==================== hazard_fwd_unit
==> hazard_fwd_unit/final_placement.png <==
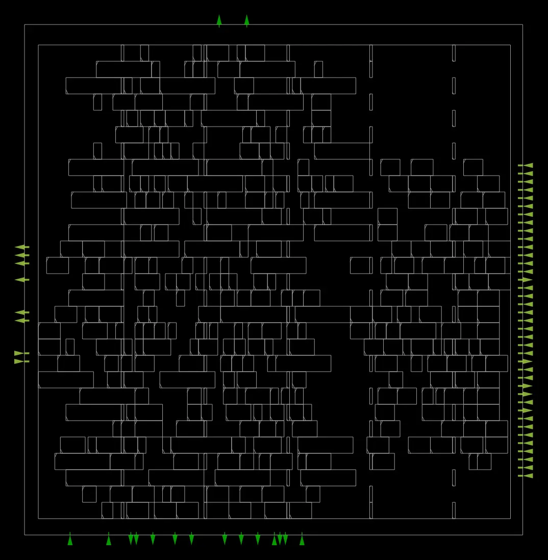

==> config.mk <==
export PLATFORM = sky130hd
export DESIGN_NAME = hazard_fwd_unit
export DESIGN_NICKNAME = d
export VERILOG_FILES = /design/src/rtl/hazard_fwd_unit.sv
export SDC_FILE = /design/constraint.sdc
export NUM_CORES = 1
export LEC_CHECK = 0
export CAP_MARGIN = 20
export CORE_AREA = 2 2 81 83
export CTS_BUF_LIST = sky130_fd_sc_hd__clkbuf_2
export DETAILED_ROUTE_END_ITERATION = 16
export DIE_AREA = 0 0 83 85
export GPL_TIMING_DRIVEN = 0
export PLACE_DENSITY = 0.66
export SYNTH_ARGS = -nofsm -noshare
export SYNTH_HDL_FRONTEND = slang
export SYNTH_SLANG_ARGS = --single-unit
==> constraint.sdc <==
create_clock -name clk -period 5.85 [get_ports clk]
set_input_delay 0.585 -clock clk [delete_from_list [all_inputs] [get_ports clk]]
set_output_delay 0.585 -clock clk [all_outputs]
set_load 0.01 [all_outputs]
==> src/rtl/hazard_fwd_unit.sv <==
// rtl/hazard_fwd_unit.sv - pipeline hazard detect, operand forwarding select and memory-wait freeze
module hazard_fwd_unit #(
  parameter int REG_W       = 4,
  parameter int CNT_W       = 16,
  parameter int TIMEOUT_CYC = 64
) (
  input  logic             clk,
  input  logic             rst_n,
  input  logic             fwd_en,
  input  logic             move,
  input  logic             two_src_ID,
  input  logic [REG_W-1:0] src1_ID,
  input  logic [REG_W-1:0] src2_ID,
  input  logic             wb_en_EXE,
  input  logic             mem_r_en_EXE,
  input  logic [REG_W-1:0] dest_EXE,
  input  logic             wb_en_MEM,
  input  logic [REG_W-1:0] dest_MEM,
  input  logic             wb_en_WB,
  input  logic [REG_W-1:0] dest_WB,
  input  logic [REG_W-1:0] src1_EXE,
  input  logic [REG_W-1:0] src2_EXE,
  input  logic             mem_req,
  input  logic             mem_ready,
  input  logic             cnt_clr,
  output logic             hazard,
  output logic             freeze,
  output logic [1:0]       sel_src1,
  output logic [1:0]       sel_src2,
  output logic [CNT_W-1:0] stall_cnt,
  output logic             timeout
);

  typedef enum logic {
    ST_RUN      = 1'b0,
    ST_MEM_WAIT = 1'b1
  } state_t;

  localparam logic [CNT_W-1:0] CNT_MAX     = '1;
  localparam logic [CNT_W-1:0] TIMEOUT_VAL = CNT_W'(TIMEOUT_CYC);
  localparam logic [CNT_W-1:0] CNT_ONE     = CNT_W'(1);

  state_t           state;
  logic [CNT_W-1:0] frz_cnt;

  logic m1_exe, m2_exe, m1_mem, m2_mem;

  // Full-width compares; register 0 is an ordinary register here.
  assign m1_exe = wb_en_EXE & (src1_ID == dest_EXE);
  assign m2_exe = wb_en_EXE & two_src_ID & (src2_ID == dest_EXE);
  assign m1_mem = wb_en_MEM & (src1_ID == dest_MEM);
  assign m2_mem = wb_en_MEM & two_src_ID & (src2_ID == dest_MEM);

  always_comb begin
    hazard = 1'b0;
    if (!move) begin
      if (fwd_en) hazard = mem_r_en_EXE & (m1_exe | m2_exe);
      else        hazard = m1_exe | m2_exe | m1_mem | m2_mem;
    end
  end

  function automatic logic [1:0] fwd_sel(input logic [REG_W-1:0] src);
    if (!fwd_en)                           return 2'b00;
    else if (wb_en_MEM && src == dest_MEM) return 2'b01;
    else if (wb_en_WB && src == dest_WB)   return 2'b10;
    else                                   return 2'b00;
  endfunction

  assign sel_src1 = fwd_sel(src1_EXE);
  assign sel_src2 = fwd_sel(src2_EXE);

  // Gated by rst_n so a pending request cannot freeze the pipe while in reset.
  assign freeze = rst_n & ~mem_ready & ((state == ST_RUN && mem_req) || state == ST_MEM_WAIT);

  always_ff @(posedge clk or negedge rst_n) begin
    if (!rst_n) begin
      state     <= ST_RUN;
      frz_cnt   <= '0;
      stall_cnt <= '0;
      timeout   <= 1'b0;
    end else begin
      case (state)
        ST_RUN:      if (mem_req && !mem_ready) state <= ST_MEM_WAIT;
        ST_MEM_WAIT: if (mem_ready) state <= ST_RUN;
      endcase

      // Run-length counter saturates at the threshold so it never wraps back below it.
      if (freeze) begin
        if (frz_cnt != TIMEOUT_VAL) frz_cnt <= frz_cnt + CNT_ONE;
      end else begin
        frz_cnt <= '0;
      end

      if (cnt_clr) begin
        stall_cnt <= '0;
        timeout   <= 1'b0;
      end else begin
        if ((hazard || freeze) && stall_cnt != CNT_MAX) stall_cnt <= stall_cnt + CNT_ONE;
        if (freeze && frz_cnt >= TIMEOUT_VAL - CNT_ONE) timeout <= 1'b1;
      end
    end
  end

endmodule

==================== shift_seq_ctrl_flat
## config.mk

```make
export PLATFORM = sky130hd
export DESIGN_NAME = shift_seq_ctrl_flat
export DESIGN_NICKNAME = d
export VERILOG_FILES = /design/src/rtl/shift_seq_ctrl_if.sv /design/src/rtl/shift_seq_ctrl.sv /design/src/flat_wrapper.sv
export SDC_FILE = /design/constraint.sdc
export NUM_CORES = 1
export LEC_CHECK = 0
export ABC_AREA = 1
export CORE_ASPECT_RATIO = 0.75
export CORE_MARGIN = 4
export CORE_UTILIZATION = 45
export CTS_CLUSTER_SIZE = 30
export DETAILED_ROUTE_END_ITERATION = 7
export PLACE_DENSITY = 0.92
export SLEW_MARGIN = 20
export SYNTH_ARGS = -nofsm -noshare
export SYNTH_HDL_FRONTEND = slang
export SYNTH_SLANG_ARGS = --single-unit
export TNS_END_PERCENT = 10
```

## constraint.sdc

```tcl
create_clock -name clk -period 3.15 [get_ports clk]
set_clock_uncertainty 0.15 [all_clocks]
set_input_delay 0.63 -clock clk [delete_from_list [all_inputs] [get_ports clk]]
set_output_delay 0.63 -clock clk [all_outputs]
set_load 0.1 [all_outputs]
```

## src/rtl/shift_seq_ctrl_if.sv

```systemverilog
// Bundle between host, shift_seq_ctrl and shifter8: request/response handshakes plus
// the shifter command lines and its registered readback.
interface shift_seq_ctrl_if;
  logic       req_valid;
  logic       req_ready;
  logic [7:0] req_data;
  logic [1:0] req_mode;
  logic [3:0] req_amt;
  logic [2:0] op;
  logic [1:0] shamt;
  logic [7:0] d_in;
  logic [7:0] shf_dout;
  logic       rsp_valid;
  logic       rsp_ready;
  logic [7:0] rsp_data;
  logic       busy;

  modport master (
    input  req_valid, req_data, req_mode, req_amt, shf_dout, rsp_ready,
    output req_ready, op, shamt, d_in, rsp_valid, rsp_data, busy
  );

  modport slave (
    output req_valid, req_data, req_mode, req_amt, shf_dout, rsp_ready,
    input  req_ready, op, shamt, d_in, rsp_valid, rsp_data, busy
  );
endinterface

```

## src/rtl/shift_seq_ctrl.sv

```systemverilog
// Sequencer for shifter8: loads a byte, splits the requested shift into steps the
// 2-bit shamt port can express, then hands the captured result back to the host.
module shift_seq_ctrl #(
  parameter int MAX_STEP = 3
) (
  input logic              clk,
  input logic              reset_n,
  shift_seq_ctrl_if.master bus
);

  localparam logic [2:0] OP_NOP  = 3'b000;
  localparam logic [2:0] OP_LOAD = 3'b001;
  localparam logic [2:0] OP_LSL  = 3'b010;
  localparam logic [2:0] OP_LSR  = 3'b011;
  localparam logic [2:0] OP_ASR  = 3'b100;
  localparam logic [3:0] STEP_LIMIT = 4'(MAX_STEP);

  typedef enum logic [2:0] {
    S_IDLE,
    S_LOAD,
    S_SHIFT,
    S_CAPT,
    S_RESP
  } state_t;

  state_t     r_state;
  state_t     w_next;
  logic [7:0] r_data;
  logic [1:0] r_mode;
  logic [3:0] r_rem;
  logic [7:0] r_rsp_data;
  logic       r_rsp_valid;
  logic [3:0] w_step;
  logic [3:0] w_rem_after;
  logic [2:0] w_shift_op;

  assign w_step      = (r_rem > STEP_LIMIT) ? STEP_LIMIT : r_rem;
  assign w_rem_after = r_rem - w_step;

  always_comb begin
    case (r_mode)
      2'b00:   w_shift_op = OP_LSL;
      2'b01:   w_shift_op = OP_LSR;
      2'b10:   w_shift_op = OP_ASR;
      default: w_shift_op = OP_NOP;
    endcase
  end

  always_ff @(posedge clk or negedge reset_n) begin
    if (!reset_n) begin
      r_state <= S_IDLE;
    end else begin
      r_state <= w_next;
    end
  end

  // Outputs depend only on state and latched registers, never on the handshake inputs.
  always_comb begin
    w_next        = r_state;
    bus.op        = OP_NOP;
    bus.shamt     = 2'd0;
    bus.req_ready = 1'b0;
    bus.busy      = 1'b1;
    case (r_state)
      S_IDLE: begin
        bus.req_ready = 1'b1;
        bus.busy      = 1'b0;
        if (bus.req_valid) begin
          w_next = S_LOAD;
        end
      end
      S_LOAD: begin
        bus.op = OP_LOAD;
        w_next = (r_rem != 4'd0) ? S_SHIFT : S_CAPT;
      end
      S_SHIFT: begin
        bus.op    = w_shift_op;
        bus.shamt = w_step[1:0];
        if (w_rem_after == 4'd0) begin
          w_next = S_CAPT;
        end
      end
      S_CAPT: begin
        w_next = S_RESP;
      end
      S_RESP: begin
        if (bus.rsp_ready) begin
          w_next = S_IDLE;
        end
      end
      default: begin
        w_next = S_IDLE;
      end
    endcase
  end

  // Load-only requests carry no remaining shift so LOAD falls straight through to CAPT.
  always_ff @(posedge clk or negedge reset_n) begin
    if (!reset_n) begin
      r_data      <= 8'h00;
      r_mode      <= 2'b00;
      r_rem       <= 4'd0;
      r_rsp_data  <= 8'h00;
      r_rsp_valid <= 1'b0;
    end else begin
      case (r_state)
        S_IDLE: begin
          if (bus.req_valid) begin
            r_data <= bus.req_data;
            r_mode <= bus.req_mode;
            r_rem  <= (bus.req_mode == 2'b11) ? 4'd0 : bus.req_amt;
          end
        end
        S_SHIFT: begin
          r_rem <= w_rem_after;
        end
        S_CAPT: begin
          r_rsp_data  <= bus.shf_dout;
          r_rsp_valid <= 1'b1;
        end
        S_RESP: begin
          if (bus.rsp_ready) begin
            r_rsp_valid <= 1'b0;
          end
        end
        default: begin
        end
      endcase
    end
  end

  assign bus.d_in      = r_data;
  assign bus.rsp_data  = r_rsp_data;
  assign bus.rsp_valid = r_rsp_valid;

endmodule

```

## src/flat_wrapper.sv

```systemverilog
// flat-port wrapper written by rule: the top's interface ports become plain ports
module shift_seq_ctrl_flat 
#(
  parameter int MAX_STEP = 3
)
  (clk, reset_n, bus_req_valid, bus_req_data, bus_req_mode, bus_req_amt, bus_shf_dout, bus_rsp_ready, bus_req_ready, bus_op, bus_shamt, bus_d_in, bus_rsp_valid, bus_rsp_data, bus_busy);
  shift_seq_ctrl_if bus_i ();
  input logic clk;
  input logic reset_n;
  input wire logic [$bits(bus_i.req_valid)-1:0] bus_req_valid;
  input wire logic [$bits(bus_i.req_data)-1:0] bus_req_data;
  input wire logic [$bits(bus_i.req_mode)-1:0] bus_req_mode;
  input wire logic [$bits(bus_i.req_amt)-1:0] bus_req_amt;
  input wire logic [$bits(bus_i.shf_dout)-1:0] bus_shf_dout;
  input wire logic [$bits(bus_i.rsp_ready)-1:0] bus_rsp_ready;
  output wire logic [$bits(bus_i.req_ready)-1:0] bus_req_ready;
  output wire logic [$bits(bus_i.op)-1:0] bus_op;
  output wire logic [$bits(bus_i.shamt)-1:0] bus_shamt;
  output wire logic [$bits(bus_i.d_in)-1:0] bus_d_in;
  output wire logic [$bits(bus_i.rsp_valid)-1:0] bus_rsp_valid;
  output wire logic [$bits(bus_i.rsp_data)-1:0] bus_rsp_data;
  output wire logic [$bits(bus_i.busy)-1:0] bus_busy;
  assign bus_i.req_valid = bus_req_valid;
  assign bus_i.req_data = bus_req_data;
  assign bus_i.req_mode = bus_req_mode;
  assign bus_i.req_amt = bus_req_amt;
  assign bus_i.shf_dout = bus_shf_dout;
  assign bus_i.rsp_ready = bus_rsp_ready;
  assign bus_req_ready = bus_i.req_ready;
  assign bus_op = bus_i.op;
  assign bus_shamt = bus_i.shamt;
  assign bus_d_in = bus_i.d_in;
  assign bus_rsp_valid = bus_i.rsp_valid;
  assign bus_rsp_data = bus_i.rsp_data;
  assign bus_busy = bus_i.busy;
  shift_seq_ctrl #(.MAX_STEP(MAX_STEP)) u_core (.clk(clk), .reset_n(reset_n), .bus(bus_i));
endmodule
```

==================== lsu_misalign_sequencer
$ cat config.mk
export PLATFORM = sky130hd
export DESIGN_NAME = lsu_misalign_sequencer
export DESIGN_NICKNAME = d
export VERILOG_FILES = /design/src/rtl/lsu_misalign_sequencer.sv
export SDC_FILE = /design/constraint.sdc
export NUM_CORES = 1
export LEC_CHECK = 0
export CORE_ASPECT_RATIO = 0.5
export CORE_MARGIN = 4
export CORE_UTILIZATION = 30
export DETAILED_ROUTE_END_ITERATION = 8
export REMOVE_ABC_BUFFERS = 1
export SLEW_MARGIN = 20
export SYNTH_ARGS = -nofsm -noshare
export SYNTH_HDL_FRONTEND = slang
export SYNTH_SLANG_ARGS = --single-unit
$ cat constraint.sdc
create_clock -name clk -period 5.8 [get_ports clk]
set_input_delay 0.87 -clock clk [delete_from_list [all_inputs] [get_ports clk]]
set_output_delay 0.87 -clock clk [all_outputs]
set_load 0.05 [all_outputs]
$ cat src/rtl/lsu_misalign_sequencer.sv
// Memory-stage load/store sequencer: forwards aligned accesses to the data memory
// in one beat and splits misaligned half/word accesses into little-endian byte beats.
module lsu_misalign_sequencer #(
  parameter int DATA_WIDTH       = 32,
  parameter bit SPLIT_MISALIGNED = 1'b1
) (
  input  logic                  clk,
  input  logic                  rst_n,
  input  logic                  i_req_valid,
  output logic                  o_req_ready,
  input  logic                  i_req_write,
  input  logic [1:0]            i_req_size,
  input  logic                  i_req_sign_ext,
  input  logic [DATA_WIDTH-1:0] i_req_address,
  input  logic [DATA_WIDTH-1:0] i_req_wdata,
  output logic                  o_rsp_valid,
  output logic [DATA_WIDTH-1:0] o_rsp_rdata,
  output logic                  o_rsp_fault,
  output logic                  o_mem_enable_write,
  output logic                  o_mem_enable_read,
  output logic [1:0]            o_mem_size,
  output logic                  o_mem_sign_ext,
  output logic [DATA_WIDTH-1:0] o_mem_address,
  output logic [DATA_WIDTH-1:0] o_mem_data_to_write,
  input  logic [DATA_WIDTH-1:0] i_mem_data_read,
  input  logic                  i_mem_misaligned
);

  typedef enum logic [1:0] {
    S_IDLE   = 2'd0,
    S_ACCESS = 2'd1,
    S_RESP   = 2'd2
  } state_t;

  state_t                r_state;
  state_t                w_state_next;
  logic                  r_write;
  logic [1:0]            r_size;
  logic                  r_sign;
  logic [DATA_WIDTH-1:0] r_addr;
  logic [DATA_WIDTH-1:0] r_wdata;
  logic [DATA_WIDTH-1:0] r_acc;
  logic [1:0]            r_beat;
  logic [1:0]            r_last;
  logic                  r_byte_mode;
  logic                  r_fault;
  logic [DATA_WIDTH-1:0] r_rsp_rdata;
  logic                  r_rsp_fault;

  logic                  w_req_aligned;
  logic                  w_req_fault;
  logic [DATA_WIDTH-1:0] w_acc_next;
  logic                  w_fault_next;
  logic                  w_last_beat;
  logic [DATA_WIDTH-1:0] w_result;
  logic                  w_mem_en_w;
  logic                  w_mem_en_r;
  logic [1:0]            w_mem_size;
  logic                  w_mem_sign;
  logic [DATA_WIDTH-1:0] w_mem_address;
  logic [DATA_WIDTH-1:0] w_mem_wdata;

  // Classify the incoming request: natural alignment and immediate-fault cases.
  always_comb begin
    w_req_aligned = 1'b0;
    case (i_req_size)
      2'b00:   w_req_aligned = 1'b1;
      2'b01:   w_req_aligned = ~i_req_address[0];
      2'b10:   w_req_aligned = (i_req_address[1:0] == 2'b00);
      default: w_req_aligned = 1'b0;
    endcase
    w_req_fault = (i_req_size == 2'b11) || (!w_req_aligned && !SPLIT_MISALIGNED);
  end

  // State register.
  always_ff @(posedge clk or negedge rst_n) begin
    if (!rst_n) begin
      r_state <= S_IDLE;
    end else begin
      r_state <= w_state_next;
    end
  end

  // Next state, memory port drive and per-beat accumulator/fault update.
  always_comb begin
    w_state_next  = r_state;
    w_acc_next    = r_acc;
    w_fault_next  = r_fault;
    w_last_beat   = 1'b0;
    w_mem_en_w    = 1'b0;
    w_mem_en_r    = 1'b0;
    w_mem_size    = 2'b00;
    w_mem_sign    = 1'b0;
    w_mem_address = {DATA_WIDTH{1'b0}};
    w_mem_wdata   = {DATA_WIDTH{1'b0}};
    case (r_state)
      S_IDLE: begin
        if (i_req_valid) begin
          w_state_next = w_req_fault ? S_RESP : S_ACCESS;
        end else begin
          w_state_next = S_IDLE;
        end
      end
      S_ACCESS: begin
        w_fault_next = r_fault | i_mem_misaligned;
        w_mem_en_w   = r_write;
        w_mem_en_r   = ~r_write;
        if (r_byte_mode) begin
          // Byte beats walk upward from the request address and wrap at 2^32.
          w_mem_address = r_addr + {{(DATA_WIDTH-2){1'b0}}, r_beat};
          w_mem_wdata   = {{(DATA_WIDTH-8){1'b0}}, r_wdata[{r_beat, 3'b000} +: 8]};
          if (!r_write) begin
            w_acc_next[{r_beat, 3'b000} +: 8] = i_mem_data_read[7:0];
          end else begin
            w_acc_next = r_acc;
          end
          w_last_beat = (r_beat == r_last);
        end else begin
          w_mem_size    = r_size;
          w_mem_sign    = r_sign;
          w_mem_address = r_addr;
          w_mem_wdata   = r_wdata;
          w_last_beat   = 1'b1;
        end
        w_state_next = w_last_beat ? S_RESP : S_ACCESS;
      end
      S_RESP:  w_state_next = S_IDLE;
      default: w_state_next = S_IDLE;
    endcase
  end

  // Final load result; native loads are already extended by the memory.
  always_comb begin
    if (w_fault_next || r_write) begin
      w_result = {DATA_WIDTH{1'b0}};
    end else if (!r_byte_mode) begin
      w_result = i_mem_data_read;
    end else if (r_size == 2'b01) begin
      w_result = {{(DATA_WIDTH-16){r_sign & w_acc_next[15]}}, w_acc_next[15:0]};
    end else begin
      w_result = w_acc_next;
    end
  end

  // Request latch, beat bookkeeping and registered response fields.
  always_ff @(posedge clk or negedge rst_n) begin
    if (!rst_n) begin
      r_write     <= 1'b0;
      r_size      <= 2'b00;
      r_sign      <= 1'b0;
      r_addr      <= {DATA_WIDTH{1'b0}};
      r_wdata     <= {DATA_WIDTH{1'b0}};
      r_acc       <= {DATA_WIDTH{1'b0}};
      r_beat      <= 2'b00;
      r_last      <= 2'b00;
      r_byte_mode <= 1'b0;
      r_fault     <= 1'b0;
      r_rsp_rdata <= {DATA_WIDTH{1'b0}};
      r_rsp_fault <= 1'b0;
    end else begin
      case (r_state)
        S_IDLE: begin
          if (i_req_valid) begin
            r_write     <= i_req_write;
            r_size      <= i_req_size;
            r_sign      <= i_req_sign_ext;
            r_addr      <= i_req_address;
            r_wdata     <= i_req_wdata;
            r_acc       <= {DATA_WIDTH{1'b0}};
            r_beat      <= 2'b00;
            r_fault     <= 1'b0;
            r_byte_mode <= ~w_req_aligned;
            r_last      <= w_req_aligned ? 2'd0 : ((i_req_size == 2'b01) ? 2'd1 : 2'd3);
            if (w_req_fault) begin
              r_rsp_rdata <= {DATA_WIDTH{1'b0}};
              r_rsp_fault <= 1'b1;
            end
          end
        end
        S_ACCESS: begin
          r_acc   <= w_acc_next;
          r_fault <= w_fault_next;
          r_beat  <= r_beat + 2'd1;
          if (w_last_beat) begin
            r_rsp_rdata <= w_result;
            r_rsp_fault <= w_fault_next;
          end
        end
        default: begin
        end
      endcase
    end
  end

  assign o_req_ready         = (r_state == S_IDLE);
  assign o_rsp_valid         = (r_state == S_RESP);
  assign o_rsp_rdata         = r_rsp_rdata;
  assign o_rsp_fault         = r_rsp_fault;
  assign o_mem_enable_write  = w_mem_en_w;
  assign o_mem_enable_read   = w_mem_en_r;
  assign o_mem_size          = w_mem_size;
  assign o_mem_sign_ext      = w_mem_sign;
  assign o_mem_address       = w_mem_address;
  assign o_mem_data_to_write = w_mem_wdata;

endmodule
==================== mem_access_stage
<file path="config.mk">
export PLATFORM = sky130hd
export DESIGN_NAME = mem_access_stage
export DESIGN_NICKNAME = d
export VERILOG_FILES = /design/src/rtl/mem_access_stage.sv
export SDC_FILE = /design/constraint.sdc
export NUM_CORES = 1
export LEC_CHECK = 0
export ABC_AREA = 0
export ABC_CLOCK_PERIOD_IN_PS = 2100
export CORE_MARGIN = 2
export CORE_UTILIZATION = 45
export DETAILED_ROUTE_END_ITERATION = 10
export GPL_TIMING_DRIVEN = 0
export PLACE_DENSITY = 0.81
export SLEW_MARGIN = 20
export SYNTH_ARGS = -nofsm -noshare
export SYNTH_HDL_FRONTEND = slang
export SYNTH_SLANG_ARGS = --single-unit
</file>
<file path="constraint.sdc">
create_clock -name clk_i -period 2.1 [get_ports clk_i]
set_input_delay 0.21 -clock clk_i [delete_from_list [all_inputs] [get_ports clk_i]]
set_output_delay 0.21 -clock clk_i [all_outputs]
set_load 0.05 [all_outputs]
</file>
<file path="src/rtl/mem_access_stage.sv">
// Memory-access pipeline stage: turns EX/MEM entries into data-memory transactions and
// fills the MEM/WB registers. Define MEM_ACCESS_MISALIGN_TRAP_EN to trap misaligned accesses.
module mem_access_stage #(
  parameter int ADDR_W = 32,
  parameter int RA_W   = 5,
  parameter int TMO    = 16
) (
  input  logic              clk_i,
  input  logic              rst_i,
  input  logic              valid_i,
  input  logic              RegWrite_i,
  input  logic              MemToReg_i,
  input  logic [1:0]        MemRead_i,
  input  logic [1:0]        MemWrite_i,
  input  logic              LoadUnsigned_i,
  input  logic [31:0]       WriteData_i,
  input  logic [ADDR_W-1:0] ALUdata_i,
  input  logic [RA_W-1:0]   RegAddr_i,
  output logic              stall_o,
  output logic              dmem_req_o,
  output logic              dmem_we_o,
  output logic [ADDR_W-1:0] dmem_addr_o,
  output logic [3:0]        dmem_be_o,
  output logic [31:0]       dmem_wdata_o,
  input  logic [31:0]       dmem_rdata_i,
  input  logic              dmem_ack_i,
  output logic              valid_o,
  output logic              RegWrite_o,
  output logic              MemToReg_o,
  output logic [31:0]       ReadData_o,
  output logic [ADDR_W-1:0] ALUdata_o,
  output logic [RA_W-1:0]   RegAddr_o,
  output logic              err_o
);

  typedef enum logic {S_IDLE, S_WAIT} state_t;

  localparam logic [7:0] TMO_LAST = 8'(TMO - 1);

  // Latched request
  state_t              state_q, state_d;
  logic [7:0]          cnt_q, cnt_d;
  logic                we_q, we_d;
  logic [1:0]          code_q, code_d;
  logic [1:0]          off_q, off_d;
  logic [3:0]          be_q, be_d;
  logic [31:0]         wdata_q, wdata_d;
  logic                uns_q, uns_d;
  logic                rw_q, rw_d;
  logic                mtr_q, mtr_d;
  logic [ADDR_W-1:0]   alu_q, alu_d;
  logic [RA_W-1:0]     ra_q, ra_d;

  // MEM/WB registers
  logic                out_valid_q, out_valid_d;
  logic                out_rw_q, out_rw_d;
  logic                out_mtr_q, out_mtr_d;
  logic [31:0]         out_rdata_q, out_rdata_d;
  logic [ADDR_W-1:0]   out_alu_q, out_alu_d;
  logic [RA_W-1:0]     out_ra_q, out_ra_d;
  logic                err_q, err_d;

  // Incoming request decode
  logic [1:0]  code_in;
  logic        we_in;
  logic [1:0]  a_lo;
  logic [1:0]  off_in;
  logic [3:0]  be_in;
  logic [31:0] wdata_in;
  logic        trap_in;
  logic        start;
  logic [31:0] lane_data;
  logic [31:0] load_data;

  always_comb begin
    code_in  = (MemWrite_i != 2'd0) ? MemWrite_i : MemRead_i;
    we_in    = (MemWrite_i != 2'd0);
    a_lo     = ALUdata_i[1:0];
    off_in   = 2'd0;
    be_in    = 4'b1111;
    wdata_in = WriteData_i;
    case (code_in)
      2'd1: begin
        off_in   = a_lo;
        be_in    = 4'b0001 << a_lo;
        wdata_in = {4{WriteData_i[7:0]}};
      end
      2'd2: begin
        off_in   = {a_lo[1], 1'b0};
        be_in    = a_lo[1] ? 4'b1100 : 4'b0011;
        wdata_in = {2{WriteData_i[15:0]}};
      end
      default: ;
    endcase
`ifdef MEM_ACCESS_MISALIGN_TRAP_EN
    trap_in = (state_q == S_IDLE) && valid_i &&
              (((code_in == 2'd2) && a_lo[0]) || ((code_in == 2'd3) && (a_lo != 2'd0)));
`else
    trap_in = 1'b0;
`endif
    start = (state_q == S_IDLE) && valid_i && (code_in != 2'd0) && !trap_in;
  end

  // Bus outputs come straight from the inputs in the issue cycle, then from the latch
  always_comb begin
    dmem_req_o   = 1'b0;
    dmem_we_o    = 1'b0;
    dmem_addr_o  = '0;
    dmem_be_o    = 4'b0000;
    dmem_wdata_o = 32'd0;
    if (state_q == S_WAIT) begin
      dmem_req_o   = 1'b1;
      dmem_we_o    = we_q;
      dmem_addr_o  = {alu_q[ADDR_W-1:2], 2'b00};
      dmem_be_o    = be_q;
      dmem_wdata_o = wdata_q;
    end else if (start) begin
      dmem_req_o   = 1'b1;
      dmem_we_o    = we_in;
      dmem_addr_o  = {ALUdata_i[ADDR_W-1:2], 2'b00};
      dmem_be_o    = be_in;
      dmem_wdata_o = wdata_in;
    end
    stall_o = start || ((state_q == S_WAIT) && !dmem_ack_i);
  end

  always_comb begin
    lane_data = dmem_rdata_i >> {off_q, 3'b000};
    case (code_q)
      2'd1:    load_data = uns_q ? {24'd0, lane_data[7:0]} : {{24{lane_data[7]}}, lane_data[7:0]};
      2'd2:    load_data = uns_q ? {16'd0, lane_data[15:0]} : {{16{lane_data[15]}}, lane_data[15:0]};
      default: load_data = dmem_rdata_i;
    endcase
    if (we_q) load_data = 32'd0;
  end

  always_comb begin
    state_d = state_q;
    cnt_d   = cnt_q;
    we_d    = we_q;
    code_d  = code_q;
    off_d   = off_q;
    be_d    = be_q;
    wdata_d = wdata_q;
    uns_d   = uns_q;
    rw_d    = rw_q;
    mtr_d   = mtr_q;
    alu_d   = alu_q;
    ra_d    = ra_q;
    // MEM/WB default is a bubble
    out_valid_d = 1'b0;
    out_rw_d    = 1'b0;
    out_mtr_d   = 1'b0;
    out_rdata_d = 32'd0;
    out_alu_d   = '0;
    out_ra_d    = '0;
    err_d       = 1'b0;
    case (state_q)
      S_IDLE: begin
        if (trap_in) begin
          out_valid_d = 1'b1;
          out_mtr_d   = MemToReg_i;
          out_alu_d   = ALUdata_i;
          out_ra_d    = RegAddr_i;
          err_d       = 1'b1;
        end else if (start) begin
          state_d = S_WAIT;
          cnt_d   = 8'd0;
          we_d    = we_in;
          code_d  = code_in;
          off_d   = off_in;
          be_d    = be_in;
          wdata_d = wdata_in;
          uns_d   = LoadUnsigned_i;
          rw_d    = RegWrite_i;
          mtr_d   = MemToReg_i;
          alu_d   = ALUdata_i;
          ra_d    = RegAddr_i;
        end else begin
          out_valid_d = valid_i;
          out_rw_d    = RegWrite_i;
          out_mtr_d   = MemToReg_i;
          out_alu_d   = ALUdata_i;
          out_ra_d    = RegAddr_i;
        end
      end
      S_WAIT: begin
        if (dmem_ack_i) begin
          state_d     = S_IDLE;
          out_valid_d = 1'b1;
          out_rw_d    = rw_q;
          out_mtr_d   = mtr_q;
          out_rdata_d = load_data;
          out_alu_d   = alu_q;
          out_ra_d    = ra_q;
        end else if (cnt_q == TMO_LAST) begin
          // Timed out: retire the entry without a register write
          state_d     = S_IDLE;
          out_valid_d = 1'b1;
          out_mtr_d   = mtr_q;
          out_alu_d   = alu_q;
          out_ra_d    = ra_q;
          err_d       = 1'b1;
        end else begin
          cnt_d = cnt_q + 8'd1;
        end
      end
      default: state_d = S_IDLE;
    endcase
  end

  always_ff @(posedge clk_i) begin
    if (rst_i) begin
      state_q     <= S_IDLE;
      cnt_q       <= 8'd0;
      we_q        <= 1'b0;
      code_q      <= 2'd0;
      off_q       <= 2'd0;
      be_q        <= 4'd0;
      wdata_q     <= 32'd0;
      uns_q       <= 1'b0;
      rw_q        <= 1'b0;
      mtr_q       <= 1'b0;
      alu_q       <= '0;
      ra_q        <= '0;
      out_valid_q <= 1'b0;
      out_rw_q    <= 1'b0;
      out_mtr_q   <= 1'b0;
      out_rdata_q <= 32'd0;
      out_alu_q   <= '0;
      out_ra_q    <= '0;
      err_q       <= 1'b0;
    end else begin
      state_q     <= state_d;
      cnt_q       <= cnt_d;
      we_q        <= we_d;
      code_q      <= code_d;
      off_q       <= off_d;
      be_q        <= be_d;
      wdata_q     <= wdata_d;
      uns_q       <= uns_d;
      rw_q        <= rw_d;
      mtr_q       <= mtr_d;
      alu_q       <= alu_d;
      ra_q        <= ra_d;
      out_valid_q <= out_valid_d;
      out_rw_q    <= out_rw_d;
      out_mtr_q   <= out_mtr_d;
      out_rdata_q <= out_rdata_d;
      out_alu_q   <= out_alu_d;
      out_ra_q    <= out_ra_d;
      err_q       <= err_d;
    end
  end

  assign valid_o    = out_valid_q;
  assign RegWrite_o = out_rw_q;
  assign MemToReg_o = out_mtr_q;
  assign ReadData_o = out_rdata_q;
  assign ALUdata_o  = out_alu_q;
  assign RegAddr_o  = out_ra_q;
  assign err_o      = err_q;

endmodule

</file>
==> lsu_misalign_sequencer/cell_classes.png <==
Fill, decap, tap and diode cells in gray.
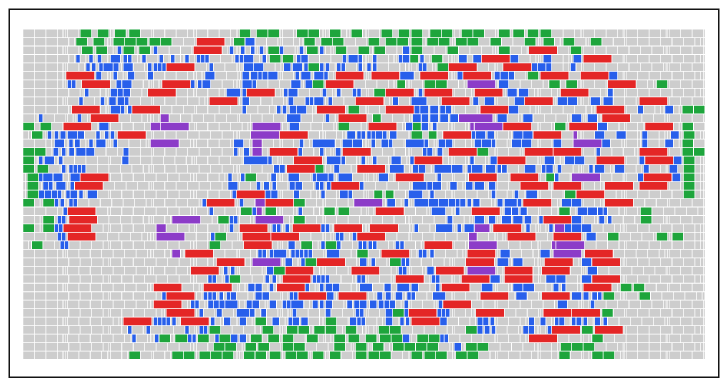
Green is other buffers and delay cells, cells 216, share of their area 22%. Red is flip-flops, cells 140, share of their area 36%. Purple is clock drivers and dummy loads, cells 32, share of their area 5.8%. Blue is all other logic, cells 609, share of their area 36%.
post-layout util: 43.25%
row cnt: 39
Core ar.: 23,230 µm²
flop share of the area: 34.87%

==> lsu_misalign_sequencer/final_placement.png <==
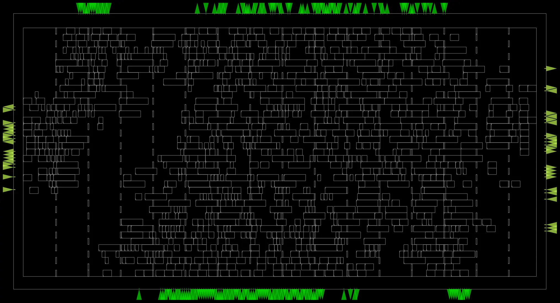
Well Taps: 307
registers: 140
Non-Filler Instances: 1,304
final-layout fill cell count: 2,282

==> run notes, lsu_misalign_sequencer <==
yosys + openroad results -> CP max-delay cell clkdlybuf4s50_1, largest net degree at the start of global routing 85, antenna cells 0, WS Path Type register to output port, Post-CTS Resized 0, nets 1,096, PortBufs 207, Pins Over Slew Limit 0, WHS Endpoint r_wdata[0]$_DFFE_PN0P_, chip footprint 26,740 µm², WL met3 689 µm, Final setup viols 0, worst stage delay on the critical path 0.82 ns, Least-Margin Pin Slew 0.9148 ns, Syn-to-layout area delta 39.27%, postcts setup bufs 0, share of synthesized registers carrying an async set or reset 100.0%, top cell type by total area after synthesis dfrtp_1, Synth flops 140, Critical Path RT 4.93 ns, layout cells sized above 1 6.018%, worst setup path endpoint o_mem_address[12], status completed, Max Used Layer met4, DRT Wirelength 23,390 µm, Max Clk Rate 210.6 MHz, final worst path period need 4.749 ns, relative max-transition margin 38.95%, DR vias 6,653, initial antenna violation count 0, Vias per Instance 5.102
-- lsu_misalign_sequencer: flip-flops by register name, summed over array words and instances (netlist names), 2 cells and up --
name and cells:
o_rsp_rdata 32, r_acc 32, r_addr 32, r_beat 2
r_last 2, r_size 2, r_state 2, r_wdata 32
-- lsu_misalign_sequencer: cell families after synthesis --
kind of cell	Yosys count	synth area share, %
adders and majority gates	8	1.492
AOI/OAI and AO/OA	168	16.29
muxes	10	1.596
buffers and inverters	70	4.180
DFF	140	48.57
xor gates and xnor gates	28	3.400
and+or+nand+nor	386	24.48
-- lsu_misalign_sequencer: area by class of cell --
type	instances	area share [%]
Sequential cell	140	34.87
Multi-Input combinational cell	600	34.08
Timing Repair Buffer	216	21.31
Clock buffer	21	4.484
Tap cell	307	3.824
Clock inverter	11	1.096
Inverter	9	0.3363
-- lsu_misalign_sequencer: critical path, delay by kind of cell (launching register included) --
kind	cells	cell delay, ns
compound gates	1	0.14
simple gates	3	1.24
flops	1	0.44
buf+inv	2	1.12
fa+ha+maj	1	0.52
-- lsu_misalign_sequencer: routing by layer --
layer  vias to the layer above  track usage (%)
met3                        33            2.841
met4                         0            5.702
met1                      3308            22.91
met5                         -                0
li1                       3176                -
met2                       136            29.55
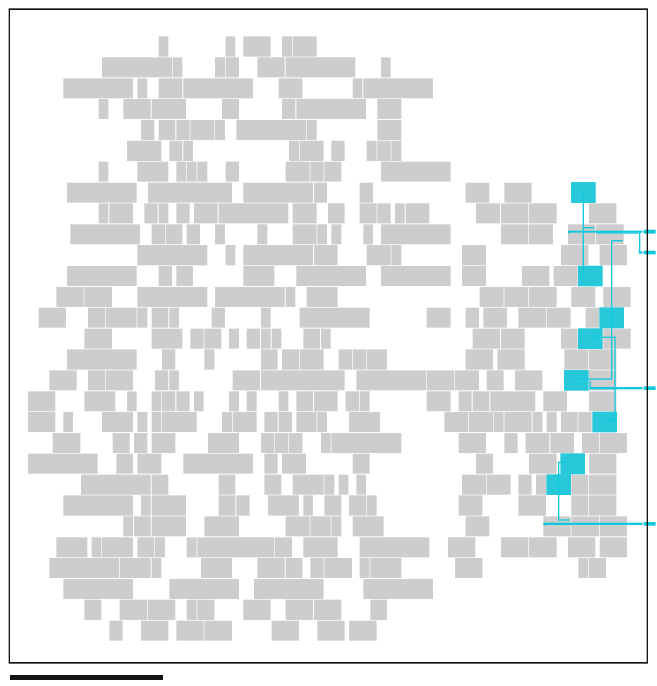
(hazard_fwd_unit/port_nets.png)
Scale bar: 20 µm.
Cyan is `dest_WB`, direction input, end cells 8, buffers 4, wire 101 µm.
PortBufs: 62
I/O Pins: 63

About hazard_fwd_unit/final_placement.png:
flop share of the area: 26.45%
row cnt: 29
Non-Filler Instances: 416
Core ar.: 6205 µm²
final-layout fill cell count: 586

==> run notes, hazard_fwd_unit <==
yosys + openroad results -> status completed, Critical Path RT 5.27 ns, antenna cells 0, number of synthesized flops with an enable pin 0, r2r setup slk 3.61 ns, Top Layout Cells clkdlybuf4s50_1, nor2_1, dfrtp_1, worst setup path endpoint hazard, Clock Pin Slew Worst Setup and Hold Paths 0.22 ns, synth warn 0, yosys adder share 1.557%, postcts setup bufs 0, maximum clock path buffer count 2, layout cells sized above 1 8.850%, Vias per Instance 5.216, Design Area, Final 3217 µm², Setup Total Neg Slack 0 ns, H-tree depth 2, CP Max Fanout 10, WS Path Type input port to output port, CTS tree done, Routed Antenna Nets 0, and+or+nand+nor area frac 25.79%, Synth Flop Type dfrtp_1, Post-CTS Resized 0, # Cells Yosys 269, Final Hold Viols 0, post-place instance area 3123 µm², CP top delay family buffers and inverters
hazard_fwd_unit: flip-flops by register name, summed over array words and instances, names as in the netlist:
signal,flops
state,1
frz_cnt,16
stall_cnt,16
timeout,1
hazard_fwd_unit: final cells by class:
type / count / area, µm²
Tap cell: 77 / 96.34
Inverter: 7 / 26.28
Sequential cell: 34 / 850.8
Timing Repair Buffer: 62 / 615.6
Clock inverter: 3 / 68.82
Multi-Input combinational cell: 220 / 1496
Clock buffer: 5 / 25.02
Fill cell: 586 / 2988
Buffer: 8 / 37.54
hazard_fwd_unit: routing by layer:
layer	vias up	track usage, %	part of all wire [%]
li1	1069	-	-
met1	1015	22.36	47
met2	78	27.86	46
met3	8	3.016	5.0
met4	0	5.514	1.4
met5	-	0	0
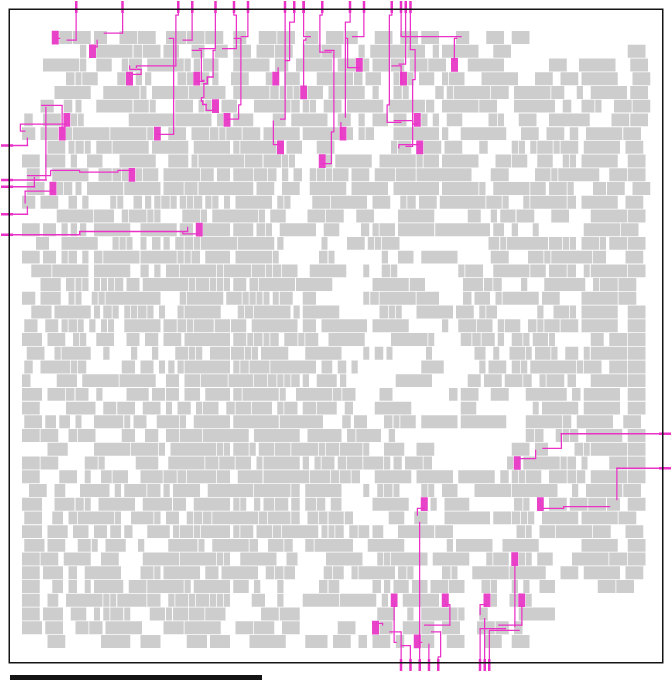
(mem_access_stage/port_nets.png)
Scale bar: 50 µm.
Magenta is `dmem_addr_o`, direction output, end cells 32, buffers 32, wire 705 µm.
I/O Pins: 256
PortBufs: 252

==> mem_access_stage/pdn.png <==
Scale bar: 50 µm. Pins as bars on the die edge. Tap cells in gray.
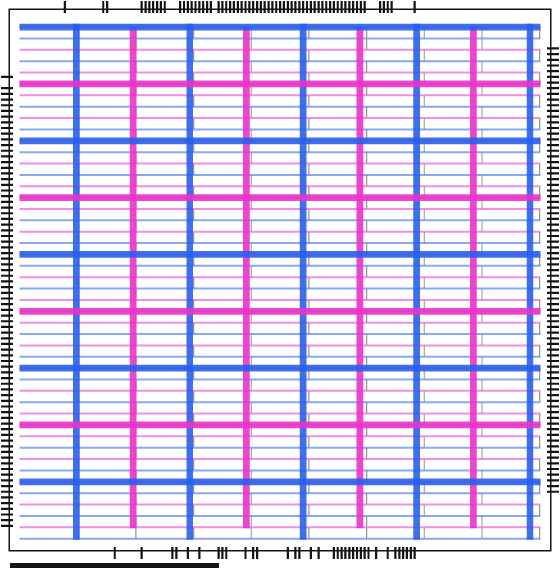
Blue is VSS. Magenta is VDD.
211 tap cells. 9 straps on met5. 9 straps on met4. 46 met1 rails follow the rows. 256 signal pins sit on the boundary.
die width: 129.2 µm
Core ar.: 15,260 µm²
Die Ht: 129.2 µm

==> run notes, mem_access_stage <==
yosys + openroad results -> dominant class by area combinational gates, FP Core Util 46.24%, worst hold path depth 3, RSZ-0062 raised after global routing yes, Vias per Instance 5.584, Detailed Routing Iterations Pass 1 5, maximum clock path buffer count 2, initial antenna violation count 0, WS Path Type register to output port, Root Buffer Master clkbuf_16, CP Max Fanout 8, Least-Margin Pin Slew 0.6372 ns, DP Wirelength 17,560 µm, final worst path period need 2.102 ns, Fin Hold WS 0.2182 ns, violated checks setup timing, Synth Flop Type dfxtp_1, combinational share of cell area 33.27%, CP max-delay cell or3b_4, clk sinks 163, Synth flops 163, startpoint type of the worst setup path register, layout cells sized above 1 19.14%, Final setup viols 1, min-delay src MemWrite_i[1], status finished, violations left, fin worst setup slack -0.001971 ns, worst setup path endpoint dmem_be_o[0], DRC violations left 0
[mem_access_stage: metrics by stage]
step	worst slack, ns	instance area (µm²)	TNS (ns)	utilization (%)	std cells
finish	-0.001971	11030	-0.001971	72.27	1371
global route	-0.04567	11030	-0.2211	72.27	1371
CTS	-0.06206	10770	-0.1635	70.56	1365
detailed placement	-1.545	9846	-128.11	64.53	1329
global placement	-1.536	9846	-125.90	64.53	1329
floorplan	-0.1067	7059	-1.704	-	866
[mem_access_stage: worst max-delay path, delay by kind of cell (launching register included)]
kind | cells | cell delay [ns]
buffers and inverters | 2 | 0.35
and+or+nand+nor | 1 | 0.49
DFF | 1 | 0.36
AOI/OAI and AO/OA | 2 | 0.27
[mem_access_stage: per-layer routing]
metal  routed length, µm  vias to the layer above  GRT usage, %
li1                    -                     3558             -
met1                9574                     3550         34.66
met2               12060                      464         49.78
met3                2528                       83         6.813
met4                1051                        0         14.71
met5                   0                        -             0
[mem_access_stage: kinds of logic after synthesis]
family	synth area share [%]
and+or+nand+nor	20.77
AOI/OAI and AO/OA	21.95
DFF	46.25
other	0.05315
muxes	3.813
buffers and inverters	6.100
adders and majority gates	1.064
==> shift_seq_ctrl_flat/pdn.png <==
Scale bar: 20 µm. Pins as bars on the die edge. Tap cells in gray.
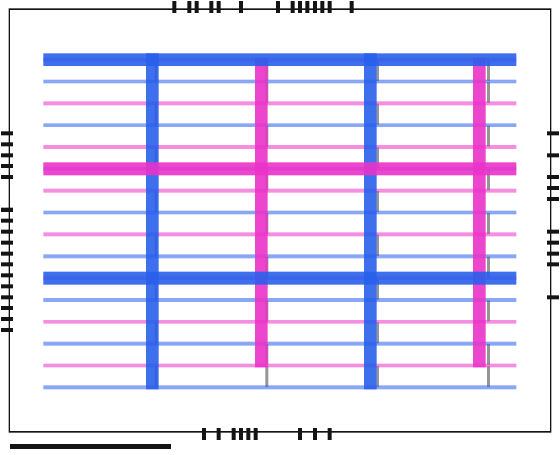
Magenta is VDD. Blue is VSS.
3 straps on met5. 4 straps on met4. 16 met1 rails follow the rows. 50 signal pins sit on the boundary.
Die Ht: 52.42 µm
die width: 67.22 µm

==> shift_seq_ctrl_flat/cell_classes.png <==
Fill, decap, tap and diode cells in gray.
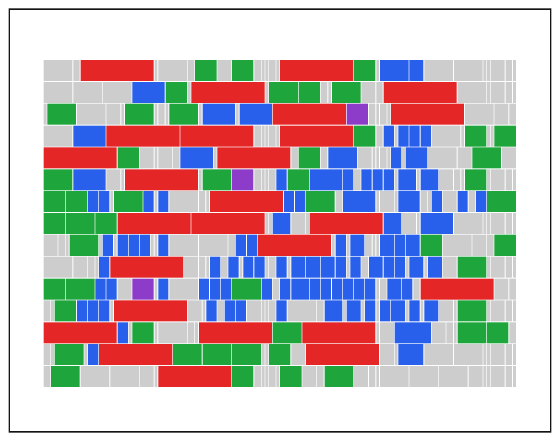
Green is other buffers and delay cells, cells 50, share of their area 27%. Blue is all other logic, cells 100, share of their area 31%. Red is flip-flops, cells 26, share of their area 40%. Purple is cells driving clock nets, cells 3, share of their area 1.4%.
flop share of the area: 39.13%
row cnt: 15
post-layout util: 69.22%
Core ar.: 2402 µm²
Design Area, Final: 1663 µm²

==> run notes, shift_seq_ctrl_flat <==
yosys + openroad results -> top cells, area dfrtp_1, nand2_1, mux2_2, # Cells Yosys 129, Syn-to-layout area delta 40.49%, Pins Over Slew Limit 0, Worst Hold Class register to register, register area share after synthesis 54.97%, Critical R2R Launch u_core.r_rem[2]$_DFFE_PN0P_, relative max-transition margin 77.30%, layout cells sized above 1 25.14%, FP Core Util 49.27%, area of the mapped netlist 1184 µm², status completed, Setup Total Neg Slack 0 ns, Max Clk Rate 391.9 MHz, maximum clock path buffer count 2, CP Launch Point u_core.r_state[2]$_DFFE_PN0P_, CP Capture Type output port, WL/cell 13.09 µm, DP Wirelength 2181 µm, I/O Pins 50, first-pass GRT wire length 4402 µm, yosys adder share 1.057%, Root Buffer Master clkbuf_4, pre-CTS WS 0.9718 ns, WHS Endpoint u_core.bus.rsp_valid$_DFFE_PN0P_, Synth Flop Type dfrtp_1, logic area 467.9 µm², and+or+nand+nor area frac 26.32%, top cell type by total area after synthesis dfrtp_1, WS Path Type register to output port, Critical Path RT 2.37 ns, Synth flops 26, FF/Latch Area 650.6 µm², worst setup path endpoint bus_op[2], final worst path period need 2.552 ns, antenna cells 0, Chip Area, Yosys 1184 µm², clock latency (worst-skew pair) 0.33 ns, Worst R2R End u_core.r_rem[2]$_DFFE_PN0P_
[shift_seq_ctrl_flat: area by class of cell]
| class | count | area share (%) |
|---|---|---|
| flip-flops and latches | 26 | 39.13 |
| well taps | 34 | 2.558 |
| repair buffers | 50 | 26.34 |
| inverters | 11 | 2.483 |
| clock buffers | 3 | 1.354 |
| multi-input cells | 89 | 28.14 |
[shift_seq_ctrl_flat: sequential cells by signal, summed over array words and instances (netlist names)]
register	count
u_core.r_rem	4
u_core.bus.rsp_data	8
u_core.bus.d_in	8
u_core.bus.rsp_valid	1
u_core.r_state	3
u_core.r_mode	2
[shift_seq_ctrl_flat: layer usage]
layer	wire [µm]	global-route usage [%]
met5	0	0
met2	1364	29.36
met1	1137	20.00
met3	267	6.438
met4	19	4.040
[shift_seq_ctrl_flat: stage by stage]
stage                     instance area (µm²)  hold slack [ns]  cells
after floorplan                          1186           0.1844    129
after CTS                                1663           0.3438    213
after global placement                   1640           0.3090    210
after global routing                     1663           0.3702    213
after detailed placement                 1640           0.3105    210
final                                    1663           0.3389    213
[shift_seq_ctrl_flat: tightest hold or removal path: cells and delay by family, from the launching register on]
family           cells  cell delay, ns
flip-flops           1            0.37
AND/OR/NAND/NOR      2            0.09

==================== pixel_fetch
==> pixel_fetch/pdn.png <==
Scale bar: 50 µm. Pins as bars on the die edge. Tap cells in gray.
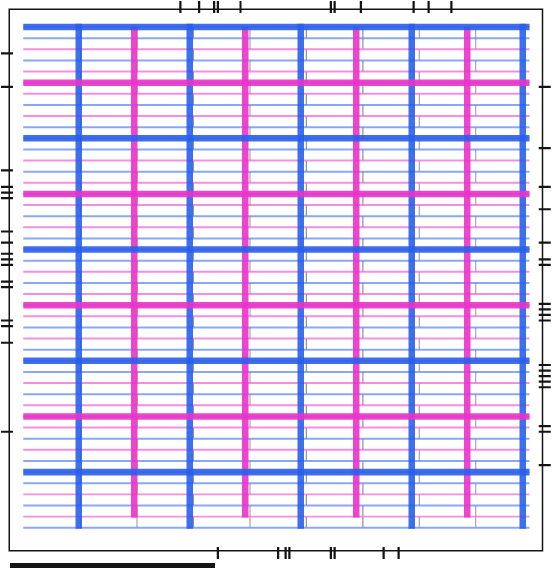

<file path="src/rtl/bf_pkg.sv">
// -----------------------------------------------------------------------------
// bf_pkg -- shared definitions for the pixel fetch block.
//   IMG_W / IMG_H : default frame geometry (pixels per row / rows per frame)
//   ADDR_W        : image memory address width
//   PIX_W         : pixel width
//   fetch_state_t : pixel_fetch FSM states
//   pixel_t       : pixel record carried through the output FIFO
// -----------------------------------------------------------------------------
package bf_pkg;

    localparam int unsigned IMG_W  = 256;
    localparam int unsigned IMG_H  = 256;
    localparam int unsigned ADDR_W = 16;
    localparam int unsigned PIX_W  = 8;

    typedef enum logic [1:0] {
        S_IDLE  = 2'd0,
        S_FETCH = 2'd1,
        S_DRAIN = 2'd2,
        S_DONE  = 2'd3
    } fetch_state_t;

    typedef struct packed {
        logic [PIX_W-1:0] data;
        logic [7:0]       x;
        logic [7:0]       y;
        logic             last;
    } pixel_t;

endpackage

</file>
<file path="src/rtl/pixel_fetch_fifo.sv">
// -----------------------------------------------------------------------------
// pixel_fifo -- synchronous FIFO for pixel records.
// Parameters:
//   DEPTH : number of entries (power of two, >= 2)
//   T     : entry type
// Ports:
//   clk, rst        : clock, synchronous active-high reset
//   i_push, i_data  : write request and entry (ignored when full without pop)
//   i_pop           : read request (ignored when empty)
//   o_data          : head entry
//   o_full, o_empty : status flags
//   o_count         : current occupancy
// Push and pop in the same cycle on a full FIFO is accepted.
// -----------------------------------------------------------------------------
module pixel_fifo #(
    parameter int unsigned DEPTH = 4,
    parameter type         T     = logic [7:0]
) (
    input  logic                     clk,
    input  logic                     rst,
    input  logic                     i_push,
    input  T                         i_data,
    input  logic                     i_pop,
    output T                         o_data,
    output logic                     o_full,
    output logic                     o_empty,
    output logic [$clog2(DEPTH):0]   o_count
);

    localparam int unsigned PTR_W = $clog2(DEPTH);
    localparam int unsigned CNT_W = PTR_W + 1;

    T                 r_mem [DEPTH];
    logic [PTR_W-1:0] r_wr;
    logic [PTR_W-1:0] r_rd;
    logic [CNT_W-1:0] r_count;

    logic w_push_ok;
    logic w_pop_ok;

    assign o_empty   = (r_count == '0);
    assign o_full    = (r_count == CNT_W'(DEPTH));
    assign o_count   = r_count;
    assign o_data    = r_mem[r_rd];
    assign w_pop_ok  = i_pop && !o_empty;
    assign w_push_ok = i_push && (!o_full || w_pop_ok);

    always_ff @(posedge clk) begin
        if (w_push_ok) begin
            r_mem[r_wr] <= i_data;
        end
    end

    always_ff @(posedge clk) begin
        if (rst) begin
            r_wr    <= '0;
            r_rd    <= '0;
            r_count <= '0;
        end else begin
            if (w_push_ok) begin
                r_wr <= r_wr + PTR_W'(1);
            end
            if (w_pop_ok) begin
                r_rd <= r_rd + PTR_W'(1);
            end
            case ({w_push_ok, w_pop_ok})
                2'b10:   r_count <= r_count + CNT_W'(1);
                2'b01:   r_count <= r_count - CNT_W'(1);
                default: r_count <= r_count;
            endcase
        end
    end

endmodule

</file>
<file path="src/rtl/pixel_fetch.sv">
// -----------------------------------------------------------------------------
// pixel_fetch -- reads a frame from image memory in raster order and streams
// it to a downstream filter core through a small FIFO with valid/ready.
// Parameters:
//   DEPTH : output FIFO entries (power of two, >= 2)
//   IMG_W : pixels per row
//   IMG_H : rows per frame
// Ports:
//   clk, rst   : clock, synchronous active-high reset
//   in_valid   : image memory readable
//   in_addr    : read address (sampled by the memory on the rising edge)
//   in_data    : pixel for the address issued on the previous rising edge
//   px_valid / px_ready : output handshake
//   px_data, px_x, px_y, px_last : FIFO head pixel (zero while empty)
//   done       : whole frame delivered, held until reset
//   fetch_sum  : running sum of delivered pixels (only with PIXEL_FETCH_SUM_EN)
// Optional feature macro: PIXEL_FETCH_SUM_EN
// -----------------------------------------------------------------------------
module pixel_fetch
    import bf_pkg::*;
#(
    parameter int unsigned DEPTH = 4,
    parameter int unsigned IMG_W = bf_pkg::IMG_W,
    parameter int unsigned IMG_H = bf_pkg::IMG_H
) (
    input  logic              clk,
    input  logic              rst,
    input  logic              in_valid,
    output logic [15:0]       in_addr,
    input  logic [7:0]        in_data,
    output logic              px_valid,
    input  logic              px_ready,
    output logic [7:0]        px_data,
    output logic [7:0]        px_x,
    output logic [7:0]        px_y,
    output logic              px_last,
    output logic              done
`ifdef PIXEL_FETCH_SUM_EN
    ,
    output logic [23:0]       fetch_sum
`endif
);

    localparam int unsigned     NPIX      = IMG_W * IMG_H;
    localparam logic [ADDR_W-1:0] LAST_ADDR = ADDR_W'(NPIX - 1);
    localparam int unsigned     CNT_W     = $clog2(DEPTH) + 1;

    fetch_state_t      r_state;
    fetch_state_t      w_state_nxt;
    logic [ADDR_W-1:0] r_addr;
    logic [ADDR_W-1:0] r_fl_addr;
    logic              r_inflight;

    logic              w_issue;
    logic              w_pop;
    logic              w_can_issue;
    logic              w_full;
    logic              w_empty;
    logic [CNT_W-1:0]  w_count;
    logic [CNT_W:0]    w_pending;
    pixel_t            w_push_px;
    pixel_t            w_head;

    assign w_pop = !w_empty && px_ready;

    // Occupancy after this edge plus the read in flight: the popped slot is
    // credited now so the stream sustains one pixel per cycle at DEPTH=2.
    assign w_pending   = {1'b0, w_count} + (CNT_W+1)'(r_inflight) - (CNT_W+1)'(w_pop);
    assign w_can_issue = w_pending < (CNT_W+1)'(DEPTH);

    always_comb begin
        w_state_nxt = r_state;
        w_issue     = 1'b0;
        case (r_state)
            S_IDLE, S_FETCH: begin
                if (in_valid && w_can_issue) begin
                    w_issue     = 1'b1;
                    w_state_nxt = (r_addr == LAST_ADDR) ? S_DRAIN : S_FETCH;
                end
            end
            S_DRAIN: begin
                // Final pixel leaving the FIFO empties it: nothing follows it.
                if (w_pop && w_head.last) begin
                    w_state_nxt = S_DONE;
                end
            end
            default: begin
                w_state_nxt = r_state;
            end
        endcase
    end

    always_ff @(posedge clk) begin
        if (rst) begin
            r_state    <= S_IDLE;
            r_addr     <= '0;
            r_fl_addr  <= '0;
            r_inflight <= 1'b0;
        end else begin
            r_state    <= w_state_nxt;
            r_inflight <= w_issue;
            if (w_issue) begin
                r_fl_addr <= r_addr;
                if (r_addr != LAST_ADDR) begin
                    r_addr <= r_addr + ADDR_W'(1);
                end
            end
        end
    end

    assign w_push_px.data = in_data;
    assign w_push_px.x    = r_fl_addr[7:0];
    assign w_push_px.y    = r_fl_addr[15:8];
    assign w_push_px.last = (r_fl_addr == LAST_ADDR);

    pixel_fifo #(
        .DEPTH (DEPTH),
        .T     (pixel_t)
    ) u_fifo (
        .clk     (clk),
        .rst     (rst),
        .i_push  (r_inflight),
        .i_data  (w_push_px),
        .i_pop   (w_pop),
        .o_data  (w_head),
        .o_full  (w_full),
        .o_empty (w_empty),
        .o_count (w_count)
    );

    assign in_addr  = r_addr;
    assign px_valid = !w_empty;
    assign px_data  = w_empty ? '0 : w_head.data;
    assign px_x     = w_empty ? '0 : w_head.x;
    assign px_y     = w_empty ? '0 : w_head.y;
    assign px_last  = !w_empty && w_head.last;
    assign done     = (r_state == S_DONE);

`ifdef PIXEL_FETCH_SUM_EN
    logic [23:0] r_sum;

    always_ff @(posedge clk) begin
        if (rst) begin
            r_sum <= '0;
        end else if (w_pop) begin
            r_sum <= r_sum + 24'(w_head.data);
        end
    end

    assign fetch_sum = r_sum;
`endif

endmodule

</file>
<file path="config.mk">
export PLATFORM = sky130hd
export DESIGN_NAME = pixel_fetch
export DESIGN_NICKNAME = d
export VERILOG_FILES = /design/src/rtl/bf_pkg.sv /design/src/rtl/pixel_fetch_fifo.sv /design/src/rtl/pixel_fetch.sv
export SDC_FILE = /design/constraint.sdc
export NUM_CORES = 1
export LEC_CHECK = 0
export CAP_MARGIN = 20
export CORE_AREA = 3 3 127 129
export CTS_BUF_LIST = sky130_fd_sc_hd__clkbuf_8
export DETAILED_ROUTE_END_ITERATION = 16
export DIE_AREA = 0 0 130 132
export GPL_ROUTABILITY_DRIVEN = 0
export PLACE_DENSITY_LB_ADDON = 0.12
export SYNTH_ARGS = -nofsm -noshare
export SYNTH_HDL_FRONTEND = slang
export SYNTH_SLANG_ARGS = --single-unit
</file>
<file path="constraint.sdc">
create_clock -name clk -period 4.5 [get_ports clk]
set_clock_uncertainty 0.2 [all_clocks]
set_input_delay 1.125 -clock clk [delete_from_list [all_inputs] [get_ports clk]]
set_output_delay 1.125 -clock clk [all_outputs]
set_load 0.02 [all_outputs]
</file>
==================== cavlc_runlevel_pbuf
===== src/rtl/cavlc_runlevel_pbuf.sv =====
// Ping-pong register buffer for CAVLC run/level entries: the scan stage fills one bank
// while the packer drains the other, with banks swapped by done/valid handshakes.
module cavlc_runlevel_pbuf #(
  parameter int DATAWIDTH = 8,
  parameter int DEPTH     = 16,
  parameter int ADDRWIDTH = 4,
  parameter int LANES     = 2
) (
  input  logic                         clk,
  input  logic                         rst_n,
  input  logic [ADDRWIDTH-1:0]         wr_addr_i,
  input  logic [LANES*DATAWIDTH-1:0]   wr_data_i,
  input  logic [LANES-1:0]             wr_en_i,
  input  logic                         wr_done_i,
  output logic                         wr_ready_o,
  input  logic [ADDRWIDTH-1:0]         rd_addr_i,
  input  logic                         rd_en_i,
  input  logic                         rd_done_i,
  output logic                         rd_bank_valid_o,
  output logic [ADDRWIDTH:0]           rd_count_o,
  output logic [LANES*DATAWIDTH-1:0]   rd_data_o,
  output logic                         rd_valid_o
);

  localparam logic [ADDRWIDTH:0] DEPTH_W = (ADDRWIDTH+1)'(DEPTH);
  localparam logic [ADDRWIDTH:0] ONE_W   = (ADDRWIDTH+1)'(1);

  logic [DATAWIDTH-1:0]         mem_q [2][DEPTH];
  logic [1:0]                   full_q, full_d;
  logic                         wr_sel_q, wr_sel_d;
  logic                         rd_sel_q, rd_sel_d;
  logic [1:0][ADDRWIDTH:0]      hwm_q, hwm_d;
  logic [LANES*DATAWIDTH-1:0]   rd_data_q, rd_data_d;
  logic                         rd_valid_q, rd_valid_d;

  logic [ADDRWIDTH-1:0]         wr_lane_addr [LANES];
  logic [ADDRWIDTH-1:0]         rd_lane_addr [LANES];
  logic [ADDRWIDTH:0]           lane_hwm     [LANES];
  logic                         wr_done_ok, rd_done_ok, rd_ok;

  // A lane whose unwrapped address reaches DEPTH pins the high-water mark at DEPTH.
  for (genvar gi = 0; gi < LANES; gi++) begin : g_lane
    logic [ADDRWIDTH:0] wr_sum;
    assign wr_sum            = {1'b0, wr_addr_i} + (ADDRWIDTH+1)'(gi);
    assign wr_lane_addr[gi]  = wr_sum[ADDRWIDTH-1:0];
    assign lane_hwm[gi]      = (wr_sum >= DEPTH_W) ? DEPTH_W : wr_sum + ONE_W;
    assign rd_lane_addr[gi]  = rd_addr_i + ADDRWIDTH'(gi);
  end

  assign wr_ready_o      = !full_q[wr_sel_q];
  assign rd_bank_valid_o = full_q[rd_sel_q];
  assign rd_count_o      = hwm_q[rd_sel_q];
  assign rd_data_o       = rd_data_q;
  assign rd_valid_o      = rd_valid_q;

  assign wr_done_ok = wr_done_i && wr_ready_o;
  assign rd_done_ok = rd_done_i && rd_bank_valid_o;
  assign rd_ok      = rd_en_i && rd_bank_valid_o;

  always_comb begin
    full_d     = full_q;
    wr_sel_d   = wr_sel_q;
    rd_sel_d   = rd_sel_q;
    hwm_d      = hwm_q;
    rd_data_d  = rd_data_q;
    rd_valid_d = rd_ok;

    if (wr_ready_o) begin
      for (int k = 0; k < LANES; k++) begin
        if (wr_en_i[k] && (lane_hwm[k] > hwm_d[wr_sel_q])) hwm_d[wr_sel_q] = lane_hwm[k];
      end
    end
    if (wr_done_ok) begin
      full_d[wr_sel_q] = 1'b1;
      wr_sel_d         = !wr_sel_q;
    end
    // Write and read banks always differ when both handshakes fire together.
    if (rd_done_ok) begin
      full_d[rd_sel_q] = 1'b0;
      hwm_d[rd_sel_q]  = '0;
      rd_sel_d         = !rd_sel_q;
    end
    if (rd_ok) begin
      for (int k = 0; k < LANES; k++) begin
        rd_data_d[k*DATAWIDTH +: DATAWIDTH] = mem_q[rd_sel_q][rd_lane_addr[k]];
      end
    end
  end

  always_ff @(posedge clk or negedge rst_n) begin
    if (!rst_n) begin
      full_q     <= '0;
      wr_sel_q   <= 1'b0;
      rd_sel_q   <= 1'b0;
      hwm_q      <= '0;
      rd_data_q  <= '0;
      rd_valid_q <= 1'b0;
    end else begin
      full_q     <= full_d;
      wr_sel_q   <= wr_sel_d;
      rd_sel_q   <= rd_sel_d;
      hwm_q      <= hwm_d;
      rd_data_q  <= rd_data_d;
      rd_valid_q <= rd_valid_d;
    end
  end

  always_ff @(posedge clk or negedge rst_n) begin
    if (!rst_n) begin
      for (int b = 0; b < 2; b++) begin
        for (int i = 0; i < DEPTH; i++) mem_q[b][i] <= '0;
      end
    end else begin
      if (rd_done_ok) begin
        for (int i = 0; i < DEPTH; i++) mem_q[rd_sel_q][i] <= '0;
      end
      if (wr_ready_o) begin
        for (int k = 0; k < LANES; k++) begin
          if (wr_en_i[k]) mem_q[wr_sel_q][wr_lane_addr[k]] <= wr_data_i[k*DATAWIDTH +: DATAWIDTH];
        end
      end
    end
  end

endmodule


===== config.mk =====
export PLATFORM = sky130hd
export DESIGN_NAME = cavlc_runlevel_pbuf
export DESIGN_NICKNAME = d
export VERILOG_FILES = /design/src/rtl/cavlc_runlevel_pbuf.sv
export SDC_FILE = /design/constraint.sdc
export NUM_CORES = 1
export LEC_CHECK = 0
export ABC_AREA = 0
export CAP_MARGIN = 20
export CORE_UTILIZATION = 50
export CTS_CLUSTER_DIAMETER = 150
export CTS_CLUSTER_SIZE = 12
export DETAILED_ROUTE_END_ITERATION = 12
export GPL_TIMING_DRIVEN = 0
export PLACE_DENSITY = 0.67
export RECOVER_POWER = 100
export SLEW_MARGIN = 25
export SYNTH_ARGS = -nofsm -noshare
export SYNTH_HDL_FRONTEND = slang
export SYNTH_SLANG_ARGS = --single-unit

===== constraint.sdc =====
create_clock -name clk -period 8.31 [get_ports clk]
set_input_delay 1.2465 -clock clk [delete_from_list [all_inputs] [get_ports clk]]
set_output_delay 1.2465 -clock clk [all_outputs]
set_load 0.1 [all_outputs]

==================== dmem_arbiter
===== src/rtl/dmem_arbiter.sv =====
// dmem_arbiter: shares the single data_memory port between the load/store stage (port 0) and the loader/debug engine (port 1).
// Latency: request sampled in IDLE at N -> memory command at N+1 -> done pulse at N+2+MEM_LATENCY; at least 3+MEM_LATENCY cycles per transaction.
// Backpressure: one transaction in flight; a losing request stays pending until granted. `DMEM_ARB_FIXED_PRIO_EN selects fixed port-0 priority.
module dmem_arbiter #(
   parameter int MEM_LATENCY = 1   // cycles from command issue to valid read data, 1..7
) (
   input  logic        clock,
   input  logic        reset,
   input  logic        req0_in,
   input  logic [31:0] addr0_in,
   input  logic [31:0] wdata0_in,
   input  logic        we0_in,
   input  logic [1:0]  size0_in,
   output logic        done0_out,
   output logic [31:0] rdata0_out,
   input  logic        req1_in,
   input  logic [31:0] addr1_in,
   input  logic [31:0] wdata1_in,
   input  logic        we1_in,
   input  logic [1:0]  size1_in,
   output logic        done1_out,
   output logic [31:0] rdata1_out,
   output logic [31:0] mem_addr_out,
   output logic [31:0] mem_wdata_out,
   output logic        mem_re_out,
   output logic        mem_we_out,
   output logic [1:0]  mem_size_out,
   input  logic [31:0] mem_rdata_in,
   output logic        busy_out
);

   typedef enum logic [1:0] {ST_IDLE, ST_ISSUE, ST_WAIT, ST_DONE} state_t;

   // WAIT spends MEM_LATENCY cycles, counting down to zero inclusive
   localparam logic [2:0] CNT_LOAD = 3'(MEM_LATENCY - 1);

   state_t      state, state_nxt;
   logic        last_grant, last_grant_nxt;
   logic        owner, owner_nxt;       // port being served
   logic        op_we, op_we_nxt;       // latched direction of the transaction
   logic [2:0]  cnt, cnt_nxt;
   logic        pick;                   // winner if a grant happens this cycle
   logic [31:0] addr_nxt, wdata_nxt;
   logic [1:0]  size_nxt;
   logic        re_nxt, we_nxt;
   logic        done0_nxt, done1_nxt;
   logic [31:0] rdata0_nxt, rdata1_nxt;
   logic        busy_nxt;

`ifdef DMEM_ARB_FIXED_PRIO_EN
   // Port 0 always wins; last_grant is tracked but not consulted
   assign pick = req0_in ? 1'b0 : 1'b1;
`else
   // On a tie serve the port that did not win last time; a lone request always wins
   assign pick = (req0_in && req1_in) ? ~last_grant : req1_in;
`endif

   // Next-state and next-output logic; every output is registered from these values
   always_comb begin
      state_nxt      = state;
      last_grant_nxt = last_grant;
      owner_nxt      = owner;
      op_we_nxt      = op_we;
      cnt_nxt        = cnt;
      addr_nxt       = mem_addr_out;
      wdata_nxt      = mem_wdata_out;
      size_nxt       = mem_size_out;
      re_nxt         = 1'b0;
      we_nxt         = 1'b0;
      done0_nxt      = 1'b0;
      done1_nxt      = 1'b0;
      rdata0_nxt     = rdata0_out;
      rdata1_nxt     = rdata1_out;
      case (state)
         ST_IDLE: begin
            if (req0_in || req1_in) begin
               owner_nxt      = pick;
               last_grant_nxt = pick;
               if (pick) begin
                  addr_nxt  = addr1_in;
                  wdata_nxt = wdata1_in;
                  size_nxt  = size1_in;
                  op_we_nxt = we1_in;
               end else begin
                  addr_nxt  = addr0_in;
                  wdata_nxt = wdata0_in;
                  size_nxt  = size0_in;
                  op_we_nxt = we0_in;
               end
               re_nxt    = ~op_we_nxt;
               we_nxt    = op_we_nxt;
               state_nxt = ST_ISSUE;
            end
         end
         ST_ISSUE: begin
            cnt_nxt   = CNT_LOAD;
            state_nxt = ST_WAIT;
         end
         ST_WAIT: begin
            if (cnt == 3'd0) begin
               // Writes leave the owner's read data untouched
               if (!op_we) begin
                  if (owner) rdata1_nxt = mem_rdata_in;
                  else       rdata0_nxt = mem_rdata_in;
               end
               done0_nxt = ~owner;
               done1_nxt = owner;
               state_nxt = ST_DONE;
            end else begin
               cnt_nxt = cnt - 3'd1;
            end
         end
         ST_DONE: begin
            state_nxt = ST_IDLE;
         end
         default: begin
            state_nxt = ST_IDLE;
         end
      endcase
   end

   assign busy_nxt = (state_nxt != ST_IDLE);

   // State and output registers; reset aborts any transaction without a done pulse
   always_ff @(posedge clock) begin
      if (reset) begin
         state         <= ST_IDLE;
         last_grant    <= 1'b1;
         owner         <= 1'b0;
         op_we         <= 1'b0;
         cnt           <= 3'd0;
         mem_addr_out  <= '0;
         mem_wdata_out <= '0;
         mem_size_out  <= '0;
         mem_re_out    <= 1'b0;
         mem_we_out    <= 1'b0;
         done0_out     <= 1'b0;
         done1_out     <= 1'b0;
         rdata0_out    <= '0;
         rdata1_out    <= '0;
         busy_out      <= 1'b0;
      end else begin
         state         <= state_nxt;
         last_grant    <= last_grant_nxt;
         owner         <= owner_nxt;
         op_we         <= op_we_nxt;
         cnt           <= cnt_nxt;
         mem_addr_out  <= addr_nxt;
         mem_wdata_out <= wdata_nxt;
         mem_size_out  <= size_nxt;
         mem_re_out    <= re_nxt;
         mem_we_out    <= we_nxt;
         done0_out     <= done0_nxt;
         done1_out     <= done1_nxt;
         rdata0_out    <= rdata0_nxt;
         rdata1_out    <= rdata1_nxt;
         busy_out      <= busy_nxt;
      end
   end

endmodule


===== config.mk =====
export PLATFORM = sky130hd
export DESIGN_NAME = dmem_arbiter
export DESIGN_NICKNAME = d
export VERILOG_FILES = /design/src/rtl/dmem_arbiter.sv
export SDC_FILE = /design/constraint.sdc
export NUM_CORES = 1
export LEC_CHECK = 0
export ABC_CLOCK_PERIOD_IN_PS = 2500
export CAP_MARGIN = 20
export CELL_PAD_IN_SITES_DETAIL_PLACEMENT = 0
export CELL_PAD_IN_SITES_GLOBAL_PLACEMENT = 2
export CORE_ASPECT_RATIO = 2
export CORE_MARGIN = 10
export CORE_UTILIZATION = 22
export DETAILED_ROUTE_END_ITERATION = 10
export PLACE_DENSITY_LB_ADDON = 0.1
export SYNTH_ARGS = -nofsm -noshare
export SYNTH_HDL_FRONTEND = slang
export SYNTH_SLANG_ARGS = --single-unit
export TNS_END_PERCENT = 10

===== constraint.sdc =====
create_clock -name clock -period 2.5 [get_ports clock]
set_input_delay 0.75 -clock clock [delete_from_list [all_inputs] [get_ports clock]]
set_output_delay 0.75 -clock clock [all_outputs]
set_load 0.01 [all_outputs]

==> dmem_arbiter/port_nets.png <==
Scale bar: 50 µm.
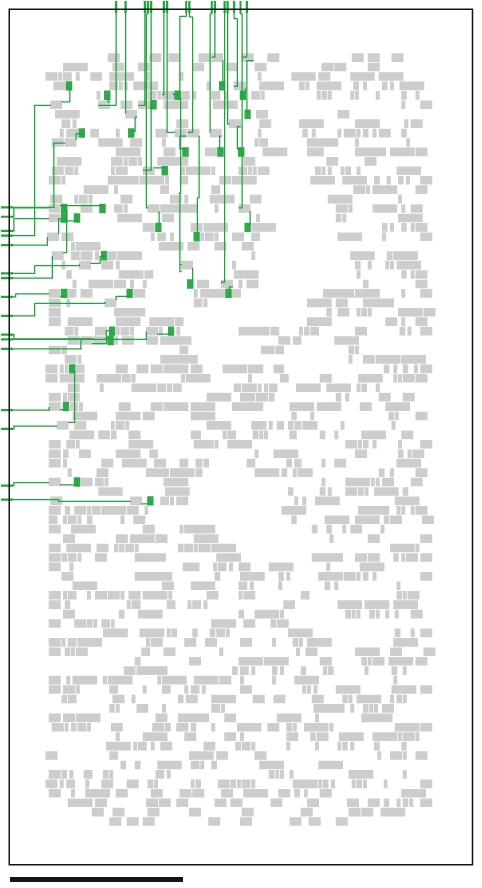
Green is `addr1_in`, direction input, end cells 32, buffers 32, wire 1,210 µm.
I/O Pins: 305
PortBufs: 304

==> dmem_arbiter/wire_density.png <==
The die is cut into 13 by 25 equal tiles; dark blue is low, red is high, scaled to the fullest tile. Values are wire area over tile area, all layers added.
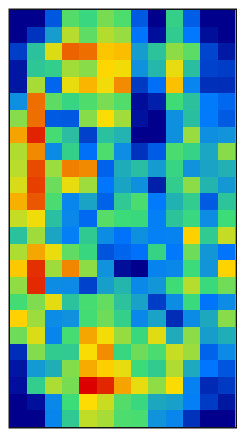
The mean over all tiles is 0.12. 4.9% of the tiles are nearly empty. The emptiest ninth of the die: north-east. The fullest tile reaches 0.29.
DR vias: 5,907
DRT Wirelength: 25,390 µm
WL/cell: 18.85 µm
GRT Total Usage: 15.14%

==> run notes, dmem_arbiter <==
yosys + openroad results -> most frequent cell after synthesis nand2_1, nonclk buf count 323, Clock-cell share 5.986%, internal power 6315 µW, combinational share of cell area 25.80%, Critical R2R Launch cnt[0]$_SDFFE_PP0P_, Max Cap Violations 0, clock share of power 27.2%, CTS tree done, GPL Wtd Cong 0.7390, OpenROAD warnings 29, postcts setup bufs 0, Routed Antenna Nets 0, status completed, CP Launch Point mem_wdata_out[6]$_SDFFE_PP0P_, CP arrival 1.38 ns, final-layout fill cell count 2,572, Well Taps 336, Final Hold Viols 0
[dmem_arbiter: metrics by stage]
stage	area (µm²)	hold slack (ns)	utilization, %	setup slack, ns	instances
global placement	9130	0.4416	36.32	0.2077	1313
finish	9719	0.4510	38.67	0.3664	1347
detailed placement	9130	0.4463	36.32	0.1523	1313
CTS	9712	0.4545	38.64	0.3197	1344
floorplan	5633	0.4496	-	0.7947	714
global route	9719	0.4715	38.67	0.3053	1347
[dmem_arbiter: layout by cell type (no fill, tap or decap), drive strengths merged, types with 3 or more instances in the layout]
cell type,count
clkdlybuf4s50,303
nand2,196
dfxtp,143
a21oi,135
nor2,74
a211oi,68
clkbuf,24
buf,20
ha,6
inv,5
o21ai,5
clkinv,4
diode,3
bufinv,3
[dmem_arbiter: logic make-up after synthesis]
| kind of cell | count (synthesis) |
|---|---|
| buffers and inverters | 65 |
| adders and majority gates | 6 |
| and+or+nand+nor | 285 |
| AOI/OAI and AO/OA | 214 |
| DFF | 143 |
| muxes | 1 |
[dmem_arbiter: per-layer routing]
metal,vias up,GRT usage [%],routed length (µm)
li1,2974,-,-
met1,2709,14.82,9086
met2,199,27.48,13820
met3,25,6.604,2089
met4,0,5.627,394
met5,-,0,0
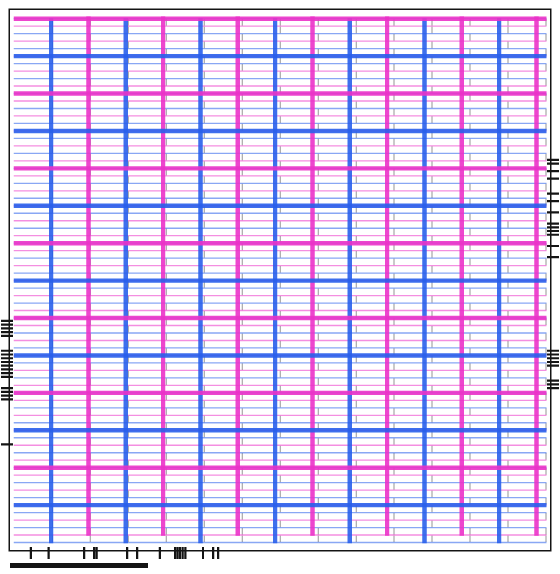
(cavlc_runlevel_pbuf/pdn.png)
Scale bar: 50 µm. Pins as bars on the die edge. Tap cells in gray.
Magenta is VDD. Blue is VSS.
71 met1 rails follow the rows. 14 straps on met5. 55 signal pins sit on the boundary. The core has 70 rows. 504 tap cells.
die width: 196.3 µm
Die Ht: 196.3 µm
Worst VDD drop: 0.2423 mV

==> run notes, cavlc_runlevel_pbuf <==
yosys + openroad results -> status finished, violations left, violated checks capacitance limit, slew limit, gr busiest metal met2, Post-Route Skew 0.04116 ns, OpenROAD warnings 30, layout cells sized above 1 16.11%, NonClk Buf Share 5.765%, Leak 0.008170 µW, Max Cap Violations 3, yosys adder share 0.9945%, Max Used Layer met5, top comb family, area AND-OR/OR-AND gates, PortBufs 37, postcts setup bufs 0, most instantiated logic cell after routing dfrtp_1, CP Capture Type register, Worst R2R End hwm_q[7]$_DFF_PN0_, Critical R2R Launch wr_sel_q$_DFFE_PN0P_, top cells, area dfrtp_1, mux4_2, o2bb2ai_1, and+or+nand+nor area frac 10.73%, syn_nets 1,765, Least-Margin Pin Slew 2.698 ns, Final Hold Viols 0, Pins Over Slew Limit 60, Initial DRC Count 3,026, Design Area, Final 20,490 µm², maximum clock path buffer count 3, Setup Total Neg Slack 0 ns, sequential share of power 30.9%, FF/Latch Area 7182 µm², Core ar. 36,870 µm², startpoint type of the worst setup path input port, mux frac, synth 20.03%, vias in the first global route 16,900, area of the mapped netlist 18,870 µm², Top-area cell share 38.06%, Clock-cell share 3.316%, worst path cell trace dlygate4sd3_1, ha_1, clkbuf_1, nand3_1, inv_1, ha_1, and2_0, clkbuf_1, o211ai_1, a22o_1, nand2_1, nand2_1, mux2_2, ha_1, and3_1, o21a_1, o221ai_1, clkbuf_1, a21boi_0, o21ai_0, a21oi_1, Post-Synthesis Cells 1,719, worst hold path depth 1
## cavlc_runlevel_pbuf: stage by stage
stage	hold slack (ns)	worst slack (ns)
2_1_floorplan	0.4609	3.234
3_3_place_gp	0.4789	-6.871
3_5_place_dp	0.4865	1.747
4_1_cts	0.5065	2.361
5_1_grt	0.5245	1.662
6_report	0.5057	2.049
## cavlc_runlevel_pbuf: cell usage after synthesis (all sizes together), types with 10 or more instances
cell type and instances:
a211oi 12, a21oi 147, a221o 32, a22oi 114, and2 15, and3 102, buf 86, clkbuf 75
dfrtp 287, ha 15, inv 30, mux2 18, mux2i 15, mux4 152, nand2 91, nand3 30
nor2 114, nor2b 18, nor3 11, o21a 11, o21ai 64, o221ai 19, o22ai 10, o2bb2ai 176
## cavlc_runlevel_pbuf: power by group through the flow
stage          Sequential, µW  Clock, µW  Combinational (µW)
2_1_floorplan            2240          0                2020
3_3_place_gp             2050          0                3340
3_5_place_dp             2060          0                3390
4_1_cts                  2040       1130                3400
5_1_grt                  2090       1180                3560
6_report                 2060       1150                3460
==> pixel_fetch/wire_density.png <==
The die is cut into 26 by 26 equal tiles; dark blue is low, red is high, scaled to the fullest tile. Values are wire area over tile area, all layers added.
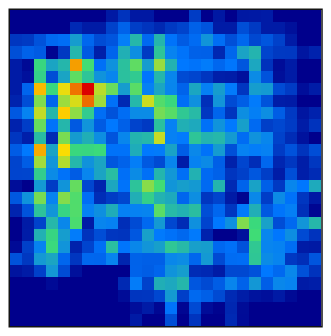
The emptiest ninth of the die: south-west. The mean over all tiles is 0.10. 15% of the tiles are nearly empty. 6.2% of the tiles are over half the peak.
WL/cell: 17.31 µm
DR vias: 3,429
DRT Wirelength: 11,370 µm

## Picture notes: pixel_fetch/pdn.png
Magenta is VDD. Blue is VSS.
188 tap cells. 46 met1 rails follow the rows. 9 straps on met4.
Die Ht: 132 µm
die width: 130 µm

==> run notes, pixel_fetch <==
yosys + openroad results -> worst path cell trace buf_12, mux4_2, nor2b_1, clkdlybuf4s50_1, Syn Area/Cell 15.25 µm², inverter count 11, CTS Hold Bufs 0, status completed, layout cells sized above 1 15.14%, RSZ-0062 raised after global routing no, OpenROAD warnings 30, register area share after synthesis 64.80%, worst hold path depth 0, Design Area, Final 7128 µm², area of the mapped netlist 5993 µm², final-layout fill cell count 1,332, flop share of the area 54.50%, and+or+nand+nor area frac 12.42%, Yosys cell types 48, FF/Latch Area 3885 µm², relative max-transition margin 36.40%, yosys adder share 2.422%, Non-Filler Instances 657, share of synthesized registers carrying an async set or reset 0%
[pixel_fetch: state kept, by name (all words and copies together), names as in the netlist, named ones only]
register and count:
u_fifo.r_mem 100, in_addr 16, r_fl_addr 16, u_fifo.o_count 3, r_state 2, u_fifo.r_rd 2, u_fifo.r_wr 2, r_inflight 1
[pixel_fetch: where the power goes]
part	switching (µW)	total (µW)	internal, µW	leakage (µW)
Clock	439	961	521	0.000210
Sequential	105	1690	1590	0.00129
Combinational	772	1480	709	0.000841
Total	1320	4130	2820	0.00234
[pixel_fetch: worst reg2reg max path, cell delays in order, from the launching register on]
cell and delay, ns:
dfxtp_1 0.53, nor3_4 0.08, nor2b_1 0.13, ha_1 0.15
inv_1 0.04, ha_1 0.31, and4b_1 0.23, a211oi_4 0.25
nand4_4 0.36, or4_1 0.62, a21oi_1 0.15
[pixel_fetch: routing by layer]
layer / vias to the layer above / GRT usage (%) / share of wire [%]
li1: 1644 / - / -
met4: 0 / 4.677 / 0.98
met3: 10 / 4.457 / 5.3
met2: 86 / 20.49 / 46
met5: - / 0 / 0
met1: 1689 / 20.38 / 47

==================== direct_mapped_cache
[src/rtl/cache_pkg.sv]
// Shared definitions for the direct-mapped cache.
//   DEFAULT_INDEX_BITS : log2 of the line count (one 32-bit word per line)
//   DEFAULT_TAG_BITS   : tag width derived from DEFAULT_INDEX_BITS
//   tag_bits()         : tag width for any index width
//   cache_state_e      : controller FSM state encoding
//   merge_bytes()      : byte-enable merge of a new word into an old word
package cache_pkg;

    localparam int ADDR_BITS          = 32;
    localparam int OFFSET_BITS        = 2;
    localparam int DEFAULT_INDEX_BITS = 4;

    function automatic int tag_bits(input int index_bits);
        return ADDR_BITS - index_bits - OFFSET_BITS;
    endfunction

    localparam int DEFAULT_TAG_BITS = ADDR_BITS - DEFAULT_INDEX_BITS - OFFSET_BITS;

    typedef enum logic [1:0] {
        ST_IDLE     = 2'd0,
        ST_MEM_REQ  = 2'd1,
        ST_MEM_WAIT = 2'd2,
        ST_RESP     = 2'd3
    } cache_state_e;

    function automatic logic [31:0] merge_bytes(input logic [31:0] old_word,
                                                input logic [31:0] new_word,
                                                input logic [3:0]  be);
        logic [31:0] res;
        res = old_word;
        for (int b = 0; b < 4; b++) begin
            if (be[b]) res[8*b +: 8] = new_word[8*b +: 8];
        end
        return res;
    endfunction

endpackage

[src/rtl/cache_storage.sv]
// Line storage for the direct-mapped cache: valid bits, tags and one data
// word per line.
//   clk, reset     : clock, synchronous active-high reset (clears valid bits)
//   rd_idx         : combinational read index
//   rd_valid/tag/data : contents of line rd_idx
//   wr_en          : write strobe; sets the line valid and replaces the tag
//   wr_idx/tag/data/be : write port; only bytes with wr_be set are replaced
module cache_storage
    import cache_pkg::*;
#(
    parameter int INDEX_BITS = DEFAULT_INDEX_BITS,
    parameter int TAG_W      = DEFAULT_TAG_BITS
) (
    input  logic                  clk,
    input  logic                  reset,
    input  logic [INDEX_BITS-1:0] rd_idx,
    output logic                  rd_valid,
    output logic [TAG_W-1:0]      rd_tag,
    output logic [31:0]           rd_data,
    input  logic                  wr_en,
    input  logic [INDEX_BITS-1:0] wr_idx,
    input  logic [TAG_W-1:0]      wr_tag,
    input  logic [31:0]           wr_data,
    input  logic [3:0]            wr_be
);

    localparam int LINES = 1 << INDEX_BITS;

    logic [LINES-1:0] valid_q;
    logic [TAG_W-1:0] tag_q  [LINES];
    logic [31:0]      data_q [LINES];

    // Only the valid bits are reset; tag/data contents are don't-care while
    // the line is invalid.
    always_ff @(posedge clk) begin
        if (reset) begin
            valid_q <= '0;
        end else if (wr_en) begin
            valid_q[wr_idx] <= 1'b1;
        end
    end

    always_ff @(posedge clk) begin
        if (wr_en) begin
            tag_q[wr_idx]  <= wr_tag;
            data_q[wr_idx] <= merge_bytes(data_q[wr_idx], wr_data, wr_be);
        end
    end

    assign rd_valid = valid_q[rd_idx];
    assign rd_tag   = tag_q[rd_idx];
    assign rd_data  = data_q[rd_idx];

endmodule

[src/rtl/direct_mapped_cache.sv]
// Direct-mapped, write-through, one-word-per-line cache between a core port
// and a memory port, both using req/gnt/rvalid.
//
// Handshake (both ports): a transfer is accepted in the cycle where req and
// gnt are both high; each accepted request gets exactly one rvalid cycle,
// never in the accept cycle. The cache accepts core requests only in IDLE
// and keeps at most one memory transaction outstanding.
//
//   clk, reset          : clock, synchronous active-high reset
//   core_*_i / core_*_o : core-side request / response
//   mem_*_o / mem_*_i   : memory-side request / response
//   dbg_state           : current controller state
//
// Read hits answer in the cycle after accept without memory traffic. Read
// misses fetch the word and refill the line (unless memory reports an
// error). Writes always go to memory; the line is updated at accept on a
// hit (byte merge) or on a full-word miss (allocate). Partial-word write
// misses do not allocate.
module direct_mapped_cache
    import cache_pkg::*;
#(
    parameter int INDEX_BITS = DEFAULT_INDEX_BITS
) (
    input  logic         clk,
    input  logic         reset,
    input  logic [31:0]  core_addr_i,
    input  logic [31:0]  core_wdata_i,
    input  logic         core_we_i,
    input  logic         core_req_i,
    input  logic [3:0]   core_be_i,
    output logic [31:0]  core_rdata_o,
    output logic         core_gnt_o,
    output logic         core_rvalid_o,
    output logic         core_error_o,
    output logic [31:0]  mem_addr_o,
    output logic [31:0]  mem_wdata_o,
    output logic         mem_we_o,
    output logic         mem_req_o,
    output logic [3:0]   mem_be_o,
    input  logic [31:0]  mem_rdata_i,
    input  logic         mem_gnt_i,
    input  logic         mem_rvalid_i,
    input  logic         mem_error_i,
    output cache_state_e dbg_state
);

    localparam int TAG_W = tag_bits(INDEX_BITS);

    cache_state_e state;

    // Registered word address and direction of the accepted request.
    logic [29:0] req_word;
    logic        req_we;

    logic [INDEX_BITS-1:0] in_idx;
    logic [TAG_W-1:0]      in_tag;
    logic [INDEX_BITS-1:0] req_idx;
    logic [TAG_W-1:0]      req_tag;

    logic                  line_valid;
    logic [TAG_W-1:0]      line_tag;
    logic [31:0]           line_data;
    logic                  hit;
    logic                  accept;

    logic                  wr_en;
    logic [INDEX_BITS-1:0] wr_idx;
    logic [TAG_W-1:0]      wr_tag;
    logic [31:0]           wr_data;
    logic [3:0]            wr_be;

    assign in_idx  = core_addr_i[INDEX_BITS+1:2];
    assign in_tag  = core_addr_i[31:INDEX_BITS+2];
    assign req_idx = req_word[INDEX_BITS-1:0];
    assign req_tag = req_word[29:INDEX_BITS];

    assign core_gnt_o = (state == ST_IDLE) && core_req_i;
    assign accept     = core_gnt_o;
    assign hit        = line_valid && (line_tag == in_tag);
    assign dbg_state  = state;

    // Storage write port: write updates happen at accept, read-miss fills
    // happen when the memory response arrives. The two never coincide
    // because accepts only occur in IDLE.
    always_comb begin
        wr_en   = 1'b0;
        wr_idx  = in_idx;
        wr_tag  = in_tag;
        wr_data = core_wdata_i;
        wr_be   = core_be_i;
        if (!reset) begin
            if (accept && core_we_i) begin
                wr_en = hit || (core_be_i == 4'b1111);
            end else if ((state == ST_MEM_WAIT) && mem_rvalid_i && !req_we && !mem_error_i) begin
                wr_en   = 1'b1;
                wr_idx  = req_idx;
                wr_tag  = req_tag;
                wr_data = mem_rdata_i;
                wr_be   = 4'b1111;
            end
        end
    end

    cache_storage #(
        .INDEX_BITS (INDEX_BITS),
        .TAG_W      (TAG_W)
    ) u_storage (
        .clk      (clk),
        .reset    (reset),
        .rd_idx   (in_idx),
        .rd_valid (line_valid),
        .rd_tag   (line_tag),
        .rd_data  (line_data),
        .wr_en    (wr_en),
        .wr_idx   (wr_idx),
        .wr_tag   (wr_tag),
        .wr_data  (wr_data),
        .wr_be    (wr_be)
    );

    always_ff @(posedge clk) begin
        if (reset) begin
            state         <= ST_IDLE;
            req_word      <= '0;
            req_we        <= 1'b0;
            core_rdata_o  <= '0;
            core_rvalid_o <= 1'b0;
            core_error_o  <= 1'b0;
            mem_req_o     <= 1'b0;
            mem_we_o      <= 1'b0;
            mem_be_o      <= '0;
            mem_addr_o    <= '0;
            mem_wdata_o   <= '0;
        end else begin
            // Response strobes are single-cycle pulses.
            core_rvalid_o <= 1'b0;
            core_error_o  <= 1'b0;
            case (state)
                ST_IDLE: begin
                    if (core_req_i) begin
                        req_word <= core_addr_i[31:2];
                        req_we   <= core_we_i;
                        if (!core_we_i && hit) begin
                            core_rvalid_o <= 1'b1;
                            core_rdata_o  <= line_data;
                        end else begin
                            state       <= ST_MEM_REQ;
                            mem_req_o   <= 1'b1;
                            mem_we_o    <= core_we_i;
                            mem_wdata_o <= core_wdata_i;
                            // Reads fetch the whole aligned word; writes pass
                            // the core's address and byte enables through.
                            mem_addr_o  <= core_we_i ? core_addr_i : {core_addr_i[31:2], 2'b00};
                            mem_be_o    <= core_we_i ? core_be_i : 4'b1111;
                        end
                    end
                end
                ST_MEM_REQ: begin
                    if (mem_gnt_i) begin
                        mem_req_o <= 1'b0;
                        state     <= ST_MEM_WAIT;
                    end
                end
                ST_MEM_WAIT: begin
                    if (mem_rvalid_i) begin
                        state         <= ST_RESP;
                        core_rvalid_o <= 1'b1;
                        core_error_o  <= mem_error_i;
                        // Write responses and failed reads leave rdata as is.
                        if (!req_we && !mem_error_i) begin
                            core_rdata_o <= mem_rdata_i;
                        end
                    end
                end
                ST_RESP: begin
                    state <= ST_IDLE;
                end
                default: begin
                    state <= ST_IDLE;
                end
            endcase
        end
    end

endmodule

[config.mk]
export PLATFORM = sky130hd
export DESIGN_NAME = direct_mapped_cache
export DESIGN_NICKNAME = d
export VERILOG_FILES = /design/src/rtl/cache_pkg.sv /design/src/rtl/cache_storage.sv /design/src/rtl/direct_mapped_cache.sv
export SDC_FILE = /design/constraint.sdc
export NUM_CORES = 1
export LEC_CHECK = 0
export CAP_MARGIN = 10
export CELL_PAD_IN_SITES_DETAIL_PLACEMENT = 0
export CELL_PAD_IN_SITES_GLOBAL_PLACEMENT = 2
export CORE_UTILIZATION = 25
export DETAILED_ROUTE_END_ITERATION = 10
export DONT_BUFFER_PORTS = 1
export PLACE_DENSITY_LB_ADDON = 0.1
export SYNTH_ARGS = -nofsm -noshare
export SYNTH_HDL_FRONTEND = slang
export SYNTH_SLANG_ARGS = --single-unit
[constraint.sdc]
create_clock -name clk -period 10.6 [get_ports clk]
set_clock_uncertainty 0.15 [all_clocks]
set_input_delay 1.06 -clock clk [delete_from_list [all_inputs] [get_ports clk]]
set_output_delay 1.06 -clock clk [all_outputs]
set_load 0.01 [all_outputs]
==> direct_mapped_cache/cell_classes.png <==
Fill, decap, tap and diode cells in gray.
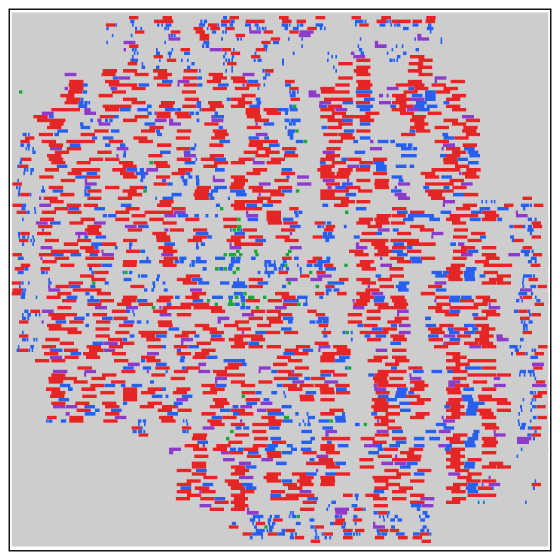
Purple is clock drivers and dummy loads, cells 240, share of their area 9.0%. Blue is all other logic, cells 1,189, share of their area 25%. Red is flip-flops, cells 1,081, share of their area 65%. Green is other buffers and delay cells, cells 56, share of their area 0.91%.
Design Area, Final: 50,100 µm²
flop share of the area: 61.73%
post-layout util: 29.57%

==> direct_mapped_cache/port_nets.png <==
Scale bar: 100 µm.
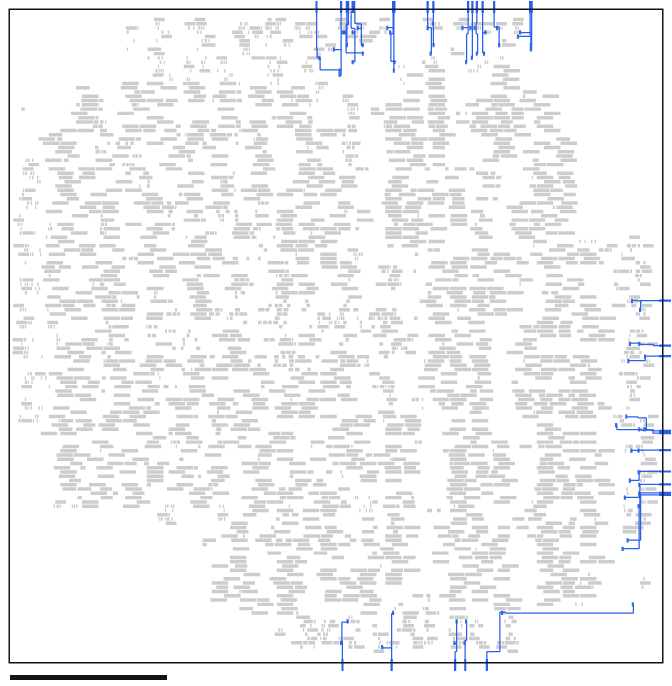
Blue is `core_wdata_i`, direction input, end cells 64, buffers 0, wire 1,160 µm.
I/O Pins: 214
PortBufs: 0

==> direct_mapped_cache/pdn.png <==
Scale bar: 100 µm. Pins as bars on the die edge. Tap cells in gray.
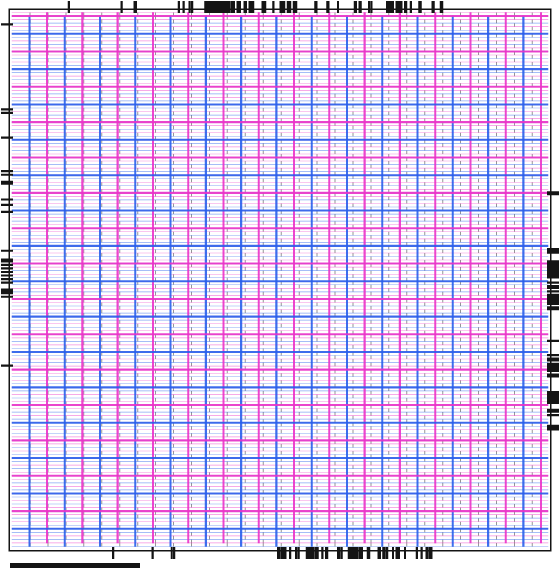
Magenta is VDD. Blue is VSS.
30 straps on met5. 152 met1 rails follow the rows.
Die Ht: 415.4 µm
Core ar.: 169,500 µm²
die width: 415.4 µm
Worst VDD drop: 0.1221 mV

==> run notes <==
yosys + openroad results -> status completed, syn_nets 2,552, Synth Flop Type edfxtp_1, Top Registers u_storage.data_q (512), u_storage.tag_q (416), stages on the worst setup path 10, chip footprint 172,500 µm², Critical R2R Launch u_storage.tag_q[12][21]$_DFFE_PP_, Detailed Routing Iterations Pass 1 5, Max Clk Rate 180.3 MHz, Top Layout Cells edfxtp_1, nand2_1, mux4_2, top cells, area edfxtp_1, mux4_2, dfxtp_1, min-delay src reset, Syn Area/Cell 17.49 µm², CP Max Fanout 228, Synth flops 1,081, Most Frequent Cell on Critical Path mux4_2, max reg flops 512, worst hold path depth 1, nets 2,571, most frequent cell after synthesis edfxtp_1, Synth top cells by count edfxtp_1, nand2_1, mux4_2, dfxtp_1, a21oi_1, register area share after synthesis 72.40%, DR vias 22,710, GRT Total Usage 16.50%, FP Core Util 25.21%, Final Hold Viols 0, yosys aoi share 3.889%, CP max-delay cell nor4_2, CP top delay family simple AND/OR/NAND/NOR gates, Routed Antenna Nets 0, worst stage delay on the critical path 1.04 ns, DRC violations left 0, Root Buffer Master clkbuf_16, share of synthesized registers carrying an async set or reset 0%, Worst Hold Class input port to register, Setup Total Neg Slack 0 ns, Final Cycle Share 52.34%, largest net degree at the start of global routing 229, Buf+Inv Stages, Crit Path 1
stage by stage:
stage | area, µm² | hold WS, ns | util, % | power [µW]
after floorplan | 42720 | 0.2720 | - | 5534
after CTS | 50080 | 0.1470 | 29.55 | 10410
after detailed placement | 45810 | 0.2945 | 27.03 | 5864
after global routing | 50100 | 0.1684 | 29.56 | 10620
final | 50100 | 0.2275 | 29.57 | 10230
after global placement | 45760 | 0.2840 | 27.00 | 5864
layer usage:
layer	wire, µm	part of all wire (%)	track usage [%]	vias up
met2	71540	50	28.03	678
met5	8	0.0056	0	-
met1	60010	42	20.88	12030
met4	4248	3.0	5.355	2
li1	-	-	-	9786
met3	6963	4.9	3.413	216
where the power goes:
part	total [µW]	internal, µW	switching [µW]
clock network	4490	2650	1840
logic	859	273	586
registers	4880	4760	128
final cells by class:
class / count / area (µm²) / share of cell area, %
Clock buffer: 172 / 3567 / 7.119
Timing Repair Buffer: 56 / 430.4 / 0.8590
Tap cell: 2218 / 2775 / 5.539
Clock inverter: 68 / 701.9 / 1.401
Multi-Input combinational cell: 1167 / 11610 / 23.17
Inverter: 22 / 83.83 / 0.1673
Antenna cell: 3 / 7.507 / 0.01498
Sequential cell: 1081 / 30930 / 61.73


## Gallery

Placed cells, one color a class.
Fill, decap, tap and diode cells in gray.
shot_01.png
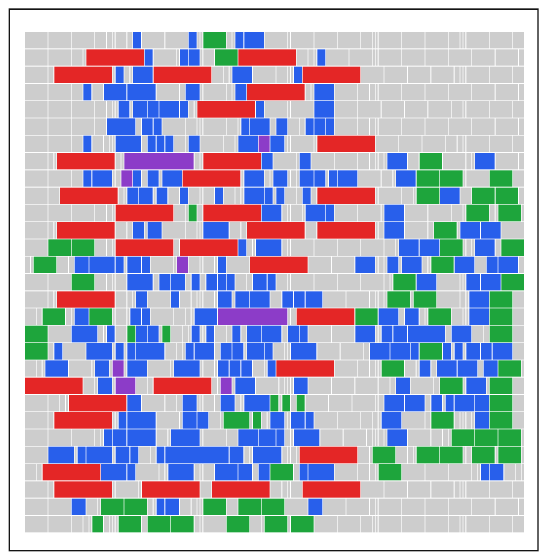
shot_02.png
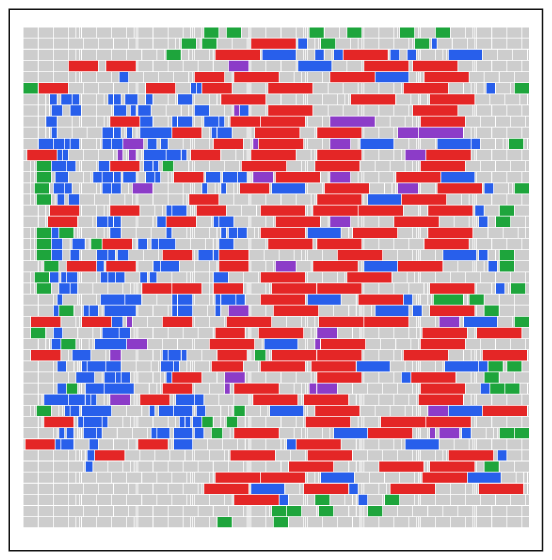
shot_03.png
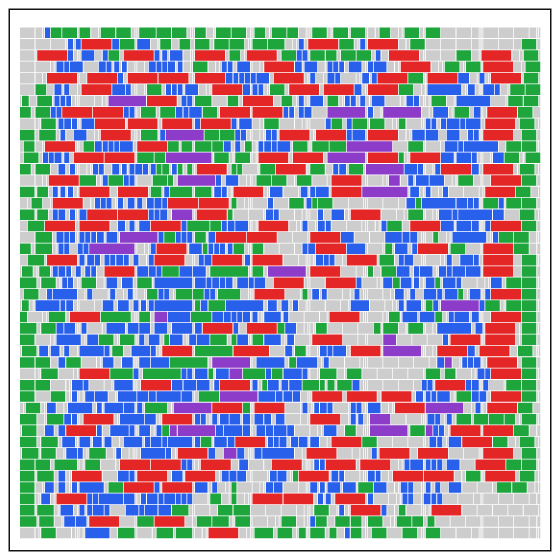
shot_04.png
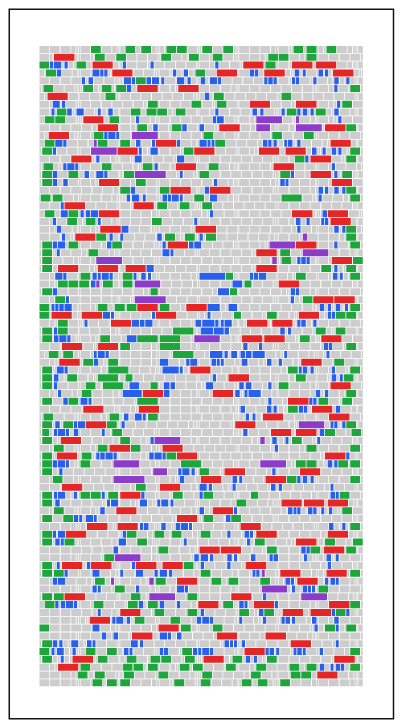
shot_05.png
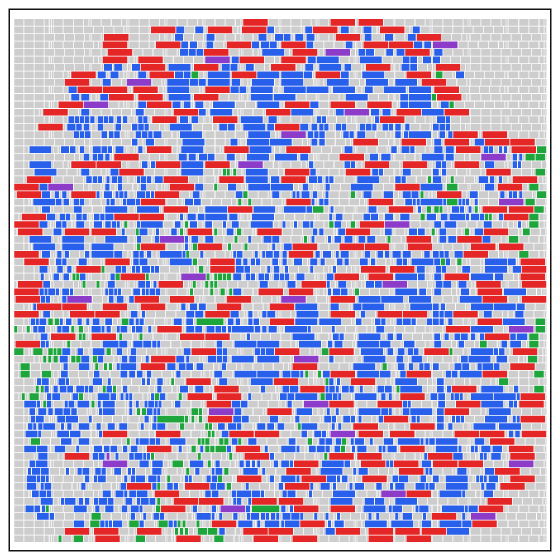
- shot_05.png = cavlc_runlevel_pbuf
- shot_04.png = dmem_arbiter
- shot_02.png = pixel_fetch
- shot_01.png = hazard_fwd_unit
- shot_03.png = mem_access_stage


==> gallery <==
I/O nets highlighted.
image #1
Scale bar: 50 µm.
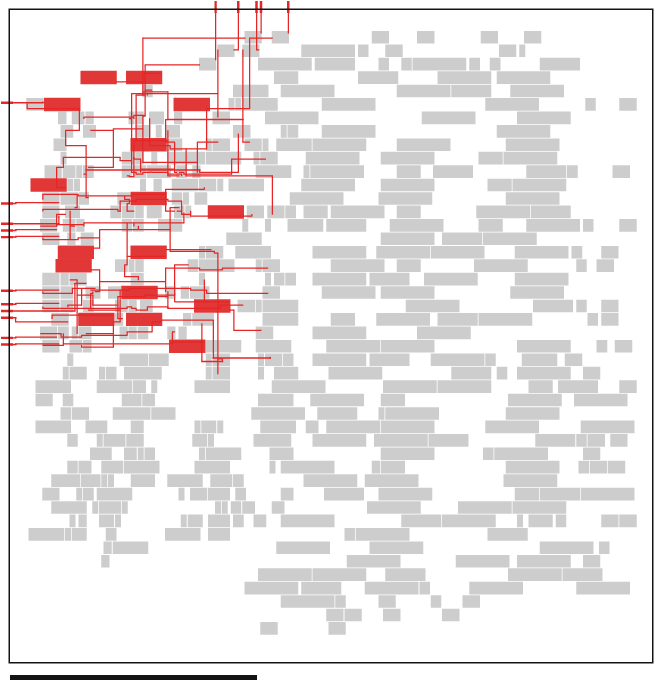
image #2
Scale bar: 50 µm.
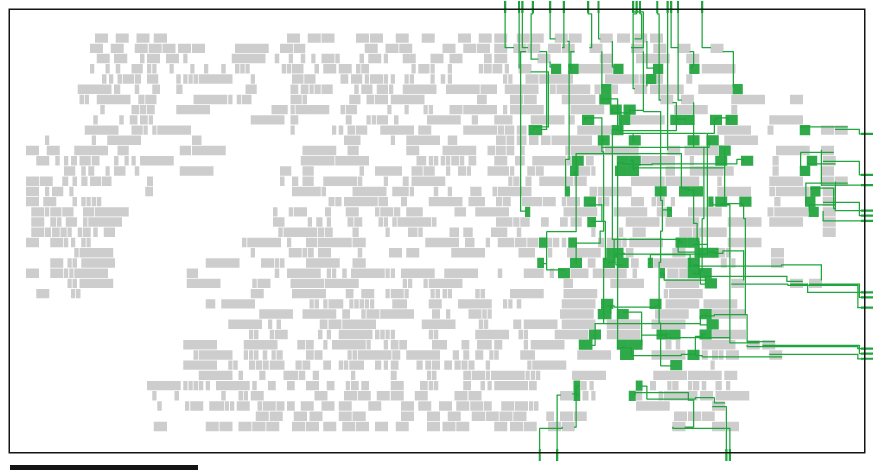
image #3
Scale bar: 20 µm.
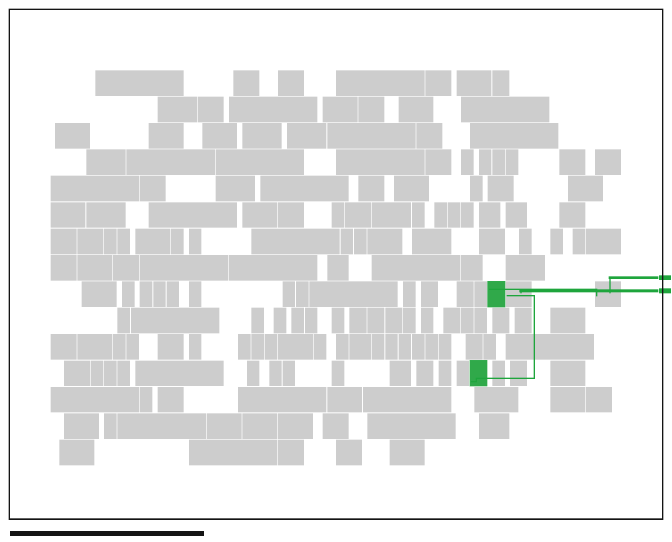
image #4
Scale bar: 50 µm.
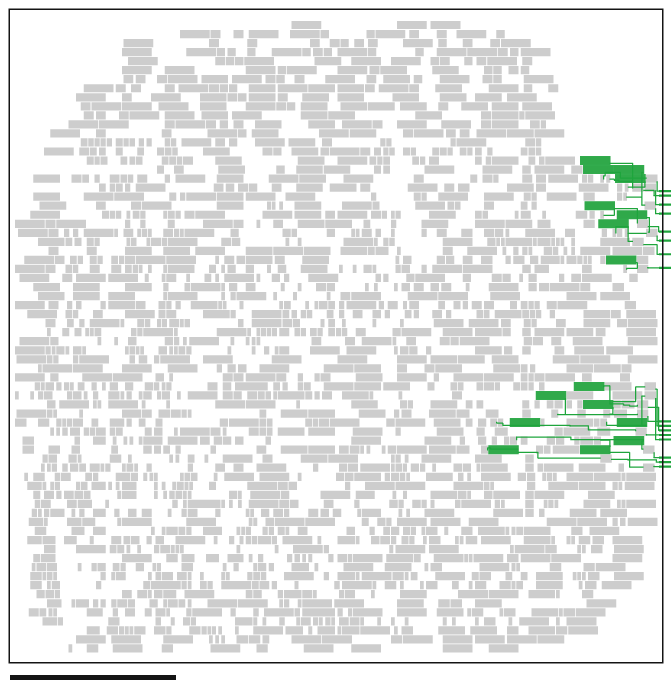
Image #2 is lsu_misalign_sequencer.
Image #4 is cavlc_runlevel_pbuf.
Image #1 is pixel_fetch.
Image #3 is shift_seq_ctrl_flat.
The one with the smallest die is image #3.

Key to image #1:
Red is `in_addr`, direction output, end cells 16, buffers 16, wire 1,300 µm.

Power figures rest on the tool's default switching activity, not on a simulated workload.
